=== block 1 ===
block_1/layer_met1.png
Supply wires on this layer in grey.
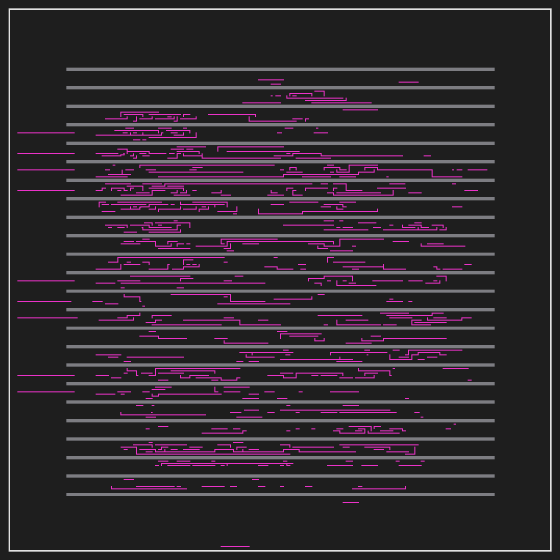

$ cat src/rtl/fifo_arb_pkg.sv
// Shared types and width helpers for the read-side FIFO drain arbiter.
// The channel and burst-counter widths are derived from the module parameters.
package fifo_arb_pkg;

    typedef enum logic {
        IDLE  = 1'b0,
        GRANT = 1'b1
    } arb_state_t;

    function automatic int ch_width(input int n);
        return (n < 2) ? 1 : $clog2(n);
    endfunction

    // One spare bit so the counter can represent BURST_MAX itself.
    function automatic int burst_width(input int bmax);
        return $clog2(bmax) + 1;
    endfunction

endpackage

$ cat src/rtl/rr_pick.sv
// Combinational round-robin search: the first set request at or after i_start,
// wrapping modulo N.
module rr_pick
    import fifo_arb_pkg::*;
#(
    parameter int N = 4,
    parameter int W = ch_width(N)
) (
    input  logic [N-1:0] i_req,
    input  logic [W-1:0] i_start,
    output logic [W-1:0] o_idx,
    output logic         o_found
);

    always_comb begin : pick_search
        int j;
        o_idx   = '0;
        o_found = 1'b0;
        // Walk from the farthest candidate back to i_start so the nearest one wins.
        for (int k = N - 1; k >= 0; k--) begin
            j = int'(i_start) + k;
            if (j >= N) begin
                j = j - N;
            end
            if (i_req[j]) begin
                o_idx   = W'(j);
                o_found = 1'b1;
            end
        end
    end

endmodule

$ cat src/rtl/rd_drain_arb.sv
// Drains several async-FIFO read ports into one valid/ready stream, serving the
// channels round-robin in bursts of up to BURST_MAX words per grant.
module rd_drain_arb
    import fifo_arb_pkg::*;
#(
    parameter  int NUM_CH     = 4,
    parameter  int DATA_WIDTH = 8,
    parameter  int BURST_MAX  = 4,
    localparam int CHW        = ch_width(NUM_CH),
    localparam int BCW        = burst_width(BURST_MAX)
) (
    input  logic                                rclk,
    input  logic                                rrst,
    input  logic                                en,
    input  logic [NUM_CH-1:0]                   rempty,
    input  logic [NUM_CH-1:0][DATA_WIDTH-1:0]   rdata,
    output logic [NUM_CH-1:0]                   rinc,
    output logic                                out_valid,
    input  logic                                out_ready,
    output logic [DATA_WIDTH-1:0]               out_data,
    output logic [CHW-1:0]                      out_ch,
    output logic                                busy
);

    arb_state_t            r_state;
    logic [CHW-1:0]        r_gnt;
    logic [CHW-1:0]        r_rr_ptr;
    logic [BCW-1:0]        r_burst_cnt;
    logic                  r_out_valid;
    logic [DATA_WIDTH-1:0] r_out_data;
    logic [CHW-1:0]        r_out_ch;

    logic [NUM_CH-1:0]     w_req;
    logic [CHW-1:0]        w_pick_idx;
    logic                  w_pick_found;
    logic                  w_gnt_empty;
    logic                  w_pop;
    logic                  w_last;
    logic [CHW-1:0]        w_next_ptr;

    assign w_req = ~rempty;

    rr_pick #(
        .N (NUM_CH),
        .W (CHW)
    ) u_pick (
        .i_req   (w_req),
        .i_start (r_rr_ptr),
        .o_idx   (w_pick_idx),
        .o_found (w_pick_found)
    );

    assign w_gnt_empty = rempty[r_gnt];
    // A pop needs a word at the head and room in the single output register.
    assign w_pop       = (r_state == GRANT) && !w_gnt_empty && (!r_out_valid || out_ready);
    assign w_last      = (r_burst_cnt == BCW'(BURST_MAX - 1));
    assign w_next_ptr  = (r_gnt == CHW'(NUM_CH - 1)) ? '0 : r_gnt + CHW'(1);

    always_comb begin
        rinc = '0;
        if (w_pop) begin
            rinc[r_gnt] = 1'b1;
        end
    end

    always_ff @(posedge rclk or posedge rrst) begin
        if (rrst) begin
            r_state     <= IDLE;
            r_gnt       <= '0;
            r_rr_ptr    <= '0;
            r_burst_cnt <= '0;
            r_out_valid <= 1'b0;
            r_out_data  <= '0;
            r_out_ch    <= '0;
        end else begin
            if (w_pop) begin
                r_out_data  <= rdata[r_gnt];
                r_out_ch    <= r_gnt;
                r_out_valid <= 1'b1;
            end else if (out_ready) begin
                r_out_valid <= 1'b0;
            end

            case (r_state)
                IDLE: begin
                    if (en && w_pick_found) begin
                        r_gnt       <= w_pick_idx;
                        r_burst_cnt <= '0;
                        r_state     <= GRANT;
                    end
                end
                GRANT: begin
                    if (w_pop) begin
                        r_burst_cnt <= r_burst_cnt + BCW'(1);
                    end
                    // en is deliberately ignored here: a started burst always runs out.
                    if (w_gnt_empty || (w_pop && w_last)) begin
                        r_state  <= IDLE;
                        r_rr_ptr <= w_next_ptr;
                    end
                end
                default: r_state <= IDLE;
            endcase
        end
    end

    assign out_valid = r_out_valid;
    assign out_data  = r_out_data;
    assign out_ch    = r_out_ch;
    assign busy      = (r_state == GRANT);

endmodule
$ cat config.mk
export PLATFORM = sky130hd
export DESIGN_NAME = rd_drain_arb
export DESIGN_NICKNAME = d
export VERILOG_FILES = /design/src/rtl/fifo_arb_pkg.sv /design/src/rtl/rr_pick.sv /design/src/rtl/rd_drain_arb.sv
export SDC_FILE = /design/constraint.sdc
export NUM_CORES = 1
export LEC_CHECK = 0
export ABC_AREA = 1
export CAP_MARGIN = 0
export CORE_MARGIN = 8
export CORE_UTILIZATION = 35
export CTS_CLUSTER_SIZE = 16
export DETAILED_ROUTE_END_ITERATION = 7
export HOLD_SLACK_MARGIN = 0.06
export PLACE_DENSITY = 0.67
export SYNTH_ARGS = -nofsm -noshare
export SYNTH_HDL_FRONTEND = slang
export SYNTH_SLANG_ARGS = --single-unit
$ cat constraint.sdc
create_clock -name rclk -period 3.14 [get_ports rclk]
set_clock_uncertainty 0.05 [all_clocks]
set_input_delay 0.628 -clock rclk [delete_from_list [all_inputs] [get_ports rclk]]
set_output_delay 0.628 -clock rclk [all_outputs]
set_load 0.05 [all_outputs]
=== block 2 ===
**config.mk**
```make
export PLATFORM = sky130hd
export DESIGN_NAME = ps_irq_ctrl_flat
export DESIGN_NICKNAME = d
export VERILOG_FILES = /design/src/rtl/ps_irq_ctrl_if.sv /design/src/rtl/ps_irq_ctrl.sv /design/src/flat_wrapper.sv
export SDC_FILE = /design/constraint.sdc
export NUM_CORES = 1
export LEC_CHECK = 0
export CORE_MARGIN = 1
export CORE_UTILIZATION = 42
export DETAILED_ROUTE_END_ITERATION = 12
export PLACE_DENSITY = 0.82
export SETUP_SLACK_MARGIN = 0.15
export SLEW_MARGIN = 40
export SYNTH_ARGS = -nofsm -noshare
export SYNTH_HDL_FRONTEND = slang
export SYNTH_SLANG_ARGS = --single-unit
```
**constraint.sdc**
```tcl
create_clock -name clk -period 2.05 [get_ports clk]
set_input_delay 0.205 -clock clk [delete_from_list [all_inputs] [get_ports clk]]
set_output_delay 0.205 -clock clk [all_outputs]
set_load 0.01 [all_outputs]
```
**src/rtl/ps_irq_ctrl_if.sv**
```systemverilog
// ps_irq_ctrl_if: bundle between the program sequencer and its interrupt responder.
// master = sequencer/core side (drives requests, register writes, handshake acks).
// slave  = interrupt controller (drives the vector request, wake and readbacks).
interface ps_irq_ctrl_if #(
    parameter int PMA_SIZE = 16,
    parameter int NUM_IRQ  = 4
);
    logic [NUM_IRQ-1:0]  irq_src;
    logic                ic_gie;
    logic                ic_wr_en;
    logic                ic_wr_sel;
    logic [NUM_IRQ-1:0]  ic_wr_data;
    logic                ps_idle;
    logic                ps_pcstk_full;
    logic                ps_vec_ack;
    logic                ps_rti;
    logic                ic_vec_req;
    logic [PMA_SIZE-1:0] ic_vec_addr;
    logic                ic_wake;
    logic                ic_in_service;
    logic [NUM_IRQ-1:0]  ic_imask;
    logic [NUM_IRQ-1:0]  ic_irptl;
    logic [NUM_IRQ-1:0]  ic_imaskp;
    modport master (
        output irq_src, ic_gie, ic_wr_en, ic_wr_sel, ic_wr_data,
               ps_idle, ps_pcstk_full, ps_vec_ack, ps_rti,
        input  ic_vec_req, ic_vec_addr, ic_wake, ic_in_service,
               ic_imask, ic_irptl, ic_imaskp
    );
    modport slave (
        input  irq_src, ic_gie, ic_wr_en, ic_wr_sel, ic_wr_data,
               ps_idle, ps_pcstk_full, ps_vec_ack, ps_rti,
        output ic_vec_req, ic_vec_addr, ic_wake, ic_in_service,
               ic_imask, ic_irptl, ic_imaskp
    );
endinterface

```
**src/rtl/ps_irq_ctrl.sv**
```systemverilog
// ps_irq_ctrl: sequencer interrupt responder (edge latch, mask, priority, vector req/ack, no nesting).
// Ports: clk (rising edge), reset (async active-low), bus (ps_irq_ctrl_if.slave):
//   in : irq_src, ic_gie, ic_wr_en/sel/data, ps_idle, ps_pcstk_full, ps_vec_ack, ps_rti
//   out: ic_vec_req, ic_vec_addr, ic_wake, ic_in_service, ic_imask, ic_irptl, ic_imaskp
module ps_irq_ctrl #(
    parameter int                  PMA_SIZE   = 16,
    parameter int                  NUM_IRQ    = 4,
    parameter logic [PMA_SIZE-1:0] IVT_BASE   = 'h0010,
    parameter int                  IVT_STRIDE = 4
) (
    input logic           clk,
    input logic           reset,
    ps_irq_ctrl_if.slave  bus
);
    localparam int SW = NUM_IRQ > 1 ? $clog2(NUM_IRQ) : 1;
    localparam logic [1:0] S_IDLE = 2'd0;
    localparam logic [1:0] S_REQ  = 2'd1;
    localparam logic [1:0] S_SVC  = 2'd2;

    logic [1:0]          state_q, state_d;
    logic [NUM_IRQ-1:0]  src_q, imask_q, imask_d, irptl_q, irptl_d, imaskp_q, imaskp_d;
    logic [NUM_IRQ-1:0]  rise, pend, ack_clr;
    logic [SW-1:0]       sel_q, sel_d, sel;
    logic [PMA_SIZE-1:0] addr_q, addr_d;
    logic                ack, withdraw;

    assign rise     = bus.irq_src & ~src_q;
    assign pend     = irptl_q & imask_q;
    assign ack      = state_q == S_REQ && bus.ps_vec_ack;
    assign ack_clr  = ack ? NUM_IRQ'(1) << sel_q : '0;
    // The request is pulled back if its source is no longer pending/enabled or vectoring became unsafe.
    assign withdraw = !irptl_q[sel_q] || !imask_q[sel_q] || !bus.ic_gie || bus.ps_pcstk_full;

    // Lowest set index wins: scan from the top so the last hit is the highest priority.
    always_comb begin
        sel = '0;
        for (int i = NUM_IRQ - 1; i >= 0; i--)
            if (pend[i]) sel = SW'(i);
    end

    always_comb begin
        // OR of the edge comes last so a hardware edge beats both SW write and ack-clear.
        irptl_d  = ((bus.ic_wr_en && bus.ic_wr_sel) ? bus.ic_wr_data : irptl_q) & ~ack_clr | rise;
        imask_d  = (bus.ic_wr_en && !bus.ic_wr_sel) ? bus.ic_wr_data : imask_q;
        state_d  = state_q;
        sel_d    = sel_q;
        addr_d   = addr_q;
        imaskp_d = imaskp_q;
        if (state_q == S_IDLE && |pend && bus.ic_gie && !bus.ps_pcstk_full) begin
            state_d = S_REQ;
            sel_d   = sel;
            addr_d  = IVT_BASE + PMA_SIZE'(sel) * PMA_SIZE'(IVT_STRIDE);
        end else if (ack) begin
            state_d  = S_SVC;
            imaskp_d = imaskp_q | ack_clr;
        end else if (state_q == S_REQ && withdraw) begin
            state_d = S_IDLE;
        end else if (state_q == S_SVC && bus.ps_rti) begin
            state_d  = S_IDLE;
            imaskp_d = '0;
        end
    end

    always_ff @(posedge clk or negedge reset) begin
        if (!reset) begin
            state_q  <= S_IDLE;
            src_q    <= '0;
            imask_q  <= '0;
            irptl_q  <= '0;
            imaskp_q <= '0;
            sel_q    <= '0;
            addr_q   <= '0;
        end else begin
            state_q  <= state_d;
            src_q    <= bus.irq_src;
            imask_q  <= imask_d;
            irptl_q  <= irptl_d;
            imaskp_q <= imaskp_d;
            sel_q    <= sel_d;
            addr_q   <= addr_d;
        end
    end

    assign bus.ic_vec_req    = state_q == S_REQ;
    assign bus.ic_vec_addr   = addr_q;
    assign bus.ic_wake       = bus.ps_idle & |pend;
    assign bus.ic_in_service = |imaskp_q;
    assign bus.ic_imask      = imask_q;
    assign bus.ic_irptl      = irptl_q;
    assign bus.ic_imaskp     = imaskp_q;
endmodule

```
**src/flat_wrapper.sv**
```systemverilog
// flat-port wrapper written by rule: the top's interface ports become plain ports
module ps_irq_ctrl_flat 
#(
    parameter int                  PMA_SIZE   = 16,
    parameter int                  NUM_IRQ    = 4,
    parameter logic [PMA_SIZE-1:0] IVT_BASE   = 'h0010,
    parameter int                  IVT_STRIDE = 4
)
  (clk, reset, bus_irq_src, bus_ic_gie, bus_ic_wr_en, bus_ic_wr_sel, bus_ic_wr_data, bus_ps_idle, bus_ps_pcstk_full, bus_ps_vec_ack, bus_ps_rti, bus_ic_vec_req, bus_ic_vec_addr, bus_ic_wake, bus_ic_in_service, bus_ic_imask, bus_ic_irptl, bus_ic_imaskp);
  ps_irq_ctrl_if #(.PMA_SIZE(PMA_SIZE), .NUM_IRQ(NUM_IRQ)) bus_i ();
  input logic clk;
  input logic reset;
  input wire logic [$bits(bus_i.irq_src)-1:0] bus_irq_src;
  input wire logic [$bits(bus_i.ic_gie)-1:0] bus_ic_gie;
  input wire logic [$bits(bus_i.ic_wr_en)-1:0] bus_ic_wr_en;
  input wire logic [$bits(bus_i.ic_wr_sel)-1:0] bus_ic_wr_sel;
  input wire logic [$bits(bus_i.ic_wr_data)-1:0] bus_ic_wr_data;
  input wire logic [$bits(bus_i.ps_idle)-1:0] bus_ps_idle;
  input wire logic [$bits(bus_i.ps_pcstk_full)-1:0] bus_ps_pcstk_full;
  input wire logic [$bits(bus_i.ps_vec_ack)-1:0] bus_ps_vec_ack;
  input wire logic [$bits(bus_i.ps_rti)-1:0] bus_ps_rti;
  output wire logic [$bits(bus_i.ic_vec_req)-1:0] bus_ic_vec_req;
  output wire logic [$bits(bus_i.ic_vec_addr)-1:0] bus_ic_vec_addr;
  output wire logic [$bits(bus_i.ic_wake)-1:0] bus_ic_wake;
  output wire logic [$bits(bus_i.ic_in_service)-1:0] bus_ic_in_service;
  output wire logic [$bits(bus_i.ic_imask)-1:0] bus_ic_imask;
  output wire logic [$bits(bus_i.ic_irptl)-1:0] bus_ic_irptl;
  output wire logic [$bits(bus_i.ic_imaskp)-1:0] bus_ic_imaskp;
  assign bus_i.irq_src = bus_irq_src;
  assign bus_i.ic_gie = bus_ic_gie;
  assign bus_i.ic_wr_en = bus_ic_wr_en;
  assign bus_i.ic_wr_sel = bus_ic_wr_sel;
  assign bus_i.ic_wr_data = bus_ic_wr_data;
  assign bus_i.ps_idle = bus_ps_idle;
  assign bus_i.ps_pcstk_full = bus_ps_pcstk_full;
  assign bus_i.ps_vec_ack = bus_ps_vec_ack;
  assign bus_i.ps_rti = bus_ps_rti;
  assign bus_ic_vec_req = bus_i.ic_vec_req;
  assign bus_ic_vec_addr = bus_i.ic_vec_addr;
  assign bus_ic_wake = bus_i.ic_wake;
  assign bus_ic_in_service = bus_i.ic_in_service;
  assign bus_ic_imask = bus_i.ic_imask;
  assign bus_ic_irptl = bus_i.ic_irptl;
  assign bus_ic_imaskp = bus_i.ic_imaskp;
  ps_irq_ctrl #(.PMA_SIZE(PMA_SIZE), .NUM_IRQ(NUM_IRQ), .IVT_BASE(IVT_BASE), .IVT_STRIDE(IVT_STRIDE)) u_core (.clk(clk), .reset(reset), .bus(bus_i));
endmodule
```
block_2/flops_by_reg.png
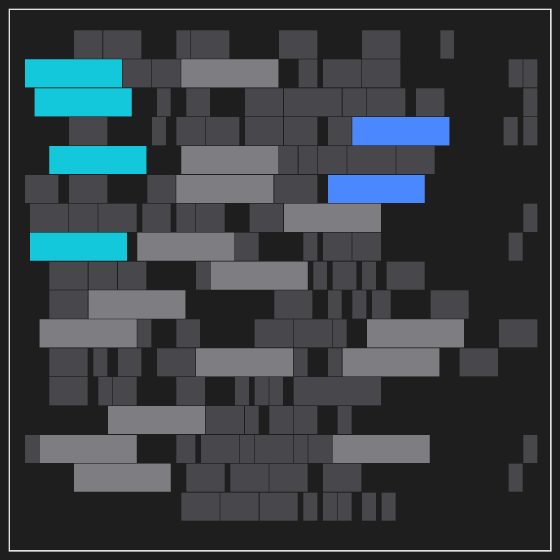
u_core.bus.ic_imaskp -> cyan  # placed flops 4, where north-west
u_core.bus.ic_vec_addr -> blue  # placed flops 2
Power Sequential: 0.611 mW
Register Area: 526 um^2

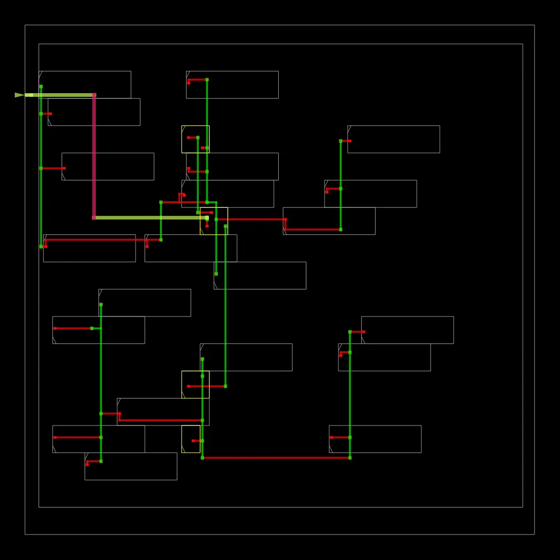
block_2/clocks.png
Clock net power: 0.196 mW
Final Skew: 3.99 ps
worst-skew pair later-pin latency: 300 ps
# clk buffers: 3

==> results_slide.txt, block 2 <==
Run Summary

Outcome
  – Status: finished clean

Synthesis
  – Most used DFF post-synth: dfrtp_1
  – Mapped Area: 1000 um^2
  – Adder Area Share: 0%
  – Flops after synth: 21
  – Simple Share, Synth: 20.5%

Timing
  – Fmax: 577 MHz
  – RSZ-0062 raised after global routing: no
  – Fin. max-slew vios: 0

Power and ir drop
  – Internal Power: 0.879 mW
  – Design Power: 1.32 mW
  – Net Switching: 0.442 mW
  – Max IR drop VDD: 0.000825 V
  – Sw Share: 33.5%

CTS
  – Total CTS buffers: 3
  – Setup Fix Bufs, Post-CTS: 0

Critical path
  – Worst Path Required: 1850 ps
  – Crit-path max cell delay: 520 ps
  – CP arrival: 1530 ps
  – Crit end category: primary output
  – CP cell instances: or4_1 -> dlygate4sd2_1
  – Worst reg2reg endpoint: u_core.state_q[0]

Run
  – Max-cap violations: 0

Layout
  – Top cell excl fill/tap: clkdlybuf4s50_1
  – Bufs w/o clock: 36
  – Final net count: 153

GRT
  – GRT Total Usage: 17.6%

Die
  – Ports: 48
  – Num rows: 17
  – Init Core Util: 44.9%
[block 2: Yosys cell counts (all sizes together) (2+ instances only)]
cell    instances  area [um^2]
a21oi           2         10.0
and2            2         13.8
buf            13         97.6
dfrtp          21          526
inv             4         15.0
mux2i           4         40.0
nand2          22         82.6
nand2b          2         15.0
nor2b           2         12.5
nor3            2         10.0
nor3b           2         15.0
o21a            4         30.0
o22ai           4         25.0
[block 2: per-stage QoR]
| step | setup slack (ps) | hold slack (ps) | cells | util (%) |
|---|---|---|---|---|
| after floorplan | 687 | -90.6 | 108 | - |
| after detailed placement | 340 | 418 | 158 | 59.7 |
| final | 318 | 232 | 163 | 61.4 |
| after global routing | 275 | 269 | 163 | 61.4 |
| after CTS | 188 | 235 | 162 | 60.8 |
| after global placement | 408 | 412 | 158 | 59.7 |
[block 2: critical path, delay by kind of cell (launching register included)]
kind          cells  cell delay (ps)
simple gates      1              520
buf+inv           1              300
flops             1              410
[block 2: per-layer routing]
metal  up-vias  part of all wire (%)  global-route usage [%]
li1        382                     -                       -
met1       385                    39                    18.4
met2        33                    53                    32.9
met3         9                   5.3                    2.08
met4         0                   3.5                    11.1
met5         -                     0                       0
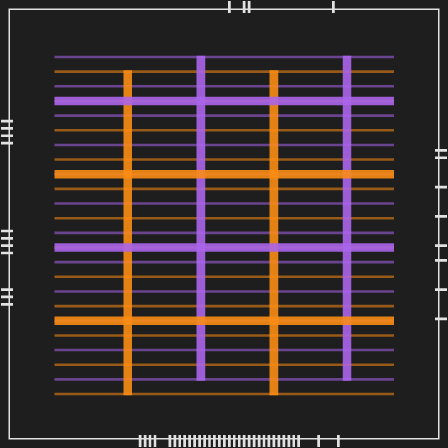
block_1/power_grid.png
Pins as bars on the die edge.
VSS -> orange
VDD -> purple
met4 straps = 4
rows = 23

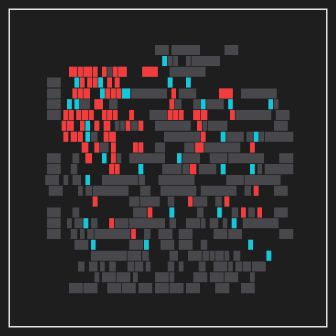
block_1/logic_types.png
NAND gates -> red  # cells 73, most used nand2_1
inverters -> cyan  # cells 30, most used inv_1
non-filler cells, final: 312
Top cell excl fill/tap: nand2_1
Comb/total area: 35.6%

## Picture notes: block_1/layer_met1.png
longest straight run = 22.5 um
wire length on this layer = 1600 um
share of all routed wire = 43%
main direction = horizontal
nets with wire on the layer = 269

==> results_slide.txt, block 1 <==
Run Summary

Drt
  – DR iter-0 viols: 121
  – Post-route ant nets: 0
  – Detailed Route WL: 3730 um
  – Routed metal-1 wirelength: 1600 um
  – Vias: 1457

Die
  – DIE WIDTH: 79.4 um
  – Core Region: 3940 um^2
  – Num rows: 23

Critical path
  – Crit path launch type: input pin
  – CP Class: input pin to primary output
  – CP cell instances: clkdlybuf4s50_1 -> nand2_1 -> nand3_1 -> nand2_2 -> nand3_2 -> nor2_1 -> buf_12

Power and ir drop
  – Net Switching: 1.02 mW
  – Combinational share of power: 67.6%
  – Max IR drop VDD: 0.000344 V
  – Internal Power: 0.922 mW
  – Pwr Density: 940 nW/um^2
  – Clk network pwr share: 8.8%

Timing
  – Count of final setup violators: 0
  – Post-route setup TNS: 0 ps
  – Fin. max-slew vios: 0
  – Fmax: 367 MHz
  – Worst setup margin: 416 ps

Synthesis
  – Synth unique cells: 22
  – Flops after synth: 19
  – AND-OR/OR-AND Cells, Area Fraction: 16.3%
  – Mapped Area: 1410 um^2
  – Yosys stat area: 1410 um^2
  – Avg Cell Area, Syn: 6.77 um^2
  – Yosys Warn Count: 0

CTS
  – Sinks on Clock Net: 19
  – Worst-skew pair later-pin latency: 260 ps
  – CTS clock-pin slew for the worst setup and hold paths: 70 ps

GRT
  – Largest net degree at the start of global routing: 21
  – First-pass GRT wire length: 6590 um
  – Initial antenna violation count: 0
  – Vias in the first global route: 1430

Place
  – Final HPWL DP: 2980 um

Outcome
  – Status: finished clean

Layout
  – Most frequent logic cells in the routed design: 55 x nand2_1, 51 x clkdlybuf4s50_1, 28 x inv_1
  – Seq cells: 19
  – Register Area: 475 um^2
  – Buffering overhead: 30.5%
block 1: state kept, by name, indices dropped and copies added, names as in the netlist:
register	count
r_rr_ptr	2
r_burst_cnt	3
out_ch	2
out_data	8
out_valid	1
r_gnt	2
busy	1
block 1: critical path, delay by kind of cell:
| family | cells | cell delay [ps] |
|---|---|---|
| buf+inv | 2 | 610 |
| simple gates | 5 | 800 |
block 1: power by group through the flow:
stage | combinational [mW] | sequential (mW) | clock (mW)
floorplan | 0.755 | 0.670 | 0
global placement | 1.31 | 0.459 | 0
detailed placement | 1.32 | 0.463 | 0
CTS | 1.32 | 0.458 | 0.177
global route | 1.47 | 0.474 | 0.188
finish | 1.31 | 0.456 | 0.171
block 1: final timing paths:
path | cells after the start | slack (ps) | start | end
worst max-delay path | 7 | 420 | rempty[3] | rinc[1]
worst min register to register | 2 | 440 | out_data[0] | out_data[0]
worst max register to register | 8 | 1340 | r_gnt[0] | r_burst_cnt[1]
max in group asynchronous | 2 | 1840 | rrst | out_data[4]
worst min-delay path | 2 | 440 | out_data[0] | out_data[0]
min in group asynchronous | 2 | 730 | rrst | out_data[2]

=== block 3 ===
block_3/clocks.png
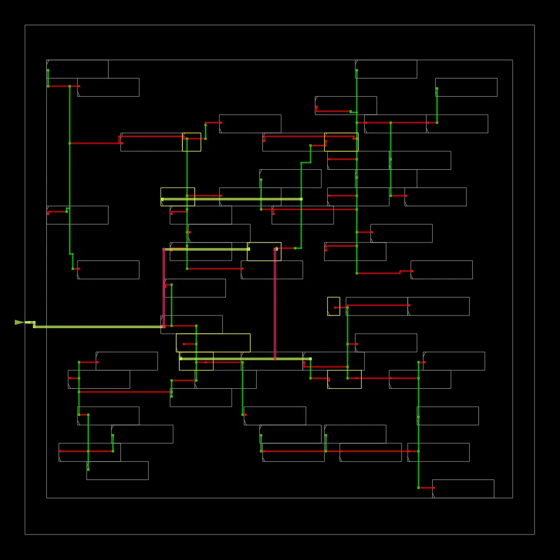

### src/rtl/prog_rom_arbiter_if.sv
// Bus bundle between the fetch/debug requesters, the ROM arbiter and the
// synchronous-read program ROM.
interface prog_rom_arbiter_if #(
  parameter int ADDR_W = 10,
  parameter int DATA_W = 18
);
  // Fetch port
  logic              f_req;
  logic [ADDR_W-1:0] f_addr;
  logic              f_gnt;
  logic              f_valid;
  logic [DATA_W-1:0] f_data;
  // Debug port
  logic              d_req;
  logic [ADDR_W-1:0] d_addr;
  logic              d_gnt;
  logic              d_valid;
  logic [DATA_W-1:0] d_data;
  // ROM side
  logic [ADDR_W-1:0] rom_addr;
  logic [DATA_W-1:0] rom_data;

  // Requesters plus the ROM model: drive requests and ROM data, observe the rest
  modport master (
    output f_req, f_addr, d_req, d_addr, rom_data,
    input  f_gnt, f_valid, f_data, d_gnt, d_valid, d_data, rom_addr
  );

  // Arbiter view
  modport slave (
    input  f_req, f_addr, d_req, d_addr, rom_data,
    output f_gnt, f_valid, f_data, d_gnt, d_valid, d_data, rom_addr
  );
endinterface

### src/rtl/prog_rom_arbiter.sv
// Shares one synchronous-read program ROM between instruction fetch and the
// debug/readback port. One read is issued per clock; fetch has priority, and
// a debug request that has lost MAX_WAIT cycles in a row takes the next slot.
// Each returned word is steered to the port whose grant issued it, using a
// one-bit-per-port tag that travels alongside the ROM's one-cycle latency.
module prog_rom_arbiter #(
  parameter int ADDR_W   = 10,
  parameter int DATA_W   = 18,
  parameter int MAX_WAIT = 4
) (
  input  logic               clk,
  input  logic               rst_n,
  prog_rom_arbiter_if.slave  bus
);

  // wait_cnt is 4 bits wide, so the limit is carried at that width
  localparam logic [3:0] WAIT_LIMIT = 4'(MAX_WAIT);

  // Tag bit positions: {fetch, debug}
  localparam int F_IDX = 1;
  localparam int D_IDX = 0;

  logic [3:0]        wait_cnt_reg;
  logic [3:0]        wait_cnt_next;
  logic [1:0]        tag_reg;
  logic [1:0]        tag_next;
  logic [ADDR_W-1:0] last_addr_reg;
  logic [ADDR_W-1:0] rom_addr_next;
  logic              f_gnt;
  logic              d_gnt;
  logic              starved;
  logic [DATA_W-1:0] port_data [2];

  // Grant decision: fetch wins unless debug has waited its full budget
  always_comb begin
    starved = (wait_cnt_reg == WAIT_LIMIT);
    d_gnt   = bus.d_req && (!bus.f_req || starved);
    f_gnt   = bus.f_req && !d_gnt;
  end

  // ROM address mux; when idle, keep presenting the last issued address so
  // the ROM output does not change under a held DATA value
  always_comb begin
    rom_addr_next = last_addr_reg;
    if (f_gnt) begin
      rom_addr_next = bus.f_addr;
    end else if (d_gnt) begin
      rom_addr_next = bus.d_addr;
    end
  end

  // Starvation counter: counts consecutive cycles a debug request is refused
  always_comb begin
    wait_cnt_next = wait_cnt_reg;
    if (d_gnt || !bus.d_req) begin
      wait_cnt_next = '0;
    end else if (wait_cnt_reg < WAIT_LIMIT) begin
      wait_cnt_next = wait_cnt_reg + 4'd1;
    end
  end

  // Issue tag for the read that returns next cycle
  always_comb begin
    tag_next        = '0;
    tag_next[F_IDX] = f_gnt;
    tag_next[D_IDX] = d_gnt;
  end

  // Arbiter state registers
  always_ff @(posedge clk or negedge rst_n) begin
    if (!rst_n) begin
      wait_cnt_reg  <= '0;
      tag_reg       <= '0;
      last_addr_reg <= '0;
    end else begin
      wait_cnt_reg  <= wait_cnt_next;
      tag_reg       <= tag_next;
      last_addr_reg <= rom_addr_next;
    end
  end

  // Per-port return path: bypass ROM data while valid, otherwise hold the
  // last word captured for that port
  generate
    for (genvar gi = 0; gi < 2; gi++) begin : g_port
      logic [DATA_W-1:0] data_reg;

      // Capture the returned word for this port on the edge after VALID
      always_ff @(posedge clk or negedge rst_n) begin
        if (!rst_n) begin
          data_reg <= '0;
        end else if (tag_reg[gi]) begin
          data_reg <= bus.rom_data;
        end
      end

      assign port_data[gi] = tag_reg[gi] ? bus.rom_data : data_reg;
    end
  endgenerate

  assign bus.f_gnt    = f_gnt;
  assign bus.d_gnt    = d_gnt;
  assign bus.rom_addr = rom_addr_next;
  assign bus.f_valid  = tag_reg[F_IDX];
  assign bus.d_valid  = tag_reg[D_IDX];
  assign bus.f_data   = port_data[F_IDX];
  assign bus.d_data   = port_data[D_IDX];

endmodule

### src/flat_wrapper.sv
// flat-port wrapper written by rule: the top's interface ports become plain ports
module prog_rom_arbiter_flat 
#(
  parameter int ADDR_W   = 10,
  parameter int DATA_W   = 18,
  parameter int MAX_WAIT = 4
)
  (clk, rst_n, bus_f_req, bus_f_addr, bus_d_req, bus_d_addr, bus_rom_data, bus_f_gnt, bus_f_valid, bus_f_data, bus_d_gnt, bus_d_valid, bus_d_data, bus_rom_addr);
  prog_rom_arbiter_if #(.ADDR_W(ADDR_W), .DATA_W(DATA_W)) bus_i ();
  input  logic clk;
  input  logic rst_n;
  input wire logic [$bits(bus_i.f_req)-1:0] bus_f_req;
  input wire logic [$bits(bus_i.f_addr)-1:0] bus_f_addr;
  input wire logic [$bits(bus_i.d_req)-1:0] bus_d_req;
  input wire logic [$bits(bus_i.d_addr)-1:0] bus_d_addr;
  input wire logic [$bits(bus_i.rom_data)-1:0] bus_rom_data;
  output wire logic [$bits(bus_i.f_gnt)-1:0] bus_f_gnt;
  output wire logic [$bits(bus_i.f_valid)-1:0] bus_f_valid;
  output wire logic [$bits(bus_i.f_data)-1:0] bus_f_data;
  output wire logic [$bits(bus_i.d_gnt)-1:0] bus_d_gnt;
  output wire logic [$bits(bus_i.d_valid)-1:0] bus_d_valid;
  output wire logic [$bits(bus_i.d_data)-1:0] bus_d_data;
  output wire logic [$bits(bus_i.rom_addr)-1:0] bus_rom_addr;
  assign bus_i.f_req = bus_f_req;
  assign bus_i.f_addr = bus_f_addr;
  assign bus_i.d_req = bus_d_req;
  assign bus_i.d_addr = bus_d_addr;
  assign bus_i.rom_data = bus_rom_data;
  assign bus_f_gnt = bus_i.f_gnt;
  assign bus_f_valid = bus_i.f_valid;
  assign bus_f_data = bus_i.f_data;
  assign bus_d_gnt = bus_i.d_gnt;
  assign bus_d_valid = bus_i.d_valid;
  assign bus_d_data = bus_i.d_data;
  assign bus_rom_addr = bus_i.rom_addr;
  prog_rom_arbiter #(.ADDR_W(ADDR_W), .DATA_W(DATA_W), .MAX_WAIT(MAX_WAIT)) u_core (.clk(clk), .rst_n(rst_n), .bus(bus_i));
endmodule
### config.mk
export PLATFORM = sky130hd
export DESIGN_NAME = prog_rom_arbiter_flat
export DESIGN_NICKNAME = d
export VERILOG_FILES = /design/src/rtl/prog_rom_arbiter_if.sv /design/src/rtl/prog_rom_arbiter.sv /design/src/flat_wrapper.sv
export SDC_FILE = /design/constraint.sdc
export NUM_CORES = 1
export LEC_CHECK = 0
export ABC_AREA = 1
export CORE_MARGIN = 3
export CORE_UTILIZATION = 43
export DETAILED_ROUTE_END_ITERATION = 10
export PLACE_DENSITY_LB_ADDON = 0.1
export SLEW_MARGIN = 5
export SYNTH_ARGS = -nofsm -noshare
export SYNTH_HDL_FRONTEND = slang
export SYNTH_SLANG_ARGS = --single-unit
### constraint.sdc
create_clock -name clk -period 2 [get_ports clk]
set_input_delay 0.3 -clock clk [delete_from_list [all_inputs] [get_ports clk]]
set_output_delay 0.3 -clock clk [all_outputs]
set_load 0.01 [all_outputs]
=== block 4 ===
### config.mk
export PLATFORM = sky130hd
export DESIGN_NAME = controller_param
export DESIGN_NICKNAME = d
export VERILOG_FILES = /design/src/rtl/controller_param.sv
export SDC_FILE = /design/constraint.sdc
export NUM_CORES = 1
export LEC_CHECK = 0
export ABC_AREA = 1
export CORE_MARGIN = 2
export CORE_UTILIZATION = 30
export CTS_CLUSTER_DIAMETER = 100
export DETAILED_ROUTE_END_ITERATION = 7
export GPL_ROUTABILITY_DRIVEN = 0
export PLACE_DENSITY = 0.63
export SLEW_MARGIN = 30
export SYNTH_ARGS = -nofsm -noshare
export SYNTH_HDL_FRONTEND = slang
export SYNTH_SLANG_ARGS = --single-unit
export TNS_END_PERCENT = 1
### constraint.sdc
create_clock -name clk -period 1.7 [get_ports clk]
set_clock_uncertainty 0.15 [all_clocks]
set_input_delay 0.255 -clock clk [delete_from_list [all_inputs] [get_ports clk]]
set_output_delay 0.255 -clock clk [all_outputs]
set_load 0.05 [all_outputs]
### src/rtl/controller_param.sv
// Tick sequencer for a crossbar neuron core: walks every neuron through
// load, per-axon accumulate, optional leak, threshold and write-back.
module controller_param #(
    parameter int NUM_NEURONS = 16,
    parameter int NUM_AXONS   = 16,
    parameter int TICK_W      = 8,
    localparam int NA_W = (NUM_NEURONS > 1) ? $clog2(NUM_NEURONS) : 1,
    localparam int AX_W = (NUM_AXONS > 1) ? $clog2(NUM_AXONS) : 1
) (
    input  logic              clk,
    input  logic              rst,
    input  logic              start,
    input  logic              leak_en,
    input  logic              reset_mode,
    input  logic              potential_ovf,
    input  logic              spike_on_axon,
    input  logic              crossbar,
    input  logic              in_ex,
    input  logic              leak_sign,
    output logic [1:0]        s_output_potential,
    output logic [1:0]        s_adder,
    output logic [NA_W-1:0]   neuron_addr,
    output logic [AX_W-1:0]   axon_addr,
    output logic              spike_buffer_wen,
    output logic              output_spike_buffer_wen,
    output logic              output_spike_buffer_dout,
    output logic              potential_memory_wen,
    output logic              ready,
    output logic              done,
    output logic [TICK_W-1:0] tick_count
);

    typedef enum logic [2:0] {
        S_WAIT,
        S_START,
        S_LOAD,
        S_ACC,
        S_LEAK,
        S_THRESH,
        S_LOOP
    } state_t;

    localparam logic [NA_W-1:0] NEURON_LAST = NA_W'(NUM_NEURONS - 1);
    localparam logic [AX_W-1:0] AXON_LAST   = AX_W'(NUM_AXONS - 1);

    localparam logic [1:0] OP_HOLD  = 2'd0;
    localparam logic [1:0] OP_LOAD  = 2'd1;
    localparam logic [1:0] OP_ZERO  = 2'd2;
    localparam logic [1:0] OP_ADDER = 2'd3;

    localparam logic [1:0] ADD_WEIGHT = 2'd0;
    localparam logic [1:0] SUB_WEIGHT = 2'd1;
    localparam logic [1:0] ADD_LEAK   = 2'd2;
    localparam logic [1:0] ADD_THRESH = 2'd3;

    state_t              state_q, state_d;
    logic [NA_W-1:0]     neuron_q, neuron_d;
    logic [AX_W-1:0]     axon_q, axon_d;
    logic [TICK_W-1:0]   tick_q, tick_d;
    logic                leak_en_q, leak_en_d;
    logic                reset_mode_q, reset_mode_d;
    logic                true_ovf;

    // The adder flag only means saturation when it disagrees with the operation direction.
    assign true_ovf = (in_ex & potential_ovf) | (~in_ex & ~potential_ovf);

    always_comb begin
        state_d      = state_q;
        neuron_d     = neuron_q;
        axon_d       = axon_q;
        tick_d       = tick_q;
        leak_en_d    = leak_en_q;
        reset_mode_d = reset_mode_q;
        case (state_q)
            S_WAIT: begin
                if (start) begin
                    state_d      = S_START;
                    leak_en_d    = leak_en;
                    reset_mode_d = reset_mode;
                end
            end
            S_START: begin
                neuron_d = '0;
                state_d  = S_LOAD;
            end
            S_LOAD: begin
                axon_d  = '0;
                state_d = S_ACC;
            end
            S_ACC: begin
                if (axon_q == AXON_LAST) begin
                    axon_d  = '0;
                    state_d = leak_en_q ? S_LEAK : S_THRESH;
                end else begin
                    axon_d = axon_q + AX_W'(1);
                end
            end
            S_LEAK: begin
                state_d = S_THRESH;
            end
            S_THRESH: begin
                state_d = S_LOOP;
            end
            S_LOOP: begin
                if (neuron_q == NEURON_LAST) begin
                    neuron_d = '0;
                    tick_d   = tick_q + TICK_W'(1);
                    state_d  = S_WAIT;
                end else begin
                    neuron_d = neuron_q + NA_W'(1);
                    state_d  = S_LOAD;
                end
            end
            default: begin
                state_d = S_WAIT;
            end
        endcase
    end

    always_ff @(posedge clk) begin
        if (rst) begin
            state_q      <= S_WAIT;
            neuron_q     <= '0;
            axon_q       <= '0;
            tick_q       <= '0;
            leak_en_q    <= 1'b0;
            reset_mode_q <= 1'b0;
        end else begin
            state_q      <= state_d;
            neuron_q     <= neuron_d;
            axon_q       <= axon_d;
            tick_q       <= tick_d;
            leak_en_q    <= leak_en_d;
            reset_mode_q <= reset_mode_d;
        end
    end

    // Datapath controls depend on live flags, so they are decoded rather than registered.
    always_comb begin
        s_output_potential       = OP_HOLD;
        s_adder                  = ADD_WEIGHT;
        spike_buffer_wen         = 1'b0;
        output_spike_buffer_wen  = 1'b0;
        output_spike_buffer_dout = 1'b0;
        potential_memory_wen     = 1'b0;
        ready                    = 1'b0;
        done                     = 1'b0;
        case (state_q)
            S_WAIT: begin
                ready = 1'b1;
            end
            S_START: begin
                spike_buffer_wen = 1'b1;
            end
            S_LOAD: begin
                s_output_potential = OP_LOAD;
            end
            S_ACC: begin
                s_adder = in_ex ? ADD_WEIGHT : SUB_WEIGHT;
                if (spike_on_axon && crossbar && !true_ovf) begin
                    s_output_potential = OP_ADDER;
                end
            end
            S_LEAK: begin
                s_adder = ADD_LEAK;
                if (!(potential_ovf ^ leak_sign)) begin
                    s_output_potential = OP_ADDER;
                end
            end
            S_THRESH: begin
                s_adder                  = ADD_THRESH;
                output_spike_buffer_wen  = 1'b1;
                output_spike_buffer_dout = potential_ovf;
                if (potential_ovf) begin
                    s_output_potential = reset_mode_q ? OP_ZERO : OP_ADDER;
                end
            end
            S_LOOP: begin
                potential_memory_wen = 1'b1;
                done                 = (neuron_q == NEURON_LAST);
            end
            default: begin
                ready = 1'b0;
            end
        endcase
    end

    assign neuron_addr = neuron_q;
    assign axon_addr   = axon_q;
    assign tick_count  = tick_q;

endmodule

=== block 5 ===
==> src/rtl/ahb3lite_interconnect_slave_arbiter.sv <==
// Per-slave arbiter: chooses which master owns this slave, by highest priority with round-robin
// tie-break. The grant may only move at a switch point, and every output comes from a register.
module ahb3lite_interconnect_slave_arbiter #(
  parameter int MASTERS     = 3,
  parameter int MASTER_BITS = $clog2(MASTERS + 1),
  parameter int MIDX_BITS   = (MASTERS > 1) ? $clog2(MASTERS) : 1
) (
  input  logic                           HCLK,
  input  logic                           HRESET,
  input  logic [MASTERS-1:0]             mst_HSEL,
  input  logic [MASTERS*MASTER_BITS-1:0] mst_priority,
  input  logic [MASTERS-1:0]             mst_can_switch,
  input  logic                           slv_HREADY,
  output logic [MASTERS-1:0]             master_granted,
  output logic [MIDX_BITS-1:0]           master_sel,
  output logic                           grant_valid
);

  localparam logic NO_OWNER = 1'b0;
  localparam logic OWNED    = 1'b1;

  logic                   state_q;
  logic [MIDX_BITS-1:0]   owner_q;
  logic [MIDX_BITS-1:0]   rr_ptr_q;
  logic [MASTER_BITS-1:0] prio [MASTERS];
  logic [MASTER_BITS-1:0] max_prio;
  logic                   any_req;
  logic                   found;
  logic [MIDX_BITS-1:0]   winner;
  logic [MASTERS-1:0]     winner_onehot;
  logic                   switch_point;

  always_comb begin
    for (int i = 0; i < MASTERS; i++) begin
      prio[i] = mst_priority[i*MASTER_BITS +: MASTER_BITS];
    end
  end

  // First pass finds the best requested priority; second pass walks from rr_ptr+1 with wrap
  // and takes the first requester at that priority.
  always_comb begin
    int idx;
    max_prio = '0;
    any_req  = 1'b0;
    for (int i = 0; i < MASTERS; i++) begin
      if (mst_HSEL[i] && (!any_req || (prio[i] > max_prio))) begin
        max_prio = prio[i];
        any_req  = 1'b1;
      end
    end
    winner = '0;
    found  = 1'b0;
    for (int k = 1; k <= MASTERS; k++) begin
      idx = (int'(rr_ptr_q) + k) % MASTERS;
      if (!found && mst_HSEL[idx] && (prio[idx] == max_prio)) begin
        winner = MIDX_BITS'(idx);
        found  = 1'b1;
      end
    end
  end

  always_comb begin
    winner_onehot         = '0;
    winner_onehot[winner] = 1'b1;
  end

  assign switch_point = slv_HREADY && ((state_q == NO_OWNER) || mst_can_switch[owner_q]);

  always_ff @(posedge HCLK or posedge HRESET) begin
    if (HRESET) begin
      state_q        <= NO_OWNER;
      owner_q        <= '0;
      rr_ptr_q       <= MIDX_BITS'(MASTERS - 1);
      master_granted <= '0;
    end else if (switch_point && any_req) begin
      state_q        <= OWNED;
      owner_q        <= winner;
      rr_ptr_q       <= winner;
      master_granted <= winner_onehot;
    end
  end

  assign master_sel  = owner_q;
  assign grant_valid = (state_q == OWNED);

endmodule
==> config.mk <==
export PLATFORM = sky130hd
export DESIGN_NAME = ahb3lite_interconnect_slave_arbiter
export DESIGN_NICKNAME = d
export VERILOG_FILES = /design/src/rtl/ahb3lite_interconnect_slave_arbiter.sv
export SDC_FILE = /design/constraint.sdc
export NUM_CORES = 1
export LEC_CHECK = 0
export CAP_MARGIN = 10
export CORE_UTILIZATION = 45
export DETAILED_ROUTE_END_ITERATION = 6
export MAX_ROUTING_LAYER = met4
export PLACE_DENSITY = 0.74
export SETUP_SLACK_MARGIN = 0.2
export SKIP_LAST_GASP = 1
export SLEW_MARGIN = 20
export SYNTH_ARGS = -nofsm -noshare
export SYNTH_HDL_FRONTEND = slang
export SYNTH_SLANG_ARGS = --single-unit
==> constraint.sdc <==
create_clock -name HCLK -period 3.3 [get_ports HCLK]
set_input_delay 0.495 -clock HCLK [delete_from_list [all_inputs] [get_ports HCLK]]
set_output_delay 0.495 -clock HCLK [all_outputs]
set_load 0.02 [all_outputs]
block_4/layer_met1.png
Supply wires on this layer in grey.
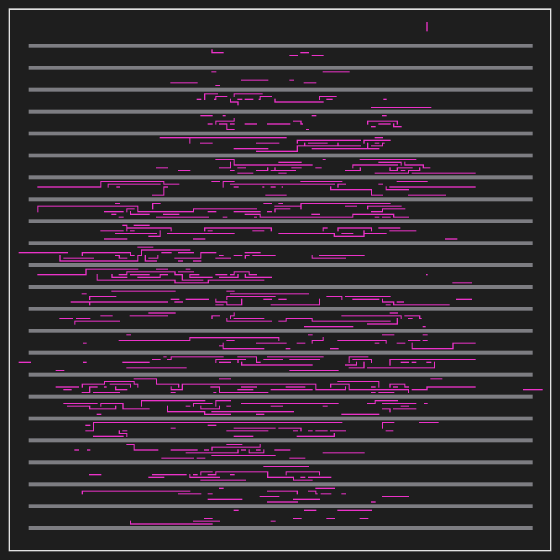
share of all routed wire = 47%
main direction = horizontal
nets with wire on the layer = 215

==> results_slide.txt, block 4 <==
Run Summary

Die
  – Ports: 36
  – Num rows: 22
  – Tap cells: 48

Layout
  – Final instance area: 2030 um^2
  – Clk tree area frac: 2.22%
  – Bufs w/o clock: 54
  – Sequential cell area share: 21.4%
  – Register Area: 434 um^2
  – Logic area: 723 um^2

Timing
  – Period utilization: 105%
  – RSZ-0062 raised after global routing: yes
  – Worst setup margin: -90.9 ps
  – Worst hold slack: 314 ps
  – Count of final setup violators: 3

Worst hold path
  – Worst min-delay path category: flop to flop

Power and ir drop
  – Power Sequential: 0.657 mW
  – Pwr Density: 1050 nW/um^2
  – Sw Share: 41.7%

Synthesis
  – Yosys Warn Count: 0
  – Register area share after synthesis: 35.3%
  – Cell type with the largest total area: dfxtp_1
  – Area leader share: 35.3%

Place
  – Pre-CTS WS: -253 ps
  – Placed cell count: 273

Outcome
  – Status: finished with violations
  – Failing checks: setup timing

Critical path
  – CP max FO: 5
  – CP Class: flop to primary output

CTS
  – Total CTS buffers: 3
  – CTS tree: done

GRT
  – Met2 usage: 24.0%
==> block 4: sequential cells by signal (all words and copies together), names as in the netlist <==
name	flops
tick_count	8
axon_addr	4
neuron_addr	4
state_q	3
leak_en_q	1
reset_mode_q	1
==> block 4: critical path, stage by stage (launching register included) <==
cell and delay [ps]:
dfxtp_4 370, inv_4 80, nand2_4 60, nor2_4 140, nand3_1 100, nand2_1 90
nor2_2 60, nor2_4 70, buf_6 160
==> block 4: cell usage after synthesis (all sizes together) <==
cell type	number
a211oi	1
a21oi	13
and2b	1
buf	2
clkbuf	1
dfxtp	21
ha	5
inv	23
nand2	50
nand3	16
nand4	2
nor2	26
nor3	3
nor3b	1
o21ai	8
o21bai	1
o31ai	1
or2	1
xnor2	1
xor2	1
==> block 4: cell families after synthesis <==
group / count (synthesis) / share of synthesized area (%)
simple gates: 100 / 38.1
buf+inv: 26 / 9.14
compound gates: 24 / 10.7
flops: 21 / 35.3
fa+ha+maj: 5 / 5.25
xor+xnor: 2 / 1.47
==> block 4: what timing repair did <==
item	CTS	global route
pin swaps	2	1
buffers inserted	4	0
resized	22	7
setup endpoints to repair	6	11
gates cloned	0	0
hold endpoints to repair	0	0
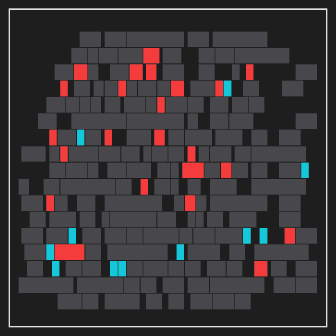
block_5/logic_types.png
inverters -> cyan  # cells 11, most used inv_1
NAND gates -> red  # cells 23, most used nand2_1

==> results_slide.txt, block 5 <==
Run Summary

CTS
  – Sinks on Clock Net: 7

Power and ir drop
  – Pwr Density: 592 nW/um^2

Drt
  – Detailed Route WL: 4030 um
  – DR iter-0 viols: 39
  – Top layer in use: met4
  – Post-DR wirelength/cell: 18.9 um
  – Met2 routed WL: 2090 um

GRT
  – Global-route layer with the greatest usage: met2

Outcome
  – Status: finished with violations
  – Failing checks: setup timing

Synthesis
  – Count of library flops with an enable pin: 0
  – Cell count after synthesis: 145

Layout
  – Layout cells sized above 1: 34.6%

Timing
  – Worst setup margin: -83.2 ps
  – Count of final setup violators: 5

Die
  – DIE WIDTH: 52.5 um
block 5: critical path: stages:
cell and delay [ps]:
buf_6 70, and2_4 140, inv_2 40, ha_4 290, nand2b_4 60, a221o_1 350, a32oi_4 250, ha_4 240
nor2b_4 140, o311a_4 350, nor2_1 160, mux2i_1 140, a221oi_4 350, o211ai_1 170, a31oi_2 210, a21o_1 110
block 5: report_power, final:
| group | total [mW] | internal [mW] | switching [mW] |
|---|---|---|---|
| logic | 0.808 | 0.353 | 0.455 |
| clock network | 0.0808 | 0.0463 | 0.0344 |
| registers | 0.137 | 0.116 | 0.0210 |
| total | 1.03 | 0.516 | 0.510 |
block 5: path summary, 6_finish.rpt:
check	start	end	slack, ps	cells past startpoint
min in group HCLK	master_granted[1]	master_granted[1]	480	1
max	mst_priority[1]	master_granted[1]	-80	16
min reg2reg	master_granted[1]	master_granted[1]	480	1
max in group asynchronous	HRESET	rr_ptr_q[1]	2560	2
min	HRESET	master_sel[1]	470	2
max reg2reg	rr_ptr_q[1]	master_granted[1]	240	9
block 5: area by class of cell:
class	count	share of cell area [%]
repair buffers	48	24.1
inverters	11	2.38
multi-input cells	115	59.8
well taps	28	2.02
flip-flops and latches	7	10.2
clock buffers	4	1.52
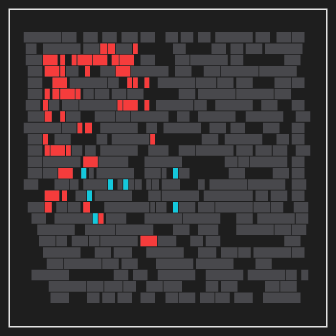
block_3/logic_types.png
NAND gates -> red  # cells 43, most used nand2_1
inverters -> cyan  # cells 7, most used inv_1
Top cell excl fill/tap: dfrtp_1
Comb/total area: 23.0%
non-filler cells, final: 337

About block_3/clocks.png:
Clock net power: 0.703 mW
Sinks on Clock Net: 52
Final Skew: 7.26 ps
Seq cells: 52

==> results_slide.txt, block 3 <==
Run Summary

Critical path
  – Worst r2r src: u_core.wait_cnt_reg[1]
  – Crit end category: primary output
  – CP Launch Point: u_core.wait_cnt_reg[1]
  – R2R Setup Slk: 550 ps
  – Worst r2r path cells: 9
  – CP Class: flop to primary output
  – CP arrival: 1660 ps

CTS
  – Total CTS buffers: 5
  – Cts hold-fix bufs: 0
  – CTS clock-pin slew for the worst setup and hold paths: 90 ps
  – CTS tree: done

Place
  – IO Port Bufs: 91
  – Final HPWL DP: 3330 um

Die
  – Die height: 75.9 um
  – Core Region: 4530 um^2
  – DIE WIDTH: 75.9 um
  – Die Area: 5770 um^2

GRT
  – First-pass GRT wire length: 7950 um
  – Global-route layer with the greatest usage: met2
  – GR met3 Demand/Resource: 5.69%
  – Initial antenna violation count: 0

Power and ir drop
  – Clk network pwr share: 28.1%
  – Cell leakage power: 1.64 nW
  – Internal Power: 1.88 mW
  – Combinational share of power: 24.2%

Layout
  – Final net count: 315
  – Final Util: 75.6%
  – Area growth syn-to-layout: 63.0%
  – Layout cells sized above 1: 36.0%

Synthesis
  – Flops after synth: 52
  – Cell type with the largest total area: dfrtp_1
  – Synth top cells by count: 52 x dfrtp_1, 36 x mux2_2, 22 x nand2_1, 20 x nand3_1
  – Register area share after synthesis: 61.9%
  – Most used DFF post-synth: dfrtp_1
  – Post-Syn Nets: 205

Outcome
  – Status: finished clean

Drt
  – DR iter-0 viols: 85
  – Via-to-Cell Ratio: 4.74
  – Routed metal-1 wirelength: 2080 um
  – Post-route ant nets: 0

Timing
  – RSZ-0062 raised after global routing: yes

Run
  – Tool warnings: 29
[block 3: cells in the final DEF (no fill, tap or decap), drive strengths merged, types with 2 or more instances in the layout]
cell / Yosys / final
dfrtp: 52 / 52
dlygate4sd2: 0 / 30
a21oi: 3 / 3
ha: 2 / 2
nor2: 8 / 8
nand2: 22 / 22
buf: 7 / 29
nand3: 21 / 21
inv: 7 / 7
mux2: 36 / 36
dlymetal6s2s: 0 / 7
clkdlybuf4s50: 0 / 42
clkbuf: 1 / 6
[block 3: cell type report]
type	count	area (um^2)
clock buffers	5	68.8
clock inverters	3	42.5
fillers	311	1110
inverters	7	26.3
multi-input cells	94	787
flip-flops and latches	52	1300
well taps	65	81.3
repair buffers	111	1120
[block 3: cell families (layout without fill, tap and decap cells)]
kind of cell | Yosys count | after routing | synth area share [%]
multiplexers | 36 | 36 | 19.3
buffers and inverters | 15 | 126 | 5.24
adder cells (fa/ha/maj) | 2 | 2 | 1.19
AND-OR/OR-AND | 4 | 4 | 1.31
flip-flops | 52 | 52 | 61.9
AND/OR/NAND/NOR | 51 | 51 | 10.7
XOR/XNOR | 1 | 1 | 0.416

==> gallery <==
Power grid.
Pins as bars on the die edge.
image #1
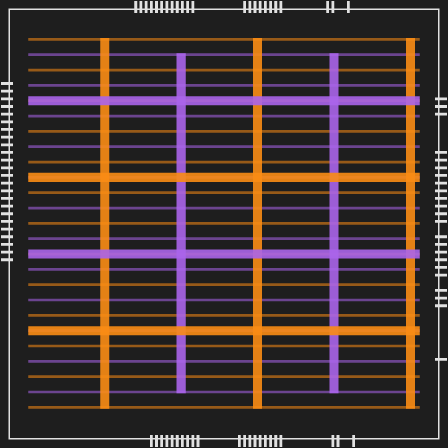
image #2
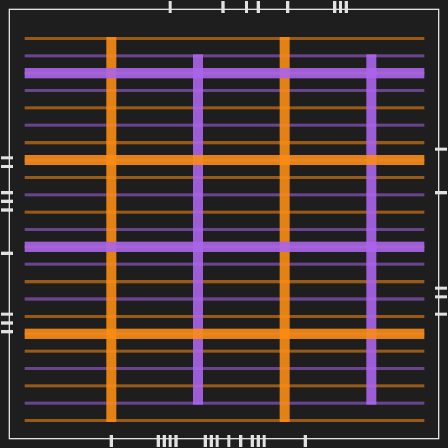
image #3
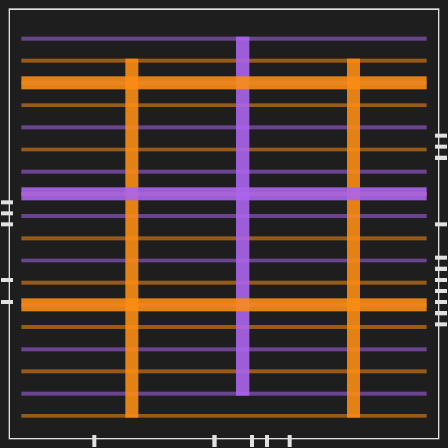
- block 3 = image #1
- block 4 = image #2
- block 5 = image #3

Key to image #2:
VSS -> orange
VDD -> purple
signal pins = 36
met1 rails = 23
met4 straps = 4


=== block 6 ===
block_6/logic_types.png
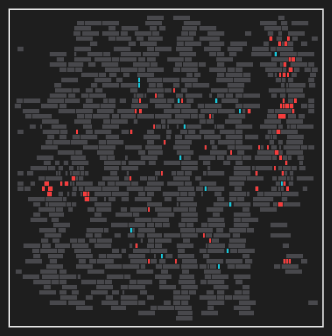

**src/rtl/ad7265_responder_pkg.sv**
```systemverilog
// ad7265_responder_pkg: shared types and sizes for the AD7265 serial responder.
package ad7265_responder_pkg;
    localparam int ADC_NCHAN     = 8;
    localparam int ADC_WORD_BITS = 12;
    typedef logic [ADC_WORD_BITS-1:0] adc_word_t;
    typedef logic [2:0] adc_chan_t;
    typedef enum logic [1:0] {IDLE, SHIFT, TRAIL} resp_state_t;
endpackage

```
**src/rtl/ad7265_responder_sig_sync.sv**
```systemverilog
// ad7265_responder_sig_sync: N-stage synchronizer for a W-bit group with rise/fall pulses.
module ad7265_responder_sig_sync #(
    parameter int W = 1,
    parameter int N = 2
) (
    input  logic         clock,
    input  logic         reset_n,
    input  logic [W-1:0] d,
    output logic [W-1:0] q,
    output logic [W-1:0] rise,
    output logic [W-1:0] fall
);
    logic [N-1:0][W-1:0] chain;
    logic [W-1:0] q_d;
    always_ff @(posedge clock or negedge reset_n) begin
        if (!reset_n) begin
            chain <= '0;
            q_d   <= '0;
        end else begin
            chain <= {chain[N-2:0], d};
            q_d   <= chain[N-1];
        end
    end
    assign q    = chain[N-1];
    assign rise = q & ~q_d;
    assign fall = ~q & q_d;
endmodule

```
**src/rtl/ad7265_responder.sv**
```systemverilog
// ad7265_responder: device-side AD7265 dual-ADC emulation shifting table words on douta/doutb.
// Optional AD7265_RESP_DITHER_EN: LFSR dither on the loaded word LSBs.
module ad7265_responder
    import ad7265_responder_pkg::*;
#(
    parameter int LEAD_ZEROS  = 2,
    parameter int SYNC_STAGES = 2
) (
    input  logic        clock,
    input  logic        reset_n,
    input  logic        wr_en,
    input  logic        wr_side,
    input  logic [2:0]  wr_addr,
    input  logic [11:0] wr_data,
    input  logic        adc_sclk,
    input  logic        ncs,
    input  logic [2:0]  adc_addr,
    input  logic        rng,
    output logic        douta,
    output logic        doutb,
    output logic [15:0] frame_cnt,
    output logic        short_frame,
    output logic        rng_latched
);
    localparam int SW = LEAD_ZEROS + ADC_WORD_BITS;
    localparam int CW = $clog2(SW + 1);

    logic sclk_q_unused, sclk_rise_unused, sclk_fall;
    logic ncs_q_unused, ncs_rise, ncs_fall;
    logic [3:0] sel_q, sel_rise_unused, sel_fall_unused;

    ad7265_responder_sig_sync #(.W(1), .N(SYNC_STAGES)) u_sclk (
        .clock(clock), .reset_n(reset_n), .d(adc_sclk),
        .q(sclk_q_unused), .rise(sclk_rise_unused), .fall(sclk_fall));
    ad7265_responder_sig_sync #(.W(1), .N(SYNC_STAGES)) u_ncs (
        .clock(clock), .reset_n(reset_n), .d(ncs),
        .q(ncs_q_unused), .rise(ncs_rise), .fall(ncs_fall));
    ad7265_responder_sig_sync #(.W(4), .N(SYNC_STAGES)) u_sel (
        .clock(clock), .reset_n(reset_n), .d({rng, adc_addr}),
        .q(sel_q), .rise(sel_rise_unused), .fall(sel_fall_unused));

    adc_word_t tab_a [ADC_NCHAN];
    adc_word_t tab_b [ADC_NCHAN];
    always_ff @(posedge clock or negedge reset_n) begin
        if (!reset_n) begin
            tab_a <= '{default: '0};
            tab_b <= '{default: '0};
        end else if (wr_en) begin
            if (wr_side) tab_b[wr_addr] <= wr_data;
            else tab_a[wr_addr] <= wr_data;
        end
    end

    logic [1:0] dith;
`ifdef AD7265_RESP_DITHER_EN
    logic [15:0] lfsr;
    always_ff @(posedge clock or negedge reset_n) begin
        if (!reset_n) lfsr <= 16'hACE1;
        else if (ncs_fall) lfsr <= {lfsr[14:0], lfsr[15] ^ lfsr[13] ^ lfsr[12] ^ lfsr[10]};
    end
    assign dith = lfsr[1:0];
`else
    assign dith = 2'b00;
`endif

    adc_chan_t ch;
    adc_word_t wa, wb;
    assign ch = sel_q[2:0];
    assign wa = {tab_a[ch][11:1], tab_a[ch][0] ^ dith[0]};
    assign wb = {tab_b[ch][11:1], tab_b[ch][0] ^ dith[1]};

    resp_state_t state, state_n;
    logic [SW-1:0] sh_a, sh_b, sh_a_n, sh_b_n;
    logic [CW-1:0] bit_cnt, cnt_n;
    logic [15:0] frame_n;
    logic short_n, rng_n;

    always_ff @(posedge clock or negedge reset_n) begin
        if (!reset_n) begin
            state       <= IDLE;
            sh_a        <= '0;
            sh_b        <= '0;
            bit_cnt     <= '0;
            frame_cnt   <= '0;
            short_frame <= 1'b0;
            rng_latched <= 1'b0;
        end else begin
            state       <= state_n;
            sh_a        <= sh_a_n;
            sh_b        <= sh_b_n;
            bit_cnt     <= cnt_n;
            frame_cnt   <= frame_n;
            short_frame <= short_n;
            rng_latched <= rng_n;
        end
    end

    // ncs rise is checked before sclk fall so a coincident shift is dropped
    always_comb begin
        state_n = state;
        sh_a_n  = sh_a;
        sh_b_n  = sh_b;
        cnt_n   = bit_cnt;
        frame_n = frame_cnt;
        short_n = 1'b0;
        rng_n   = rng_latched;
        case (state)
            IDLE: if (ncs_fall) begin
                state_n = SHIFT;
                rng_n   = sel_q[3];
                sh_a_n  = {{LEAD_ZEROS{1'b0}}, wa};
                sh_b_n  = {{LEAD_ZEROS{1'b0}}, wb};
                cnt_n   = '0;
            end
            SHIFT: if (ncs_rise) begin
                state_n = IDLE;
                short_n = 1'b1;
            end else if (sclk_fall) begin
                sh_a_n  = sh_a << 1;
                sh_b_n  = sh_b << 1;
                cnt_n   = bit_cnt + CW'(1);
                state_n = (cnt_n == CW'(SW)) ? TRAIL : SHIFT;
            end
            TRAIL: if (ncs_rise) begin
                state_n = IDLE;
                frame_n = frame_cnt + 16'd1;
            end
            default: state_n = IDLE;
        endcase
    end

    assign douta = (state == SHIFT) & sh_a[SW-1];
    assign doutb = (state == SHIFT) & sh_b[SW-1];
endmodule

```
**config.mk**
```make
export PLATFORM = sky130hd
export DESIGN_NAME = ad7265_responder
export DESIGN_NICKNAME = d
export VERILOG_FILES = /design/src/rtl/ad7265_responder_pkg.sv /design/src/rtl/ad7265_responder_sig_sync.sv /design/src/rtl/ad7265_responder.sv
export SDC_FILE = /design/constraint.sdc
export NUM_CORES = 1
export LEC_CHECK = 0
export ABC_CLOCK_PERIOD_IN_PS = 4000
export CORE_AREA = 2 2 162 164
export DETAILED_ROUTE_END_ITERATION = 7
export DIE_AREA = 0 0 164 166
export SYNTH_ARGS = -nofsm -noshare
export SYNTH_HDL_FRONTEND = slang
export SYNTH_SLANG_ARGS = --single-unit
```
**constraint.sdc**
```tcl
create_clock -name clock -period 4 [get_ports clock]
set_clock_uncertainty 0.2 [all_clocks]
set_input_delay 0.8 -clock clock [delete_from_list [all_inputs] [get_ports clock]]
set_output_delay 0.8 -clock clock [all_outputs]
set_load 0.05 [all_outputs]
```
=== block 7 ===
File: config.mk
export PLATFORM = sky130hd
export DESIGN_NAME = tetromino_row_streamer
export DESIGN_NICKNAME = d
export VERILOG_FILES = /design/src/rtl/tetromino_row_streamer_pkg.sv /design/src/rtl/tetromino_row_streamer_get_tetromino_info.sv /design/src/rtl/tetromino_row_streamer.sv
export SDC_FILE = /design/constraint.sdc
export NUM_CORES = 1
export LEC_CHECK = 0
export CAP_MARGIN = 15
export CORE_MARGIN = 5
export CORE_UTILIZATION = 50
export DETAILED_ROUTE_END_ITERATION = 8
export GPL_TIMING_DRIVEN = 0
export PLACE_DENSITY_LB_ADDON = 0.2
export SYNTH_ARGS = -nofsm -noshare
export SYNTH_HDL_FRONTEND = slang
export SYNTH_SLANG_ARGS = --single-unit
File: constraint.sdc
create_clock -name clk -period 3.8 [get_ports clk]
set_input_delay 1.14 -clock clk [delete_from_list [all_inputs] [get_ports clk]]
set_output_delay 1.14 -clock clk [all_outputs]
set_load 0.02 [all_outputs]
File: src/rtl/tetromino_row_streamer_pkg.sv
`default_nettype none
// ============================================================================
// Module   : tetromino_row_streamer_pkg
// Purpose  : Shared tetromino definitions: piece index type and encoding,
//            packed 4-rotation shape type, the seven shape constants and
//            the streamer FSM state type.
// Revision : 1.0 - initial release
// ============================================================================
package tetromino_row_streamer_pkg;

  localparam int TETRO_GRID       = 4;
  localparam int TETRO_NUM_ROT    = 4;
  localparam int TETRO_NUM_PIECES = 7;
  localparam int TETRO_IDX_W      = 3;

  typedef logic [TETRO_IDX_W-1:0] tetromino_idx_t;

  // Rotation 0 occupies the MSB group, row 0 leads within a rotation and
  // the leftmost column is the MSB of each row.
  typedef logic [TETRO_NUM_ROT*TETRO_GRID*TETRO_GRID-1:0] tetromino_t;

  localparam tetromino_idx_t TETROMINO_I_IDX = 3'd0;
  localparam tetromino_idx_t TETROMINO_J_IDX = 3'd1;
  localparam tetromino_idx_t TETROMINO_L_IDX = 3'd2;
  localparam tetromino_idx_t TETROMINO_O_IDX = 3'd3;
  localparam tetromino_idx_t TETROMINO_S_IDX = 3'd4;
  localparam tetromino_idx_t TETROMINO_T_IDX = 3'd5;
  localparam tetromino_idx_t TETROMINO_Z_IDX = 3'd6;

  // Each 16-bit group is one rotation: four nibbles, top row first.
  localparam tetromino_t TETROMINO_I = 64'h0F00_2222_00F0_4444;
  localparam tetromino_t TETROMINO_J = 64'h08E0_0644_00E2_044C;
  localparam tetromino_t TETROMINO_L = 64'h02E0_0446_00E8_0C44;
  localparam tetromino_t TETROMINO_O = 64'h0660_0660_0660_0660;
  localparam tetromino_t TETROMINO_S = 64'h06C0_0462_006C_08C4;
  localparam tetromino_t TETROMINO_T = 64'h04E0_0464_00E4_04C4;
  localparam tetromino_t TETROMINO_Z = 64'h0C60_0264_00C6_04C8;

  typedef enum logic [1:0] {
    ST_IDLE   = 2'd0,
    ST_LOAD   = 2'd1,
    ST_STREAM = 2'd2
  } stream_state_t;

endpackage
`default_nettype wire

File: src/rtl/tetromino_row_streamer_get_tetromino_info.sv
`default_nettype none
// ============================================================================
// Module   : get_tetromino_info
// Purpose  : Combinational piece lookup returning all rotations of the
//            selected tetromino plus a flag marking a legal index.
// Revision : 1.0 - initial release
// ============================================================================
module get_tetromino_info
  import tetromino_row_streamer_pkg::*;
(
  input  tetromino_idx_t idx,
  output tetromino_t     shape,
  output logic           legal
);

  // Index decode; unknown indices return an empty shape flagged illegal.
  always_comb begin
    shape = '0;
    legal = 1'b1;
    case (idx)
      TETROMINO_I_IDX: shape = TETROMINO_I;
      TETROMINO_J_IDX: shape = TETROMINO_J;
      TETROMINO_L_IDX: shape = TETROMINO_L;
      TETROMINO_O_IDX: shape = TETROMINO_O;
      TETROMINO_S_IDX: shape = TETROMINO_S;
      TETROMINO_T_IDX: shape = TETROMINO_T;
      TETROMINO_Z_IDX: shape = TETROMINO_Z;
      default:         legal = 1'b0;
    endcase
  end

endmodule
`default_nettype wire

File: src/rtl/tetromino_row_streamer.sv
`default_nettype none
// ============================================================================
// Module   : tetromino_row_streamer
// Purpose  : Accepts a piece/rotation/mirror request, then streams the shape
//            one row per beat with a running cell count and column mask
//            presented on the final beat.
// Revision : 1.0 - initial release
// ============================================================================
module tetromino_row_streamer
  import tetromino_row_streamer_pkg::*;
#(
  parameter  int GRID       = TETRO_GRID,
  parameter  int NUM_ROT    = TETRO_NUM_ROT,
  parameter  int NUM_PIECES = TETRO_NUM_PIECES,
  parameter  int IDX_W      = TETRO_IDX_W,
  localparam int ROT_W      = (NUM_ROT > 1) ? $clog2(NUM_ROT) : 1,
  localparam int ROW_W      = (GRID > 1) ? $clog2(GRID) : 1,
  localparam int CNT_W      = $clog2(GRID*GRID+1)
)(
  input  logic             clk,
  input  logic             reset,
  input  logic             req_valid,
  output logic             req_ready,
  input  logic [IDX_W-1:0] req_idx,
  input  logic [ROT_W-1:0] req_rot,
  input  logic             req_mirror,
  output logic             row_valid,
  input  logic             row_ready,
  output logic [GRID-1:0]  row_data,
  output logic [ROW_W-1:0] row_num,
  output logic             row_last,
  output logic             row_err,
  output logic [CNT_W-1:0] sum_count,
  output logic [GRID-1:0]  sum_colmask
);

  localparam int GG = GRID * GRID;

  stream_state_t    r_state;
  logic             r_req_ready;
  logic             r_row_valid;
  logic [IDX_W-1:0] r_idx;
  logic [ROT_W-1:0] r_rot;
  logic             r_mirror;
  logic             r_err;
  logic [GG-1:0]    r_shape;
  logic [ROW_W-1:0] r_row;
  logic [CNT_W-1:0] r_acc_count;
  logic [GRID-1:0]  r_acc_mask;

  tetromino_t       w_table;
  logic             w_legal_idx;
  logic             w_illegal;
  logic [GG-1:0]    w_slice;
  logic [GRID-1:0]  w_row_raw;
  logic [GRID-1:0]  w_row_data;
  logic             w_last;

  function automatic logic [CNT_W-1:0] popcount(input logic [GRID-1:0] v);
    logic [CNT_W-1:0] n;
    n = '0;
    for (int i = 0; i < GRID; i++) n = n + CNT_W'(v[i]);
    return n;
  endfunction

  function automatic logic [GRID-1:0] bit_reverse(input logic [GRID-1:0] v);
    logic [GRID-1:0] r;
    r = '0;
    for (int i = 0; i < GRID; i++) r[i] = v[GRID-1-i];
    return r;
  endfunction

  get_tetromino_info u_lookup (
    .idx   (tetromino_idx_t'(r_idx)),
    .shape (w_table),
    .legal (w_legal_idx)
  );

  // Pick the rotation slice and flag out-of-range index/rotation as illegal.
  always_comb begin
    w_illegal = !w_legal_idx
              || (32'(r_idx) >= NUM_PIECES)
              || (32'(r_rot) >= NUM_ROT);
    w_slice   = w_illegal ? '0 : w_table[(NUM_ROT-1-int'(r_rot))*GG +: GG];
  end

  // Present the current row (optionally mirrored) and the last-beat sums,
  // forcing everything to zero while no beat is offered.
  always_comb begin
    w_row_raw   = r_shape[(GRID-1-int'(r_row))*GRID +: GRID];
    w_row_data  = '0;
    if (r_row_valid) w_row_data = r_mirror ? bit_reverse(w_row_raw) : w_row_raw;
    w_last      = r_row_valid && (r_row == ROW_W'(GRID-1));
    row_data    = w_row_data;
    row_num     = r_row_valid ? r_row : '0;
    row_last    = w_last;
    row_err     = r_row_valid && r_err;
    sum_count   = w_last ? (r_acc_count + popcount(w_row_data)) : '0;
    sum_colmask = w_last ? (r_acc_mask | w_row_data) : '0;
    req_ready   = r_req_ready;
    row_valid   = r_row_valid;
  end

  // Request capture, shape load and row-stream sequencing.
  always_ff @(posedge clk or posedge reset) begin
    if (reset) begin
      r_state     <= ST_IDLE;
      r_req_ready <= 1'b1;
      r_row_valid <= 1'b0;
      r_idx       <= '0;
      r_rot       <= '0;
      r_mirror    <= 1'b0;
      r_err       <= 1'b0;
      r_shape     <= '0;
      r_row       <= '0;
      r_acc_count <= '0;
      r_acc_mask  <= '0;
    end else begin
      case (r_state)
        ST_IDLE: begin
          if (req_valid && r_req_ready) begin
            r_idx       <= req_idx;
            r_rot       <= req_rot;
            r_mirror    <= req_mirror;
            r_req_ready <= 1'b0;
            r_state     <= ST_LOAD;
          end
        end
        ST_LOAD: begin
          r_shape     <= w_slice;
          r_err       <= w_illegal;
          r_acc_count <= '0;
          r_acc_mask  <= '0;
          r_row       <= '0;
          r_row_valid <= 1'b1;
          r_state     <= ST_STREAM;
        end
        ST_STREAM: begin
          if (row_ready) begin
            r_acc_count <= r_acc_count + popcount(w_row_data);
            r_acc_mask  <= r_acc_mask | w_row_data;
            if (w_last) begin
              r_row_valid <= 1'b0;
              r_req_ready <= 1'b1;
              r_state     <= ST_IDLE;
            end else begin
              r_row <= r_row + 1'b1;
            end
          end
        end
        default: begin
          r_row_valid <= 1'b0;
          r_req_ready <= 1'b1;
          r_state     <= ST_IDLE;
        end
      endcase
    end
  end

endmodule
`default_nettype wire

=== block 8 ===
===== src/rtl/pulse_pkg.sv =====
// rtl/pulse_pkg.sv - shared time width, reset defaults and edge saturation helper
package pulse_pkg;
   localparam int W = 32;

   typedef logic [W-1:0] time_t;
   typedef logic [W:0]   edge_t;

   localparam time_t DEF_PER  = time_t'(201000);
   localparam time_t DEF_P1   = time_t'(30);
   localparam time_t DEF_DEL  = time_t'(200);
   localparam time_t DEF_P2   = time_t'(30);
   localparam time_t DEF_BOFF = time_t'(100);
   localparam time_t MIN_PER  = time_t'(2);

   // Clamp an edge to the period end so windows truncate instead of wrapping.
   function automatic edge_t sat_edge(input edge_t e, input edge_t lim);
      return (e >= lim) ? lim : e;
   endfunction
endpackage


===== src/rtl/pulse_window.sv =====
// rtl/pulse_window.sv - half-open [start, stop) window flag on the period counter
module pulse_window
   import pulse_pkg::*;
(
   input  edge_t cnt,
   input  edge_t start,
   input  edge_t stop,
   output logic  in_win
);
   assign in_win = (start < stop) && (cnt >= start) && (cnt < stop);
endmodule


===== src/rtl/pulse_sequencer.sv =====
// rtl/pulse_sequencer.sv - two-pulse echo timing engine; receiver block gate built only when PULSE_SEQUENCER_BLOCK_EN is defined
module pulse_sequencer #(
   parameter pulse_pkg::time_t DEF_PER  = pulse_pkg::DEF_PER,
   parameter pulse_pkg::time_t DEF_P1   = pulse_pkg::DEF_P1,
   parameter pulse_pkg::time_t DEF_DEL  = pulse_pkg::DEF_DEL,
   parameter pulse_pkg::time_t DEF_P2   = pulse_pkg::DEF_P2,
   parameter pulse_pkg::time_t DEF_BOFF = pulse_pkg::DEF_BOFF,
   parameter pulse_pkg::time_t MIN_PER  = pulse_pkg::MIN_PER
) (
   input  logic             clk,
   input  logic             resetn,
   input  pulse_pkg::time_t per,
   input  pulse_pkg::time_t p1wid,
   input  pulse_pkg::time_t del,
   input  pulse_pkg::time_t p2wid,
   input  pulse_pkg::time_t p_bl_off,
   input  logic             pu,
   input  logic             bl,
   output logic             pulse,
   output logic             sync,
   output logic             blk,
   output logic             cyc_start
);
   import pulse_pkg::*;

   localparam edge_t E_ZERO = '0;
   localparam edge_t E_ONE  = edge_t'(1);

   time_t cnt;
   time_t per_s;
   time_t p1_s;
   time_t del_s;
   time_t p2_s;
   logic  pu_s;

   time_t per_in;
   logic  wrap;
   edge_t lim;
   edge_t cnt_x;
   edge_t e1;
   edge_t s2;
   edge_t e2_raw;
   edge_t e2;
   logic  sync_hit;
   logic  p1_win;
   logic  p2_win;

   assign per_in = (per < MIN_PER) ? MIN_PER : per;
   assign wrap   = (cnt == per_s - time_t'(1));
   assign lim    = {1'b0, per_s};
   assign cnt_x  = {1'b0, cnt};

   // Each edge is saturated before the next add, so W+1 bits never overflow.
   assign e1     = sat_edge({1'b0, p1_s}, lim);
   assign s2     = sat_edge(e1 + {1'b0, del_s}, lim);
   assign e2_raw = s2 + {1'b0, p2_s};
   assign e2     = sat_edge(e2_raw, lim);

   // sync only for a p2 that ends inside the period; a truncated p2 has no falling edge.
   assign sync_hit = (cnt_x == e2_raw - E_ONE) && (p2_s != '0) && (e2_raw <= lim);

   pulse_window u_p1 (.cnt(cnt_x), .start(E_ZERO), .stop(e1), .in_win(p1_win));
   pulse_window u_p2 (.cnt(cnt_x), .start(s2),     .stop(e2), .in_win(p2_win));

   always_ff @(posedge clk or negedge resetn) begin
      if (!resetn) begin
         cnt       <= '0;
         per_s     <= DEF_PER;
         p1_s      <= DEF_P1;
         del_s     <= DEF_DEL;
         p2_s      <= DEF_P2;
         pu_s      <= 1'b1;
         pulse     <= 1'b0;
         sync      <= 1'b0;
         cyc_start <= 1'b0;
      end else begin
         if (wrap) begin
            cnt   <= '0;
            per_s <= per_in;
            p1_s  <= p1wid;
            del_s <= del;
            p2_s  <= p2wid;
            pu_s  <= pu;
         end else begin
            cnt <= cnt + time_t'(1);
         end
         pulse     <= pu_s & (p1_win | p2_win);
         sync      <= sync_hit;
         cyc_start <= (cnt == '0);
      end
   end

`ifdef PULSE_SEQUENCER_BLOCK_EN
   time_t boff_s;
   logic  bl_s;
   logic  blk_q;
   logic  blk_win;
   edge_t eb;

   assign eb = sat_edge(e2 + {1'b0, boff_s}, lim);

   pulse_window u_blk (.cnt(cnt_x), .start(E_ZERO), .stop(eb), .in_win(blk_win));

   always_ff @(posedge clk or negedge resetn) begin
      if (!resetn) begin
         boff_s <= DEF_BOFF;
         bl_s   <= 1'b1;
         blk_q  <= 1'b0;
      end else begin
         if (wrap) begin
            boff_s <= p_bl_off;
            bl_s   <= bl;
         end
         blk_q <= bl_s & blk_win;
      end
   end

   assign blk = blk_q;
`else
   logic unused_blk;
   assign unused_blk = ^{p_bl_off, bl, DEF_BOFF};
   assign blk        = 1'b0;
`endif
endmodule


===== config.mk =====
export PLATFORM = sky130hd
export DESIGN_NAME = pulse_sequencer
export DESIGN_NICKNAME = d
export VERILOG_FILES = /design/src/rtl/pulse_pkg.sv /design/src/rtl/pulse_window.sv /design/src/rtl/pulse_sequencer.sv
export SDC_FILE = /design/constraint.sdc
export NUM_CORES = 1
export LEC_CHECK = 0
export CORE_AREA = 5 5 210 212
export CTS_CLUSTER_DIAMETER = 30
export DETAILED_ROUTE_END_ITERATION = 7
export DIE_AREA = 0 0 215 217
export GPL_TIMING_DRIVEN = 1
export PLACE_DENSITY = 0.73
export SKIP_CTS_REPAIR_TIMING = 1
export SLEW_MARGIN = 15
export SYNTH_ARGS = -nofsm -noshare
export SYNTH_HDL_FRONTEND = slang
export SYNTH_SLANG_ARGS = --single-unit

===== constraint.sdc =====
create_clock -name clk -period 24.4 [get_ports clk]
set_input_delay 4.88 -clock clk [delete_from_list [all_inputs] [get_ports clk]]
set_output_delay 4.88 -clock clk [all_outputs]
set_load 0.01 [all_outputs]

=== block 9 ===
## config.mk

```make
export PLATFORM = sky130hd
export DESIGN_NAME = spi_rx_sampled
export DESIGN_NICKNAME = d
export VERILOG_FILES = /design/src/rtl/spi_pkg.sv /design/src/rtl/fifo_sync.sv /design/src/rtl/spi_rx_sampled.sv
export SDC_FILE = /design/constraint.sdc
export NUM_CORES = 1
export LEC_CHECK = 0
export CAP_MARGIN = 10
export CORE_ASPECT_RATIO = 1.4
export CORE_UTILIZATION = 40
export CTS_BUF_LIST = sky130_fd_sc_hd__clkbuf_16
export CTS_CLUSTER_SIZE = 10
export DETAILED_ROUTE_END_ITERATION = 16
export SYNTH_ARGS = -nofsm -noshare
export SYNTH_HDL_FRONTEND = slang
export SYNTH_SLANG_ARGS = --single-unit
export TNS_END_PERCENT = 10
```

## constraint.sdc

```tcl
create_clock -name clk -period 2.1 [get_ports clk]
set_clock_uncertainty 0.2 [all_clocks]
set_input_delay 0.21 -clock clk [delete_from_list [all_inputs] [get_ports clk]]
set_output_delay 0.21 -clock clk [all_outputs]
set_load 0.01 [all_outputs]
```

## src/rtl/spi_pkg.sv

```systemverilog
// Shared constants for the sampled SPI receiver: frame width, synchronizer idle
// levels and a constant-foldable log2 for pointer sizing.
package spi_pkg;

    localparam int SPI_BITS = 8;

    localparam logic SCK_IDLE = 1'b0;
    localparam logic CSN_IDLE = 1'b1;
    localparam logic SDI_IDLE = 1'b0;

    function automatic int clog2(input int value);
        int r;
        for (r = 0; (1 << r) < value; r++) begin
        end
        return r;
    endfunction

endpackage

```

## src/rtl/fifo_sync.sv

```systemverilog
// Single-clock FIFO with extra-MSB pointers; head is read combinationally.
// Only the pointers are reset, the storage array powers up undefined.
module fifo_sync
    import spi_pkg::*;
#(
    parameter int DEPTH = 4,
    parameter int WIDTH = 8
) (
    input  logic             clk,
    input  logic             rst_n,
    input  logic             push,
    input  logic [WIDTH-1:0] wdata,
    input  logic             pop,
    output logic             full,
    output logic             empty,
    output logic [WIDTH-1:0] head
);

    localparam int AW = clog2(DEPTH);

    logic [AW:0]      wr_q, wr_d;
    logic [AW:0]      rd_q, rd_d;
    logic [WIDTH-1:0] mem_q [DEPTH];
    logic             push_ok;
    logic             pop_ok;

    assign empty = (wr_q == rd_q);
    assign full  = (wr_q[AW] != rd_q[AW]) && (wr_q[AW-1:0] == rd_q[AW-1:0]);
    assign head  = mem_q[rd_q[AW-1:0]];

    // A full FIFO still takes a push when the head leaves in the same cycle;
    // the freed slot is the one being written.
    assign pop_ok  = pop && !empty;
    assign push_ok = push && (!full || pop_ok);

    always_comb begin
        wr_d = wr_q;
        rd_d = rd_q;
        if (push_ok) wr_d = wr_q + 1'b1;
        if (pop_ok)  rd_d = rd_q + 1'b1;
    end

    always_ff @(posedge clk or negedge rst_n) begin
        if (!rst_n) begin
            wr_q <= '0;
            rd_q <= '0;
        end else begin
            wr_q <= wr_d;
            rd_q <= rd_d;
        end
    end

    always_ff @(posedge clk) begin
        if (push_ok) mem_q[wr_q[AW-1:0]] <= wdata;
    end

endmodule

```

## src/rtl/spi_rx_sampled.sv

```systemverilog
// Mode-0 SPI slave receiver run entirely on clk: pads are oversampled through
// synchronizers, sck rises assemble MSB-first bytes into a small stream FIFO.
module spi_rx_sampled
    import spi_pkg::*;
#(
    parameter int SYNC_STAGES = 2,
    parameter int DEPTH       = 4
) (
    input  logic                clk,
    input  logic                rst_n,
    input  logic                spi_sck,
    input  logic                spi_csn,
    input  logic                spi_sdi,
    output logic [SPI_BITS-1:0] rx_data,
    output logic                rx_valid,
    input  logic                rx_ready,
    output logic                rx_overrun,
    input  logic                rx_overrun_clr,
    output logic                spi_active
);

    localparam int CW = clog2(SPI_BITS);

    // Each stage carries {sdi, csn, sck} so all three pads see equal latency.
    for (genvar i = 0; i < SYNC_STAGES; i++) begin : g_sync
        logic [2:0] q;
        if (i == 0) begin : g_first
            always_ff @(posedge clk or negedge rst_n) begin
                if (!rst_n) q <= {SDI_IDLE, CSN_IDLE, SCK_IDLE};
                else        q <= {spi_sdi, spi_csn, spi_sck};
            end
        end else begin : g_next
            always_ff @(posedge clk or negedge rst_n) begin
                if (!rst_n) q <= {SDI_IDLE, CSN_IDLE, SCK_IDLE};
                else        q <= g_sync[i-1].q;
            end
        end
    end

    logic sck_s, csn_s, sdi_s;
    assign {sdi_s, csn_s, sck_s} = g_sync[SYNC_STAGES-1].q;

    logic                sck_prev_q;
    logic [CW-1:0]       bit_cnt_q, bit_cnt_d;
    logic [SPI_BITS-1:0] shift_q, shift_d;
    logic                ovr_q, ovr_d;
    logic                sck_rise;
    logic [SPI_BITS-1:0] byte_w;
    logic                push;
    logic                pop;
    logic                full, empty;
    logic [SPI_BITS-1:0] head;

    assign sck_rise = sck_s && !sck_prev_q && !csn_s;
    assign byte_w   = {shift_q[SPI_BITS-2:0], sdi_s};

    always_comb begin
        bit_cnt_d = bit_cnt_q;
        shift_d   = shift_q;
        push      = 1'b0;
        if (csn_s) begin
            bit_cnt_d = '0;
            shift_d   = '0;
        end else if (sck_rise) begin
            if (bit_cnt_q == CW'(SPI_BITS - 1)) begin
                push      = 1'b1;
                bit_cnt_d = '0;
                shift_d   = '0;
            end else begin
                bit_cnt_d = bit_cnt_q + 1'b1;
                shift_d   = byte_w;
            end
        end
    end

    assign pop = rx_ready && !empty;

    // A fresh drop outranks a clear arriving in the same cycle.
    always_comb begin
        ovr_d = ovr_q;
        if (push && full && !pop) ovr_d = 1'b1;
        else if (rx_overrun_clr)  ovr_d = 1'b0;
    end

    always_ff @(posedge clk or negedge rst_n) begin
        if (!rst_n) begin
            sck_prev_q <= 1'b0;
            bit_cnt_q  <= '0;
            shift_q    <= '0;
            ovr_q      <= 1'b0;
        end else begin
            sck_prev_q <= sck_s;
            bit_cnt_q  <= bit_cnt_d;
            shift_q    <= shift_d;
            ovr_q      <= ovr_d;
        end
    end

    fifo_sync #(
        .DEPTH (DEPTH),
        .WIDTH (SPI_BITS)
    ) u_fifo (
        .clk   (clk),
        .rst_n (rst_n),
        .push  (push),
        .wdata (byte_w),
        .pop   (pop),
        .full  (full),
        .empty (empty),
        .head  (head)
    );

    // Storage is not reset, so the head is masked to keep rx_data at 0 when empty.
    assign rx_data    = empty ? '0 : head;
    assign rx_valid   = !empty;
    assign rx_overrun = ovr_q;
    assign spi_active = !csn_s;

endmodule

```

block_8/clocks.png
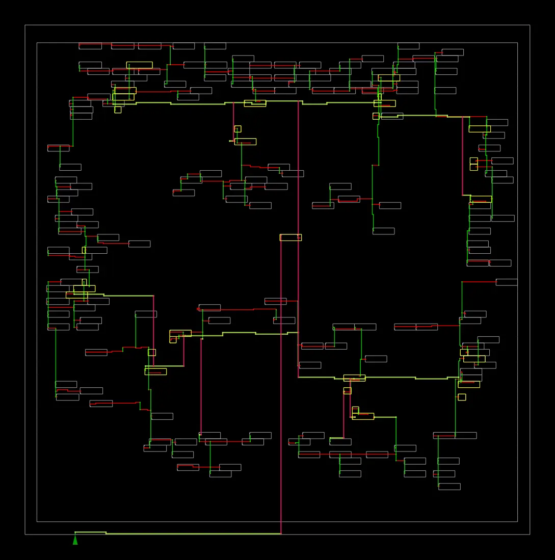
Clock net power: 0.269 mW
# clk buffers: 19
worst-skew pair later-pin latency: 480 ps
Seq cells: 164

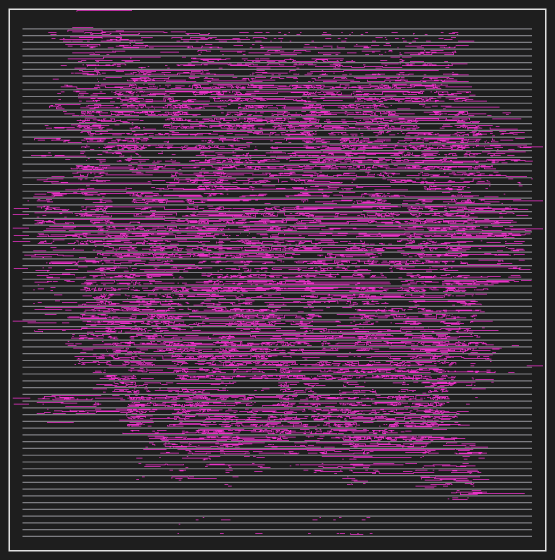
block_8/layer_met1.png
Supply wires on this layer in grey.
share of all routed wire = 42%
nets with wire on the layer = 2517
M1 GR Usage: 29.8%
vias: 16700
Detailed Route WL: 57300 um

==> results_slide.txt, block 8 <==
Run Summary

Synthesis
  – Yosys stat area: 18700 um^2
  – Register area share after synthesis: 22.1%
  – Cell count after synthesis: 2156
  – Synth unique cells: 82

Timing
  – Clock period minus worst slack: 18090 ps
  – Slew HR: 29.3%
  – Final Hold Violation Tally: 0
  – RSZ-0062 raised after global routing: no
  – Period utilization: 74.1%
  – Worst setup margin: 6310 ps

Layout
  – Buffering overhead: 6.84%
  – Top cell excl fill/tap: ha_1
  – Invs w/o clock: 133
  – Most frequent logic cells in the routed design: 287 x ha_1, 156 x mux2_2, 146 x dfrtp_1
  – Final net count: 2690

Worst hold path
  – Hold Path Depth: 1
  – Worst min-delay path category: flop to flop

CTS
  – Sinks on Clock Net: 164
  – CTS tree: done
  – CTS max path bufs: 2

Place
  – Pre-CTS WS: 6960 ps
  – Final HPWL DP: 46300 um
  – Placed cell count: 2757
  – Post-DP Area: 20500 um^2

Power and ir drop
  – Seq pwr share: 17.0%
  – Clk network pwr share: 15.3%
  – Internal Power: 0.913 mW
  – Combinational share of power: 67.7%
  – Design Power: 1.76 mW
  – Max IR drop VDD: 0.0000522 V

Die
  – Tap cells: 539

GRT
  – Initial antenna violation count: 2
  – Largest net degree at the start of global routing: 76
  – Vias in the first global route: 16300

Critical path
  – R2R Setup Slk: 6310 ps
  – Crit end category: flop
  – Worst r2r src: per_s[10]
  – CP arrival: 18430 ps

Drt
  – DR iter-0 viols: 1164
  – Detailed Routing Iterations Pass 1: 5

Outcome
  – Status: finished clean
[block 8: worst max-delay path, delay by kind of cell (launching register included)]
family / cells / cell delay (ps)
compound gates: 36 / 8920
simple gates: 17 / 2780
fa+ha+maj: 8 / 2500
buf+inv: 5 / 1660
mux: 3 / 1170
flops: 1 / 470
xor+xnor: 1 / 350
[block 8: cells by family (layout without fill, tap and decap cells)]
group,Yosys count,after routing,share of synthesized area (%)
buffers and inverters,218,312,4.44
and+or+nand+nor,648,648,18.2
other,1,1,0.0201
AOI/OAI and AO/OA,485,485,16.9
DFF,164,164,22.1
xor gates and xnor gates,153,153,7.22
muxes,197,197,11.6
adders and majority gates,290,290,19.5
[block 8: power by group through the flow]
stage               sequential (mW)  clock [mW]  combinational (mW)
floorplan                     0.297           0               0.863
global route                  0.300       0.285                1.32
finish                        0.299       0.269                1.19
global placement              0.303           0                1.12
CTS                           0.298       0.275                1.17
detailed placement            0.303           0                1.16
[block 8: per-layer routing]
metal	vias up	track usage [%]	wire, um
met2	518	41.6	27700
met3	98	4.91	3640
met5	-	0	13
met1	7954	29.8	24300
li1	8108	-	-
met4	2	8.26	1690
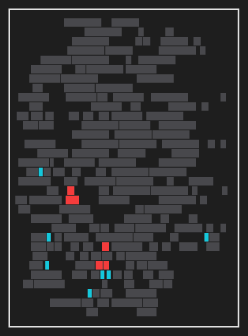
block_9/logic_types.png
NAND gates -> red  # cells 5, most used nand2b_1, where south
inverters -> cyan  # cells 7, most used inv_1

==> results_slide.txt, block 9 <==
Run Summary

Timing
  – Worst setup margin: -9.11 ps
  – Fmax: 474 MHz
  – Count of final setup violators: 2

Layout
  – Final Util: 51.9%
  – Fillcell total: 462
  – Buffering overhead: 12.6%

Drt
  – Detailed Route WL: 3950 um
  – Detailed Routing Iterations Pass 1: 4
  – Post-DR wirelength/cell: 16.2 um

Place
  – Placed cell count: 229
  – Pre-CTS WS: -142 ps

CTS
  – CTS tree: done
  – Clk root buf: clkbuf_16

Critical path
  – Worst Path Required: 1690 ps
  – Crit end category: primary output
  – CP delay by family, top: multiplexers
  – Crit path launch type: flop

GRT
  – First-pass GRT wire length: 6310 um
  – Largest net degree at the start of global routing: 25

Power and ir drop
  – Cell leakage power: 1.14 nW

Synthesis
  – Post-Syn Nets: 144
  – Multiplexer share: 11.0%
  – Area leader share: 41.5%
  – Flops after synth: 56
  – # Cells Yosys: 130

Die
  – Num rows: 32
  – Tap cells: 68

Outcome
  – Failing checks: setup timing
  – Status: finished with violations
## block 9: state kept, by name (all words and copies together) (netlist names)
register	flops
u_fifo.mem_q	32
bit_cnt_q	3
u_fifo.rd_q	3
rx_overrun	1
u_fifo.wr_q	3
sck_prev_q	1
g_sync.q	6
shift_q	7
## block 9: report_power, final
| group | total (mW) | leakage [nW] | internal, mW | switching, mW |
|---|---|---|---|---|
| sequential | 1.24 | 0.608 | 1.20 | 0.0403 |
| combinational | 0.887 | 0.461 | 0.491 | 0.396 |
| clock | 0.833 | 0.0719 | 0.452 | 0.381 |
## block 9: path summary, 6_finish.rpt
check	to	from	slack, ps	cells after the start
max	rx_data[2]	u_fifo.rd_q[0]	-9	5
min	bit_cnt_q[1]	rst_n	70	2
max reg2reg	u_fifo.mem_q[2][4]	u_fifo.rd_q[0]	110	6
min reg2reg	g_sync[1].q[1]	g_sync[0].q[1]	160	0
max in group asynchronous	g_sync[1].q[1]	rst_n	1350	2
min in group clk	g_sync[0].q[1]	spi_csn	130	1
## block 9: per-layer routing
metal,track usage (%),vias to the layer above,routed length [um]
met4,4.26,0,64
met2,24.4,27,2120
met5,0,-,0
li1,-,580,-
met1,18.3,600,1650
met3,3.11,6,112
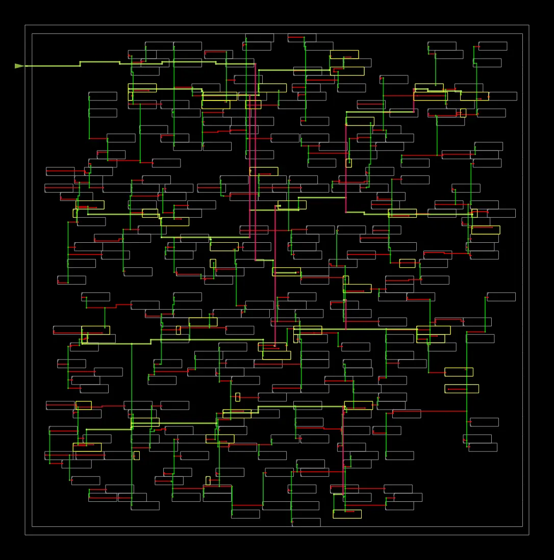
block_6/clocks.png
worst-skew pair later-pin latency: 530 ps
Clock net power: 2.73 mW
Sinks on Clock Net: 258
# clk buffers: 39
Seq cells: 258

Notes on block_6/logic_types.png above:
inverters -> cyan  # cells 15, most used inv_1
NAND gates -> red  # cells 67, most used nand2_1

==> results_slide.txt, block 6 <==
Run Summary

Outcome
  – Status: finished clean

GRT
  – Largest net degree at the start of global routing: 118
  – GRT Total Usage: 19.0%
  – M1 GR Usage: 26.6%

Layout
  – Fillcell total: 2101

Timing
  – Fin. max-slew vios: 0
  – Clock period minus worst slack: 3240 ps

Critical path
  – Worst r2r src: u_sel.q[0]
  – CP Launch Point: state[1]
  – Crit end category: primary output
  – CP cell instances: and2b_1 -> and2_1 -> clkdlybuf4s50_1

Run
  – Max-cap violations: 0

Drt
  – Vias: 6488

Power and ir drop
  – Top power group: sequential cells
  – Combinational share of power: 16.2%

Synthesis
  – Synth top cells by count: 258 x dfrtp_1, 200 x mux2_2, 48 x mux4_2, 39 x nand2_1, 29 x nor2_1
  – Top-count cell post-synth: dfrtp_1

CTS
  – Setup Fix Bufs, Post-CTS: 0
  – Clk root buf: clkbuf_16
[block 6: layout make-up]
class                   count  area (um^2)  share of cell area, %
inverters                  15         56.3                  0.429
multi-input cells         440         4560                   34.7
flip-flops and latches    258         6460                   49.2
repair buffers             68          651                   4.95
clock buffers              39          803                   6.12
clock inverters            12          185                   1.41
well taps                 335          419                   3.19
[block 6: cells by family (layout without fill, tap and decap cells)]
family	Yosys count	in the layout
AND-OR/OR-AND	44	44
XOR/XNOR	16	16
multiplexers	258	258
AND/OR/NAND/NOR	119	119
flip-flops	258	258
adder cells (fa/ha/maj)	3	3
buffers and inverters	64	134
[block 6: layout by cell type (no fill, tap or decap), types with 6 or more instances in the layout]
cell             count
a221o_1             18
buf_4               22
clkbuf_1             6
clkbuf_16           29
clkdlybuf4s50_1     43
clkinv_2             7
dfrtp_1            256
inv_1               15
mux2_2             200
mux2i_1             10
mux4_2              48
nand2_1             39
nand3_1             13
nor2_1              29
o21ai_0              8
xnor2_1             11
[block 6: metrics by stage]
step           hold slack (ps)  cells
3_3_place_gp               133   1116
5_1_grt                    166   1167
6_report                   150   1167
4_1_cts                    152   1167
3_5_place_dp               137   1116
2_1_floorplan              131    762
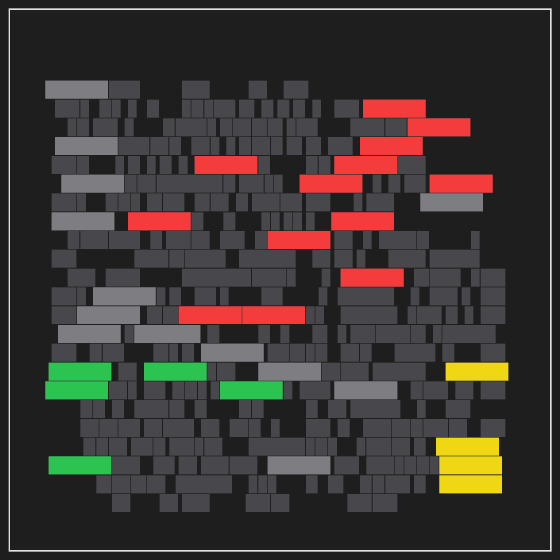
block_7/flops_by_reg.png
r_acc_mask -> yellow  # placed flops 4, where south-east
r_acc_count -> green  # placed flops 5
r_shape -> red  # placed flops 13

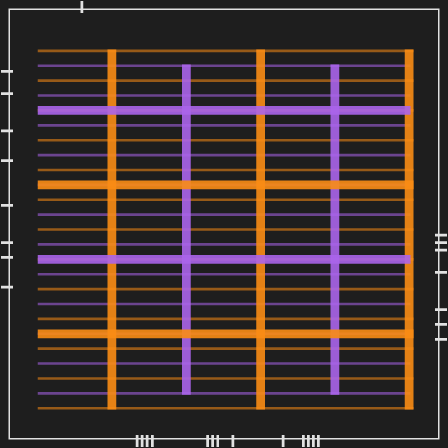
block_7/power_grid.png
Pins as bars on the die edge.
VDD -> purple
VSS -> orange
rows = 24
met4 straps = 5
die height: 78.2 um
DIE WIDTH: 78.2 um

==> results_slide.txt, block 7 <==
Run Summary

Drt
  – Post-route ant nets: 0
  – DRC Markers: 0
  – Vias: 2087
  – Post-DR wirelength/cell: 16.1 um

Timing
  – Count of final setup violators: 5
  – Slew HR: 56.6%
  – Worst setup margin: -788 ps
  – Fin. max-slew vios: 0

Layout
  – Invs w/o clock: 20
  – Buffering overhead: 16.1%
  – Most frequent logic cells in the routed design: 34 x dfrtp_1, 27 x nand2_1, 22 x clkdlybuf4s50_1
  – Comb/total area: 46.6%
  – Largest cell class: combinational gates

Critical path
  – Crit path launch type: flop
  – Worst Path Required: 2660 ps
  – CP arrival: 3450 ps
  – CP cell instances: buf_6 -> mux2i_4 -> mux4_2 -> nor2_4 -> fa_1 -> inv_2 -> fa_2 -> fa_2 -> nand3b_1 -> xor2_2 -> nor2_2 -> buf_6
  – CP Class: flop to primary output
  – Crit end category: primary output
  – Worst reg2reg endpoint: r_acc_count[4]
  – Sum of buffers and inverters on the critical path: 3

Power and ir drop
  – Cell leakage power: 1.23 nW
  – Combinational power: 1.34 mW

Synthesis
  – AND-OR/OR-AND Cells, Area Fraction: 22.9%
  – Yosys stat area: 2320 um^2
  – Cell count after synthesis: 258
  – Multiplexer share: 7.21%
  – Count of library flops with an enable pin: 0
  – Simple Share, Synth: 17.8%

CTS
  – Max H-tree Level: 2
  – Worst-skew pair later-pin latency: 290 ps

Outcome
  – Status: finished with violations
  – Failing checks: setup timing

Worst hold path
  – Hold Path Depth: 2
  – Hold path startpoint: r_shape[14]

GRT
  – Largest net degree at the start of global routing: 22
-- block 7: through the flow --
| step | setup slack [ps] | cell area, um^2 | hold WS (ps) | TNS [ps] |
|---|---|---|---|---|
| final | -788 | 2970 | 482 | -2780 |
| after floorplan | -304 | 2410 | 444 | -460 |
| after detailed placement | -1050 | 2770 | 467 | -3540 |
| after CTS | -804 | 2940 | 483 | -2660 |
| after global placement | -944 | 2750 | 462 | -3320 |
| after global routing | -928 | 2970 | 513 | -3440 |
-- block 7: state kept, by name, indices dropped and copies added (netlist names) --
register and flops:
r_shape 13, r_acc_count 5, r_acc_mask 4, r_idx 3
r_rot 2, r_row 2, r_state 2, r_err 1
r_mirror 1, req_ready 1, row_valid 1
-- block 7: layer usage --
layer  vias up  GRT usage [%]  share of wire [%]
met2        61           30.9                 48
met3         8           3.55                4.7
met1      1012           27.8                 46
met5         -              0                  0
li1       1006              -                  -
met4         0           5.77                1.2
-- block 7: timing repair --
item,in CTS,in global routing
buffers inserted,8,3
setup endpoints to repair,5,5
gates cloned,0,0
pin swaps,4,5
resized,33,2
endpoints found under the hold margin,0,0


==> notes/layouts.md <==
Pictures saved along the way, in no particular order.

Clock routing.
shot_01.png
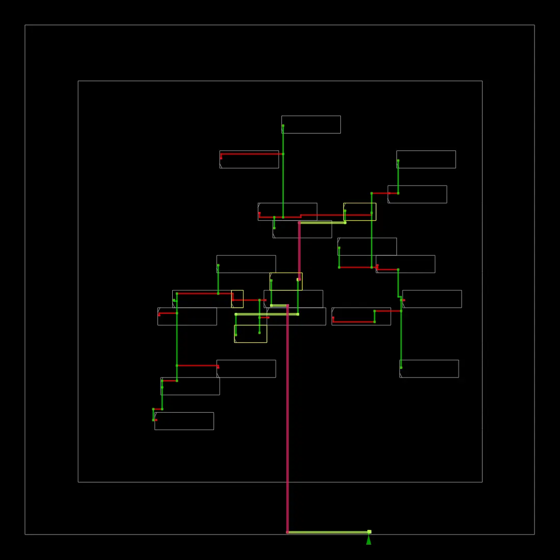
shot_02.png
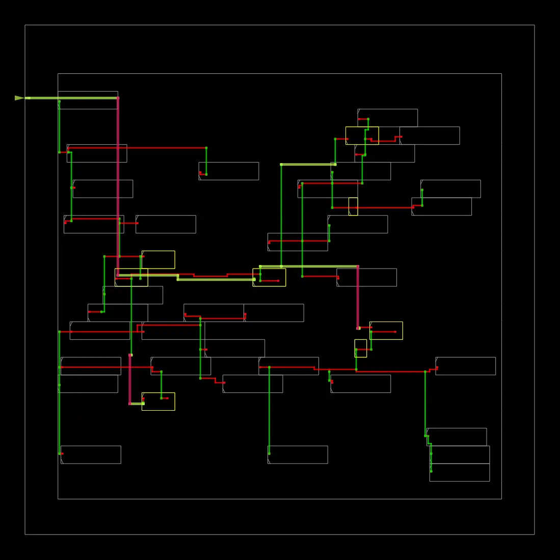
shot_03.png
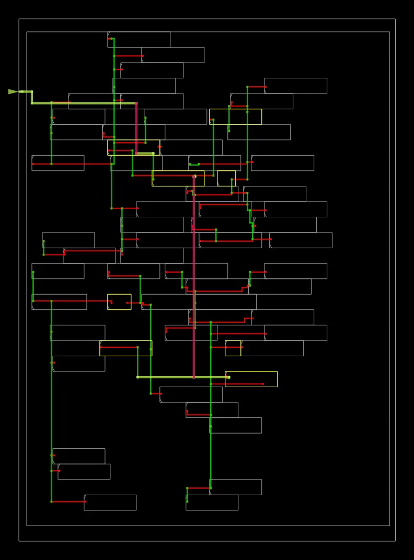
shot_04.png
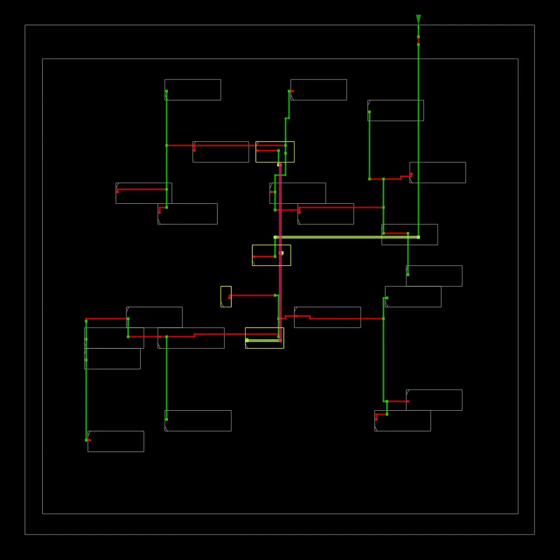
- most sequential cells: shot_03.png
Block 7 is shot_02.png.
Block 9 is shot_03.png.
Block 1 is shot_01.png.
Block 4 is shot_04.png.


==> notes/layouts.md <==
Pictures saved along the way, in no particular order.

Power grid.
Pins as bars on the die edge.
Plate I
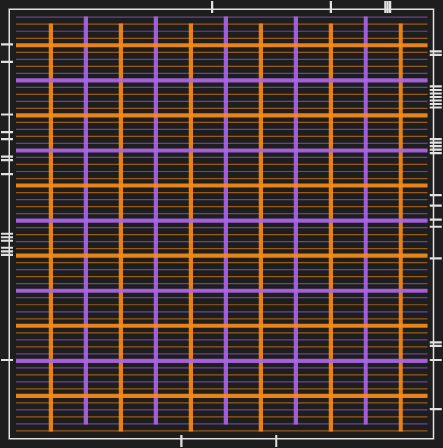
Plate II
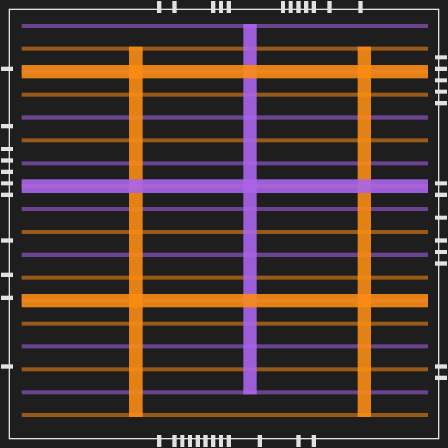
Plate III
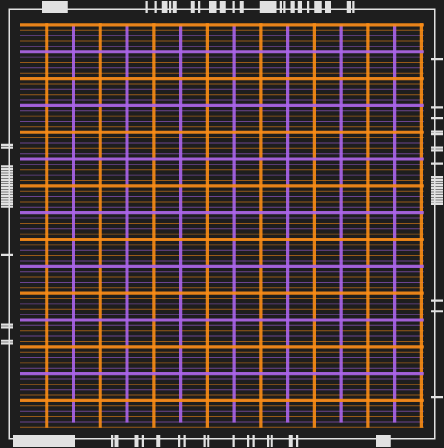
Plate IV
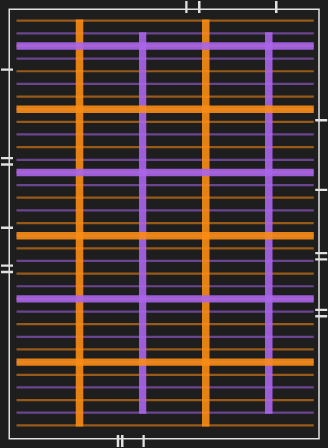
Of these, most pins: Plate III
- Plate II = block 2
- Plate III = block 8
- Plate IV = block 9
- Plate I = block 6

Key to Plate III:
VSS -> orange
VDD -> purple
met5 straps = 15
rows = 75

Power figures rest on the tool's default switching activity, not on a simulated workload.
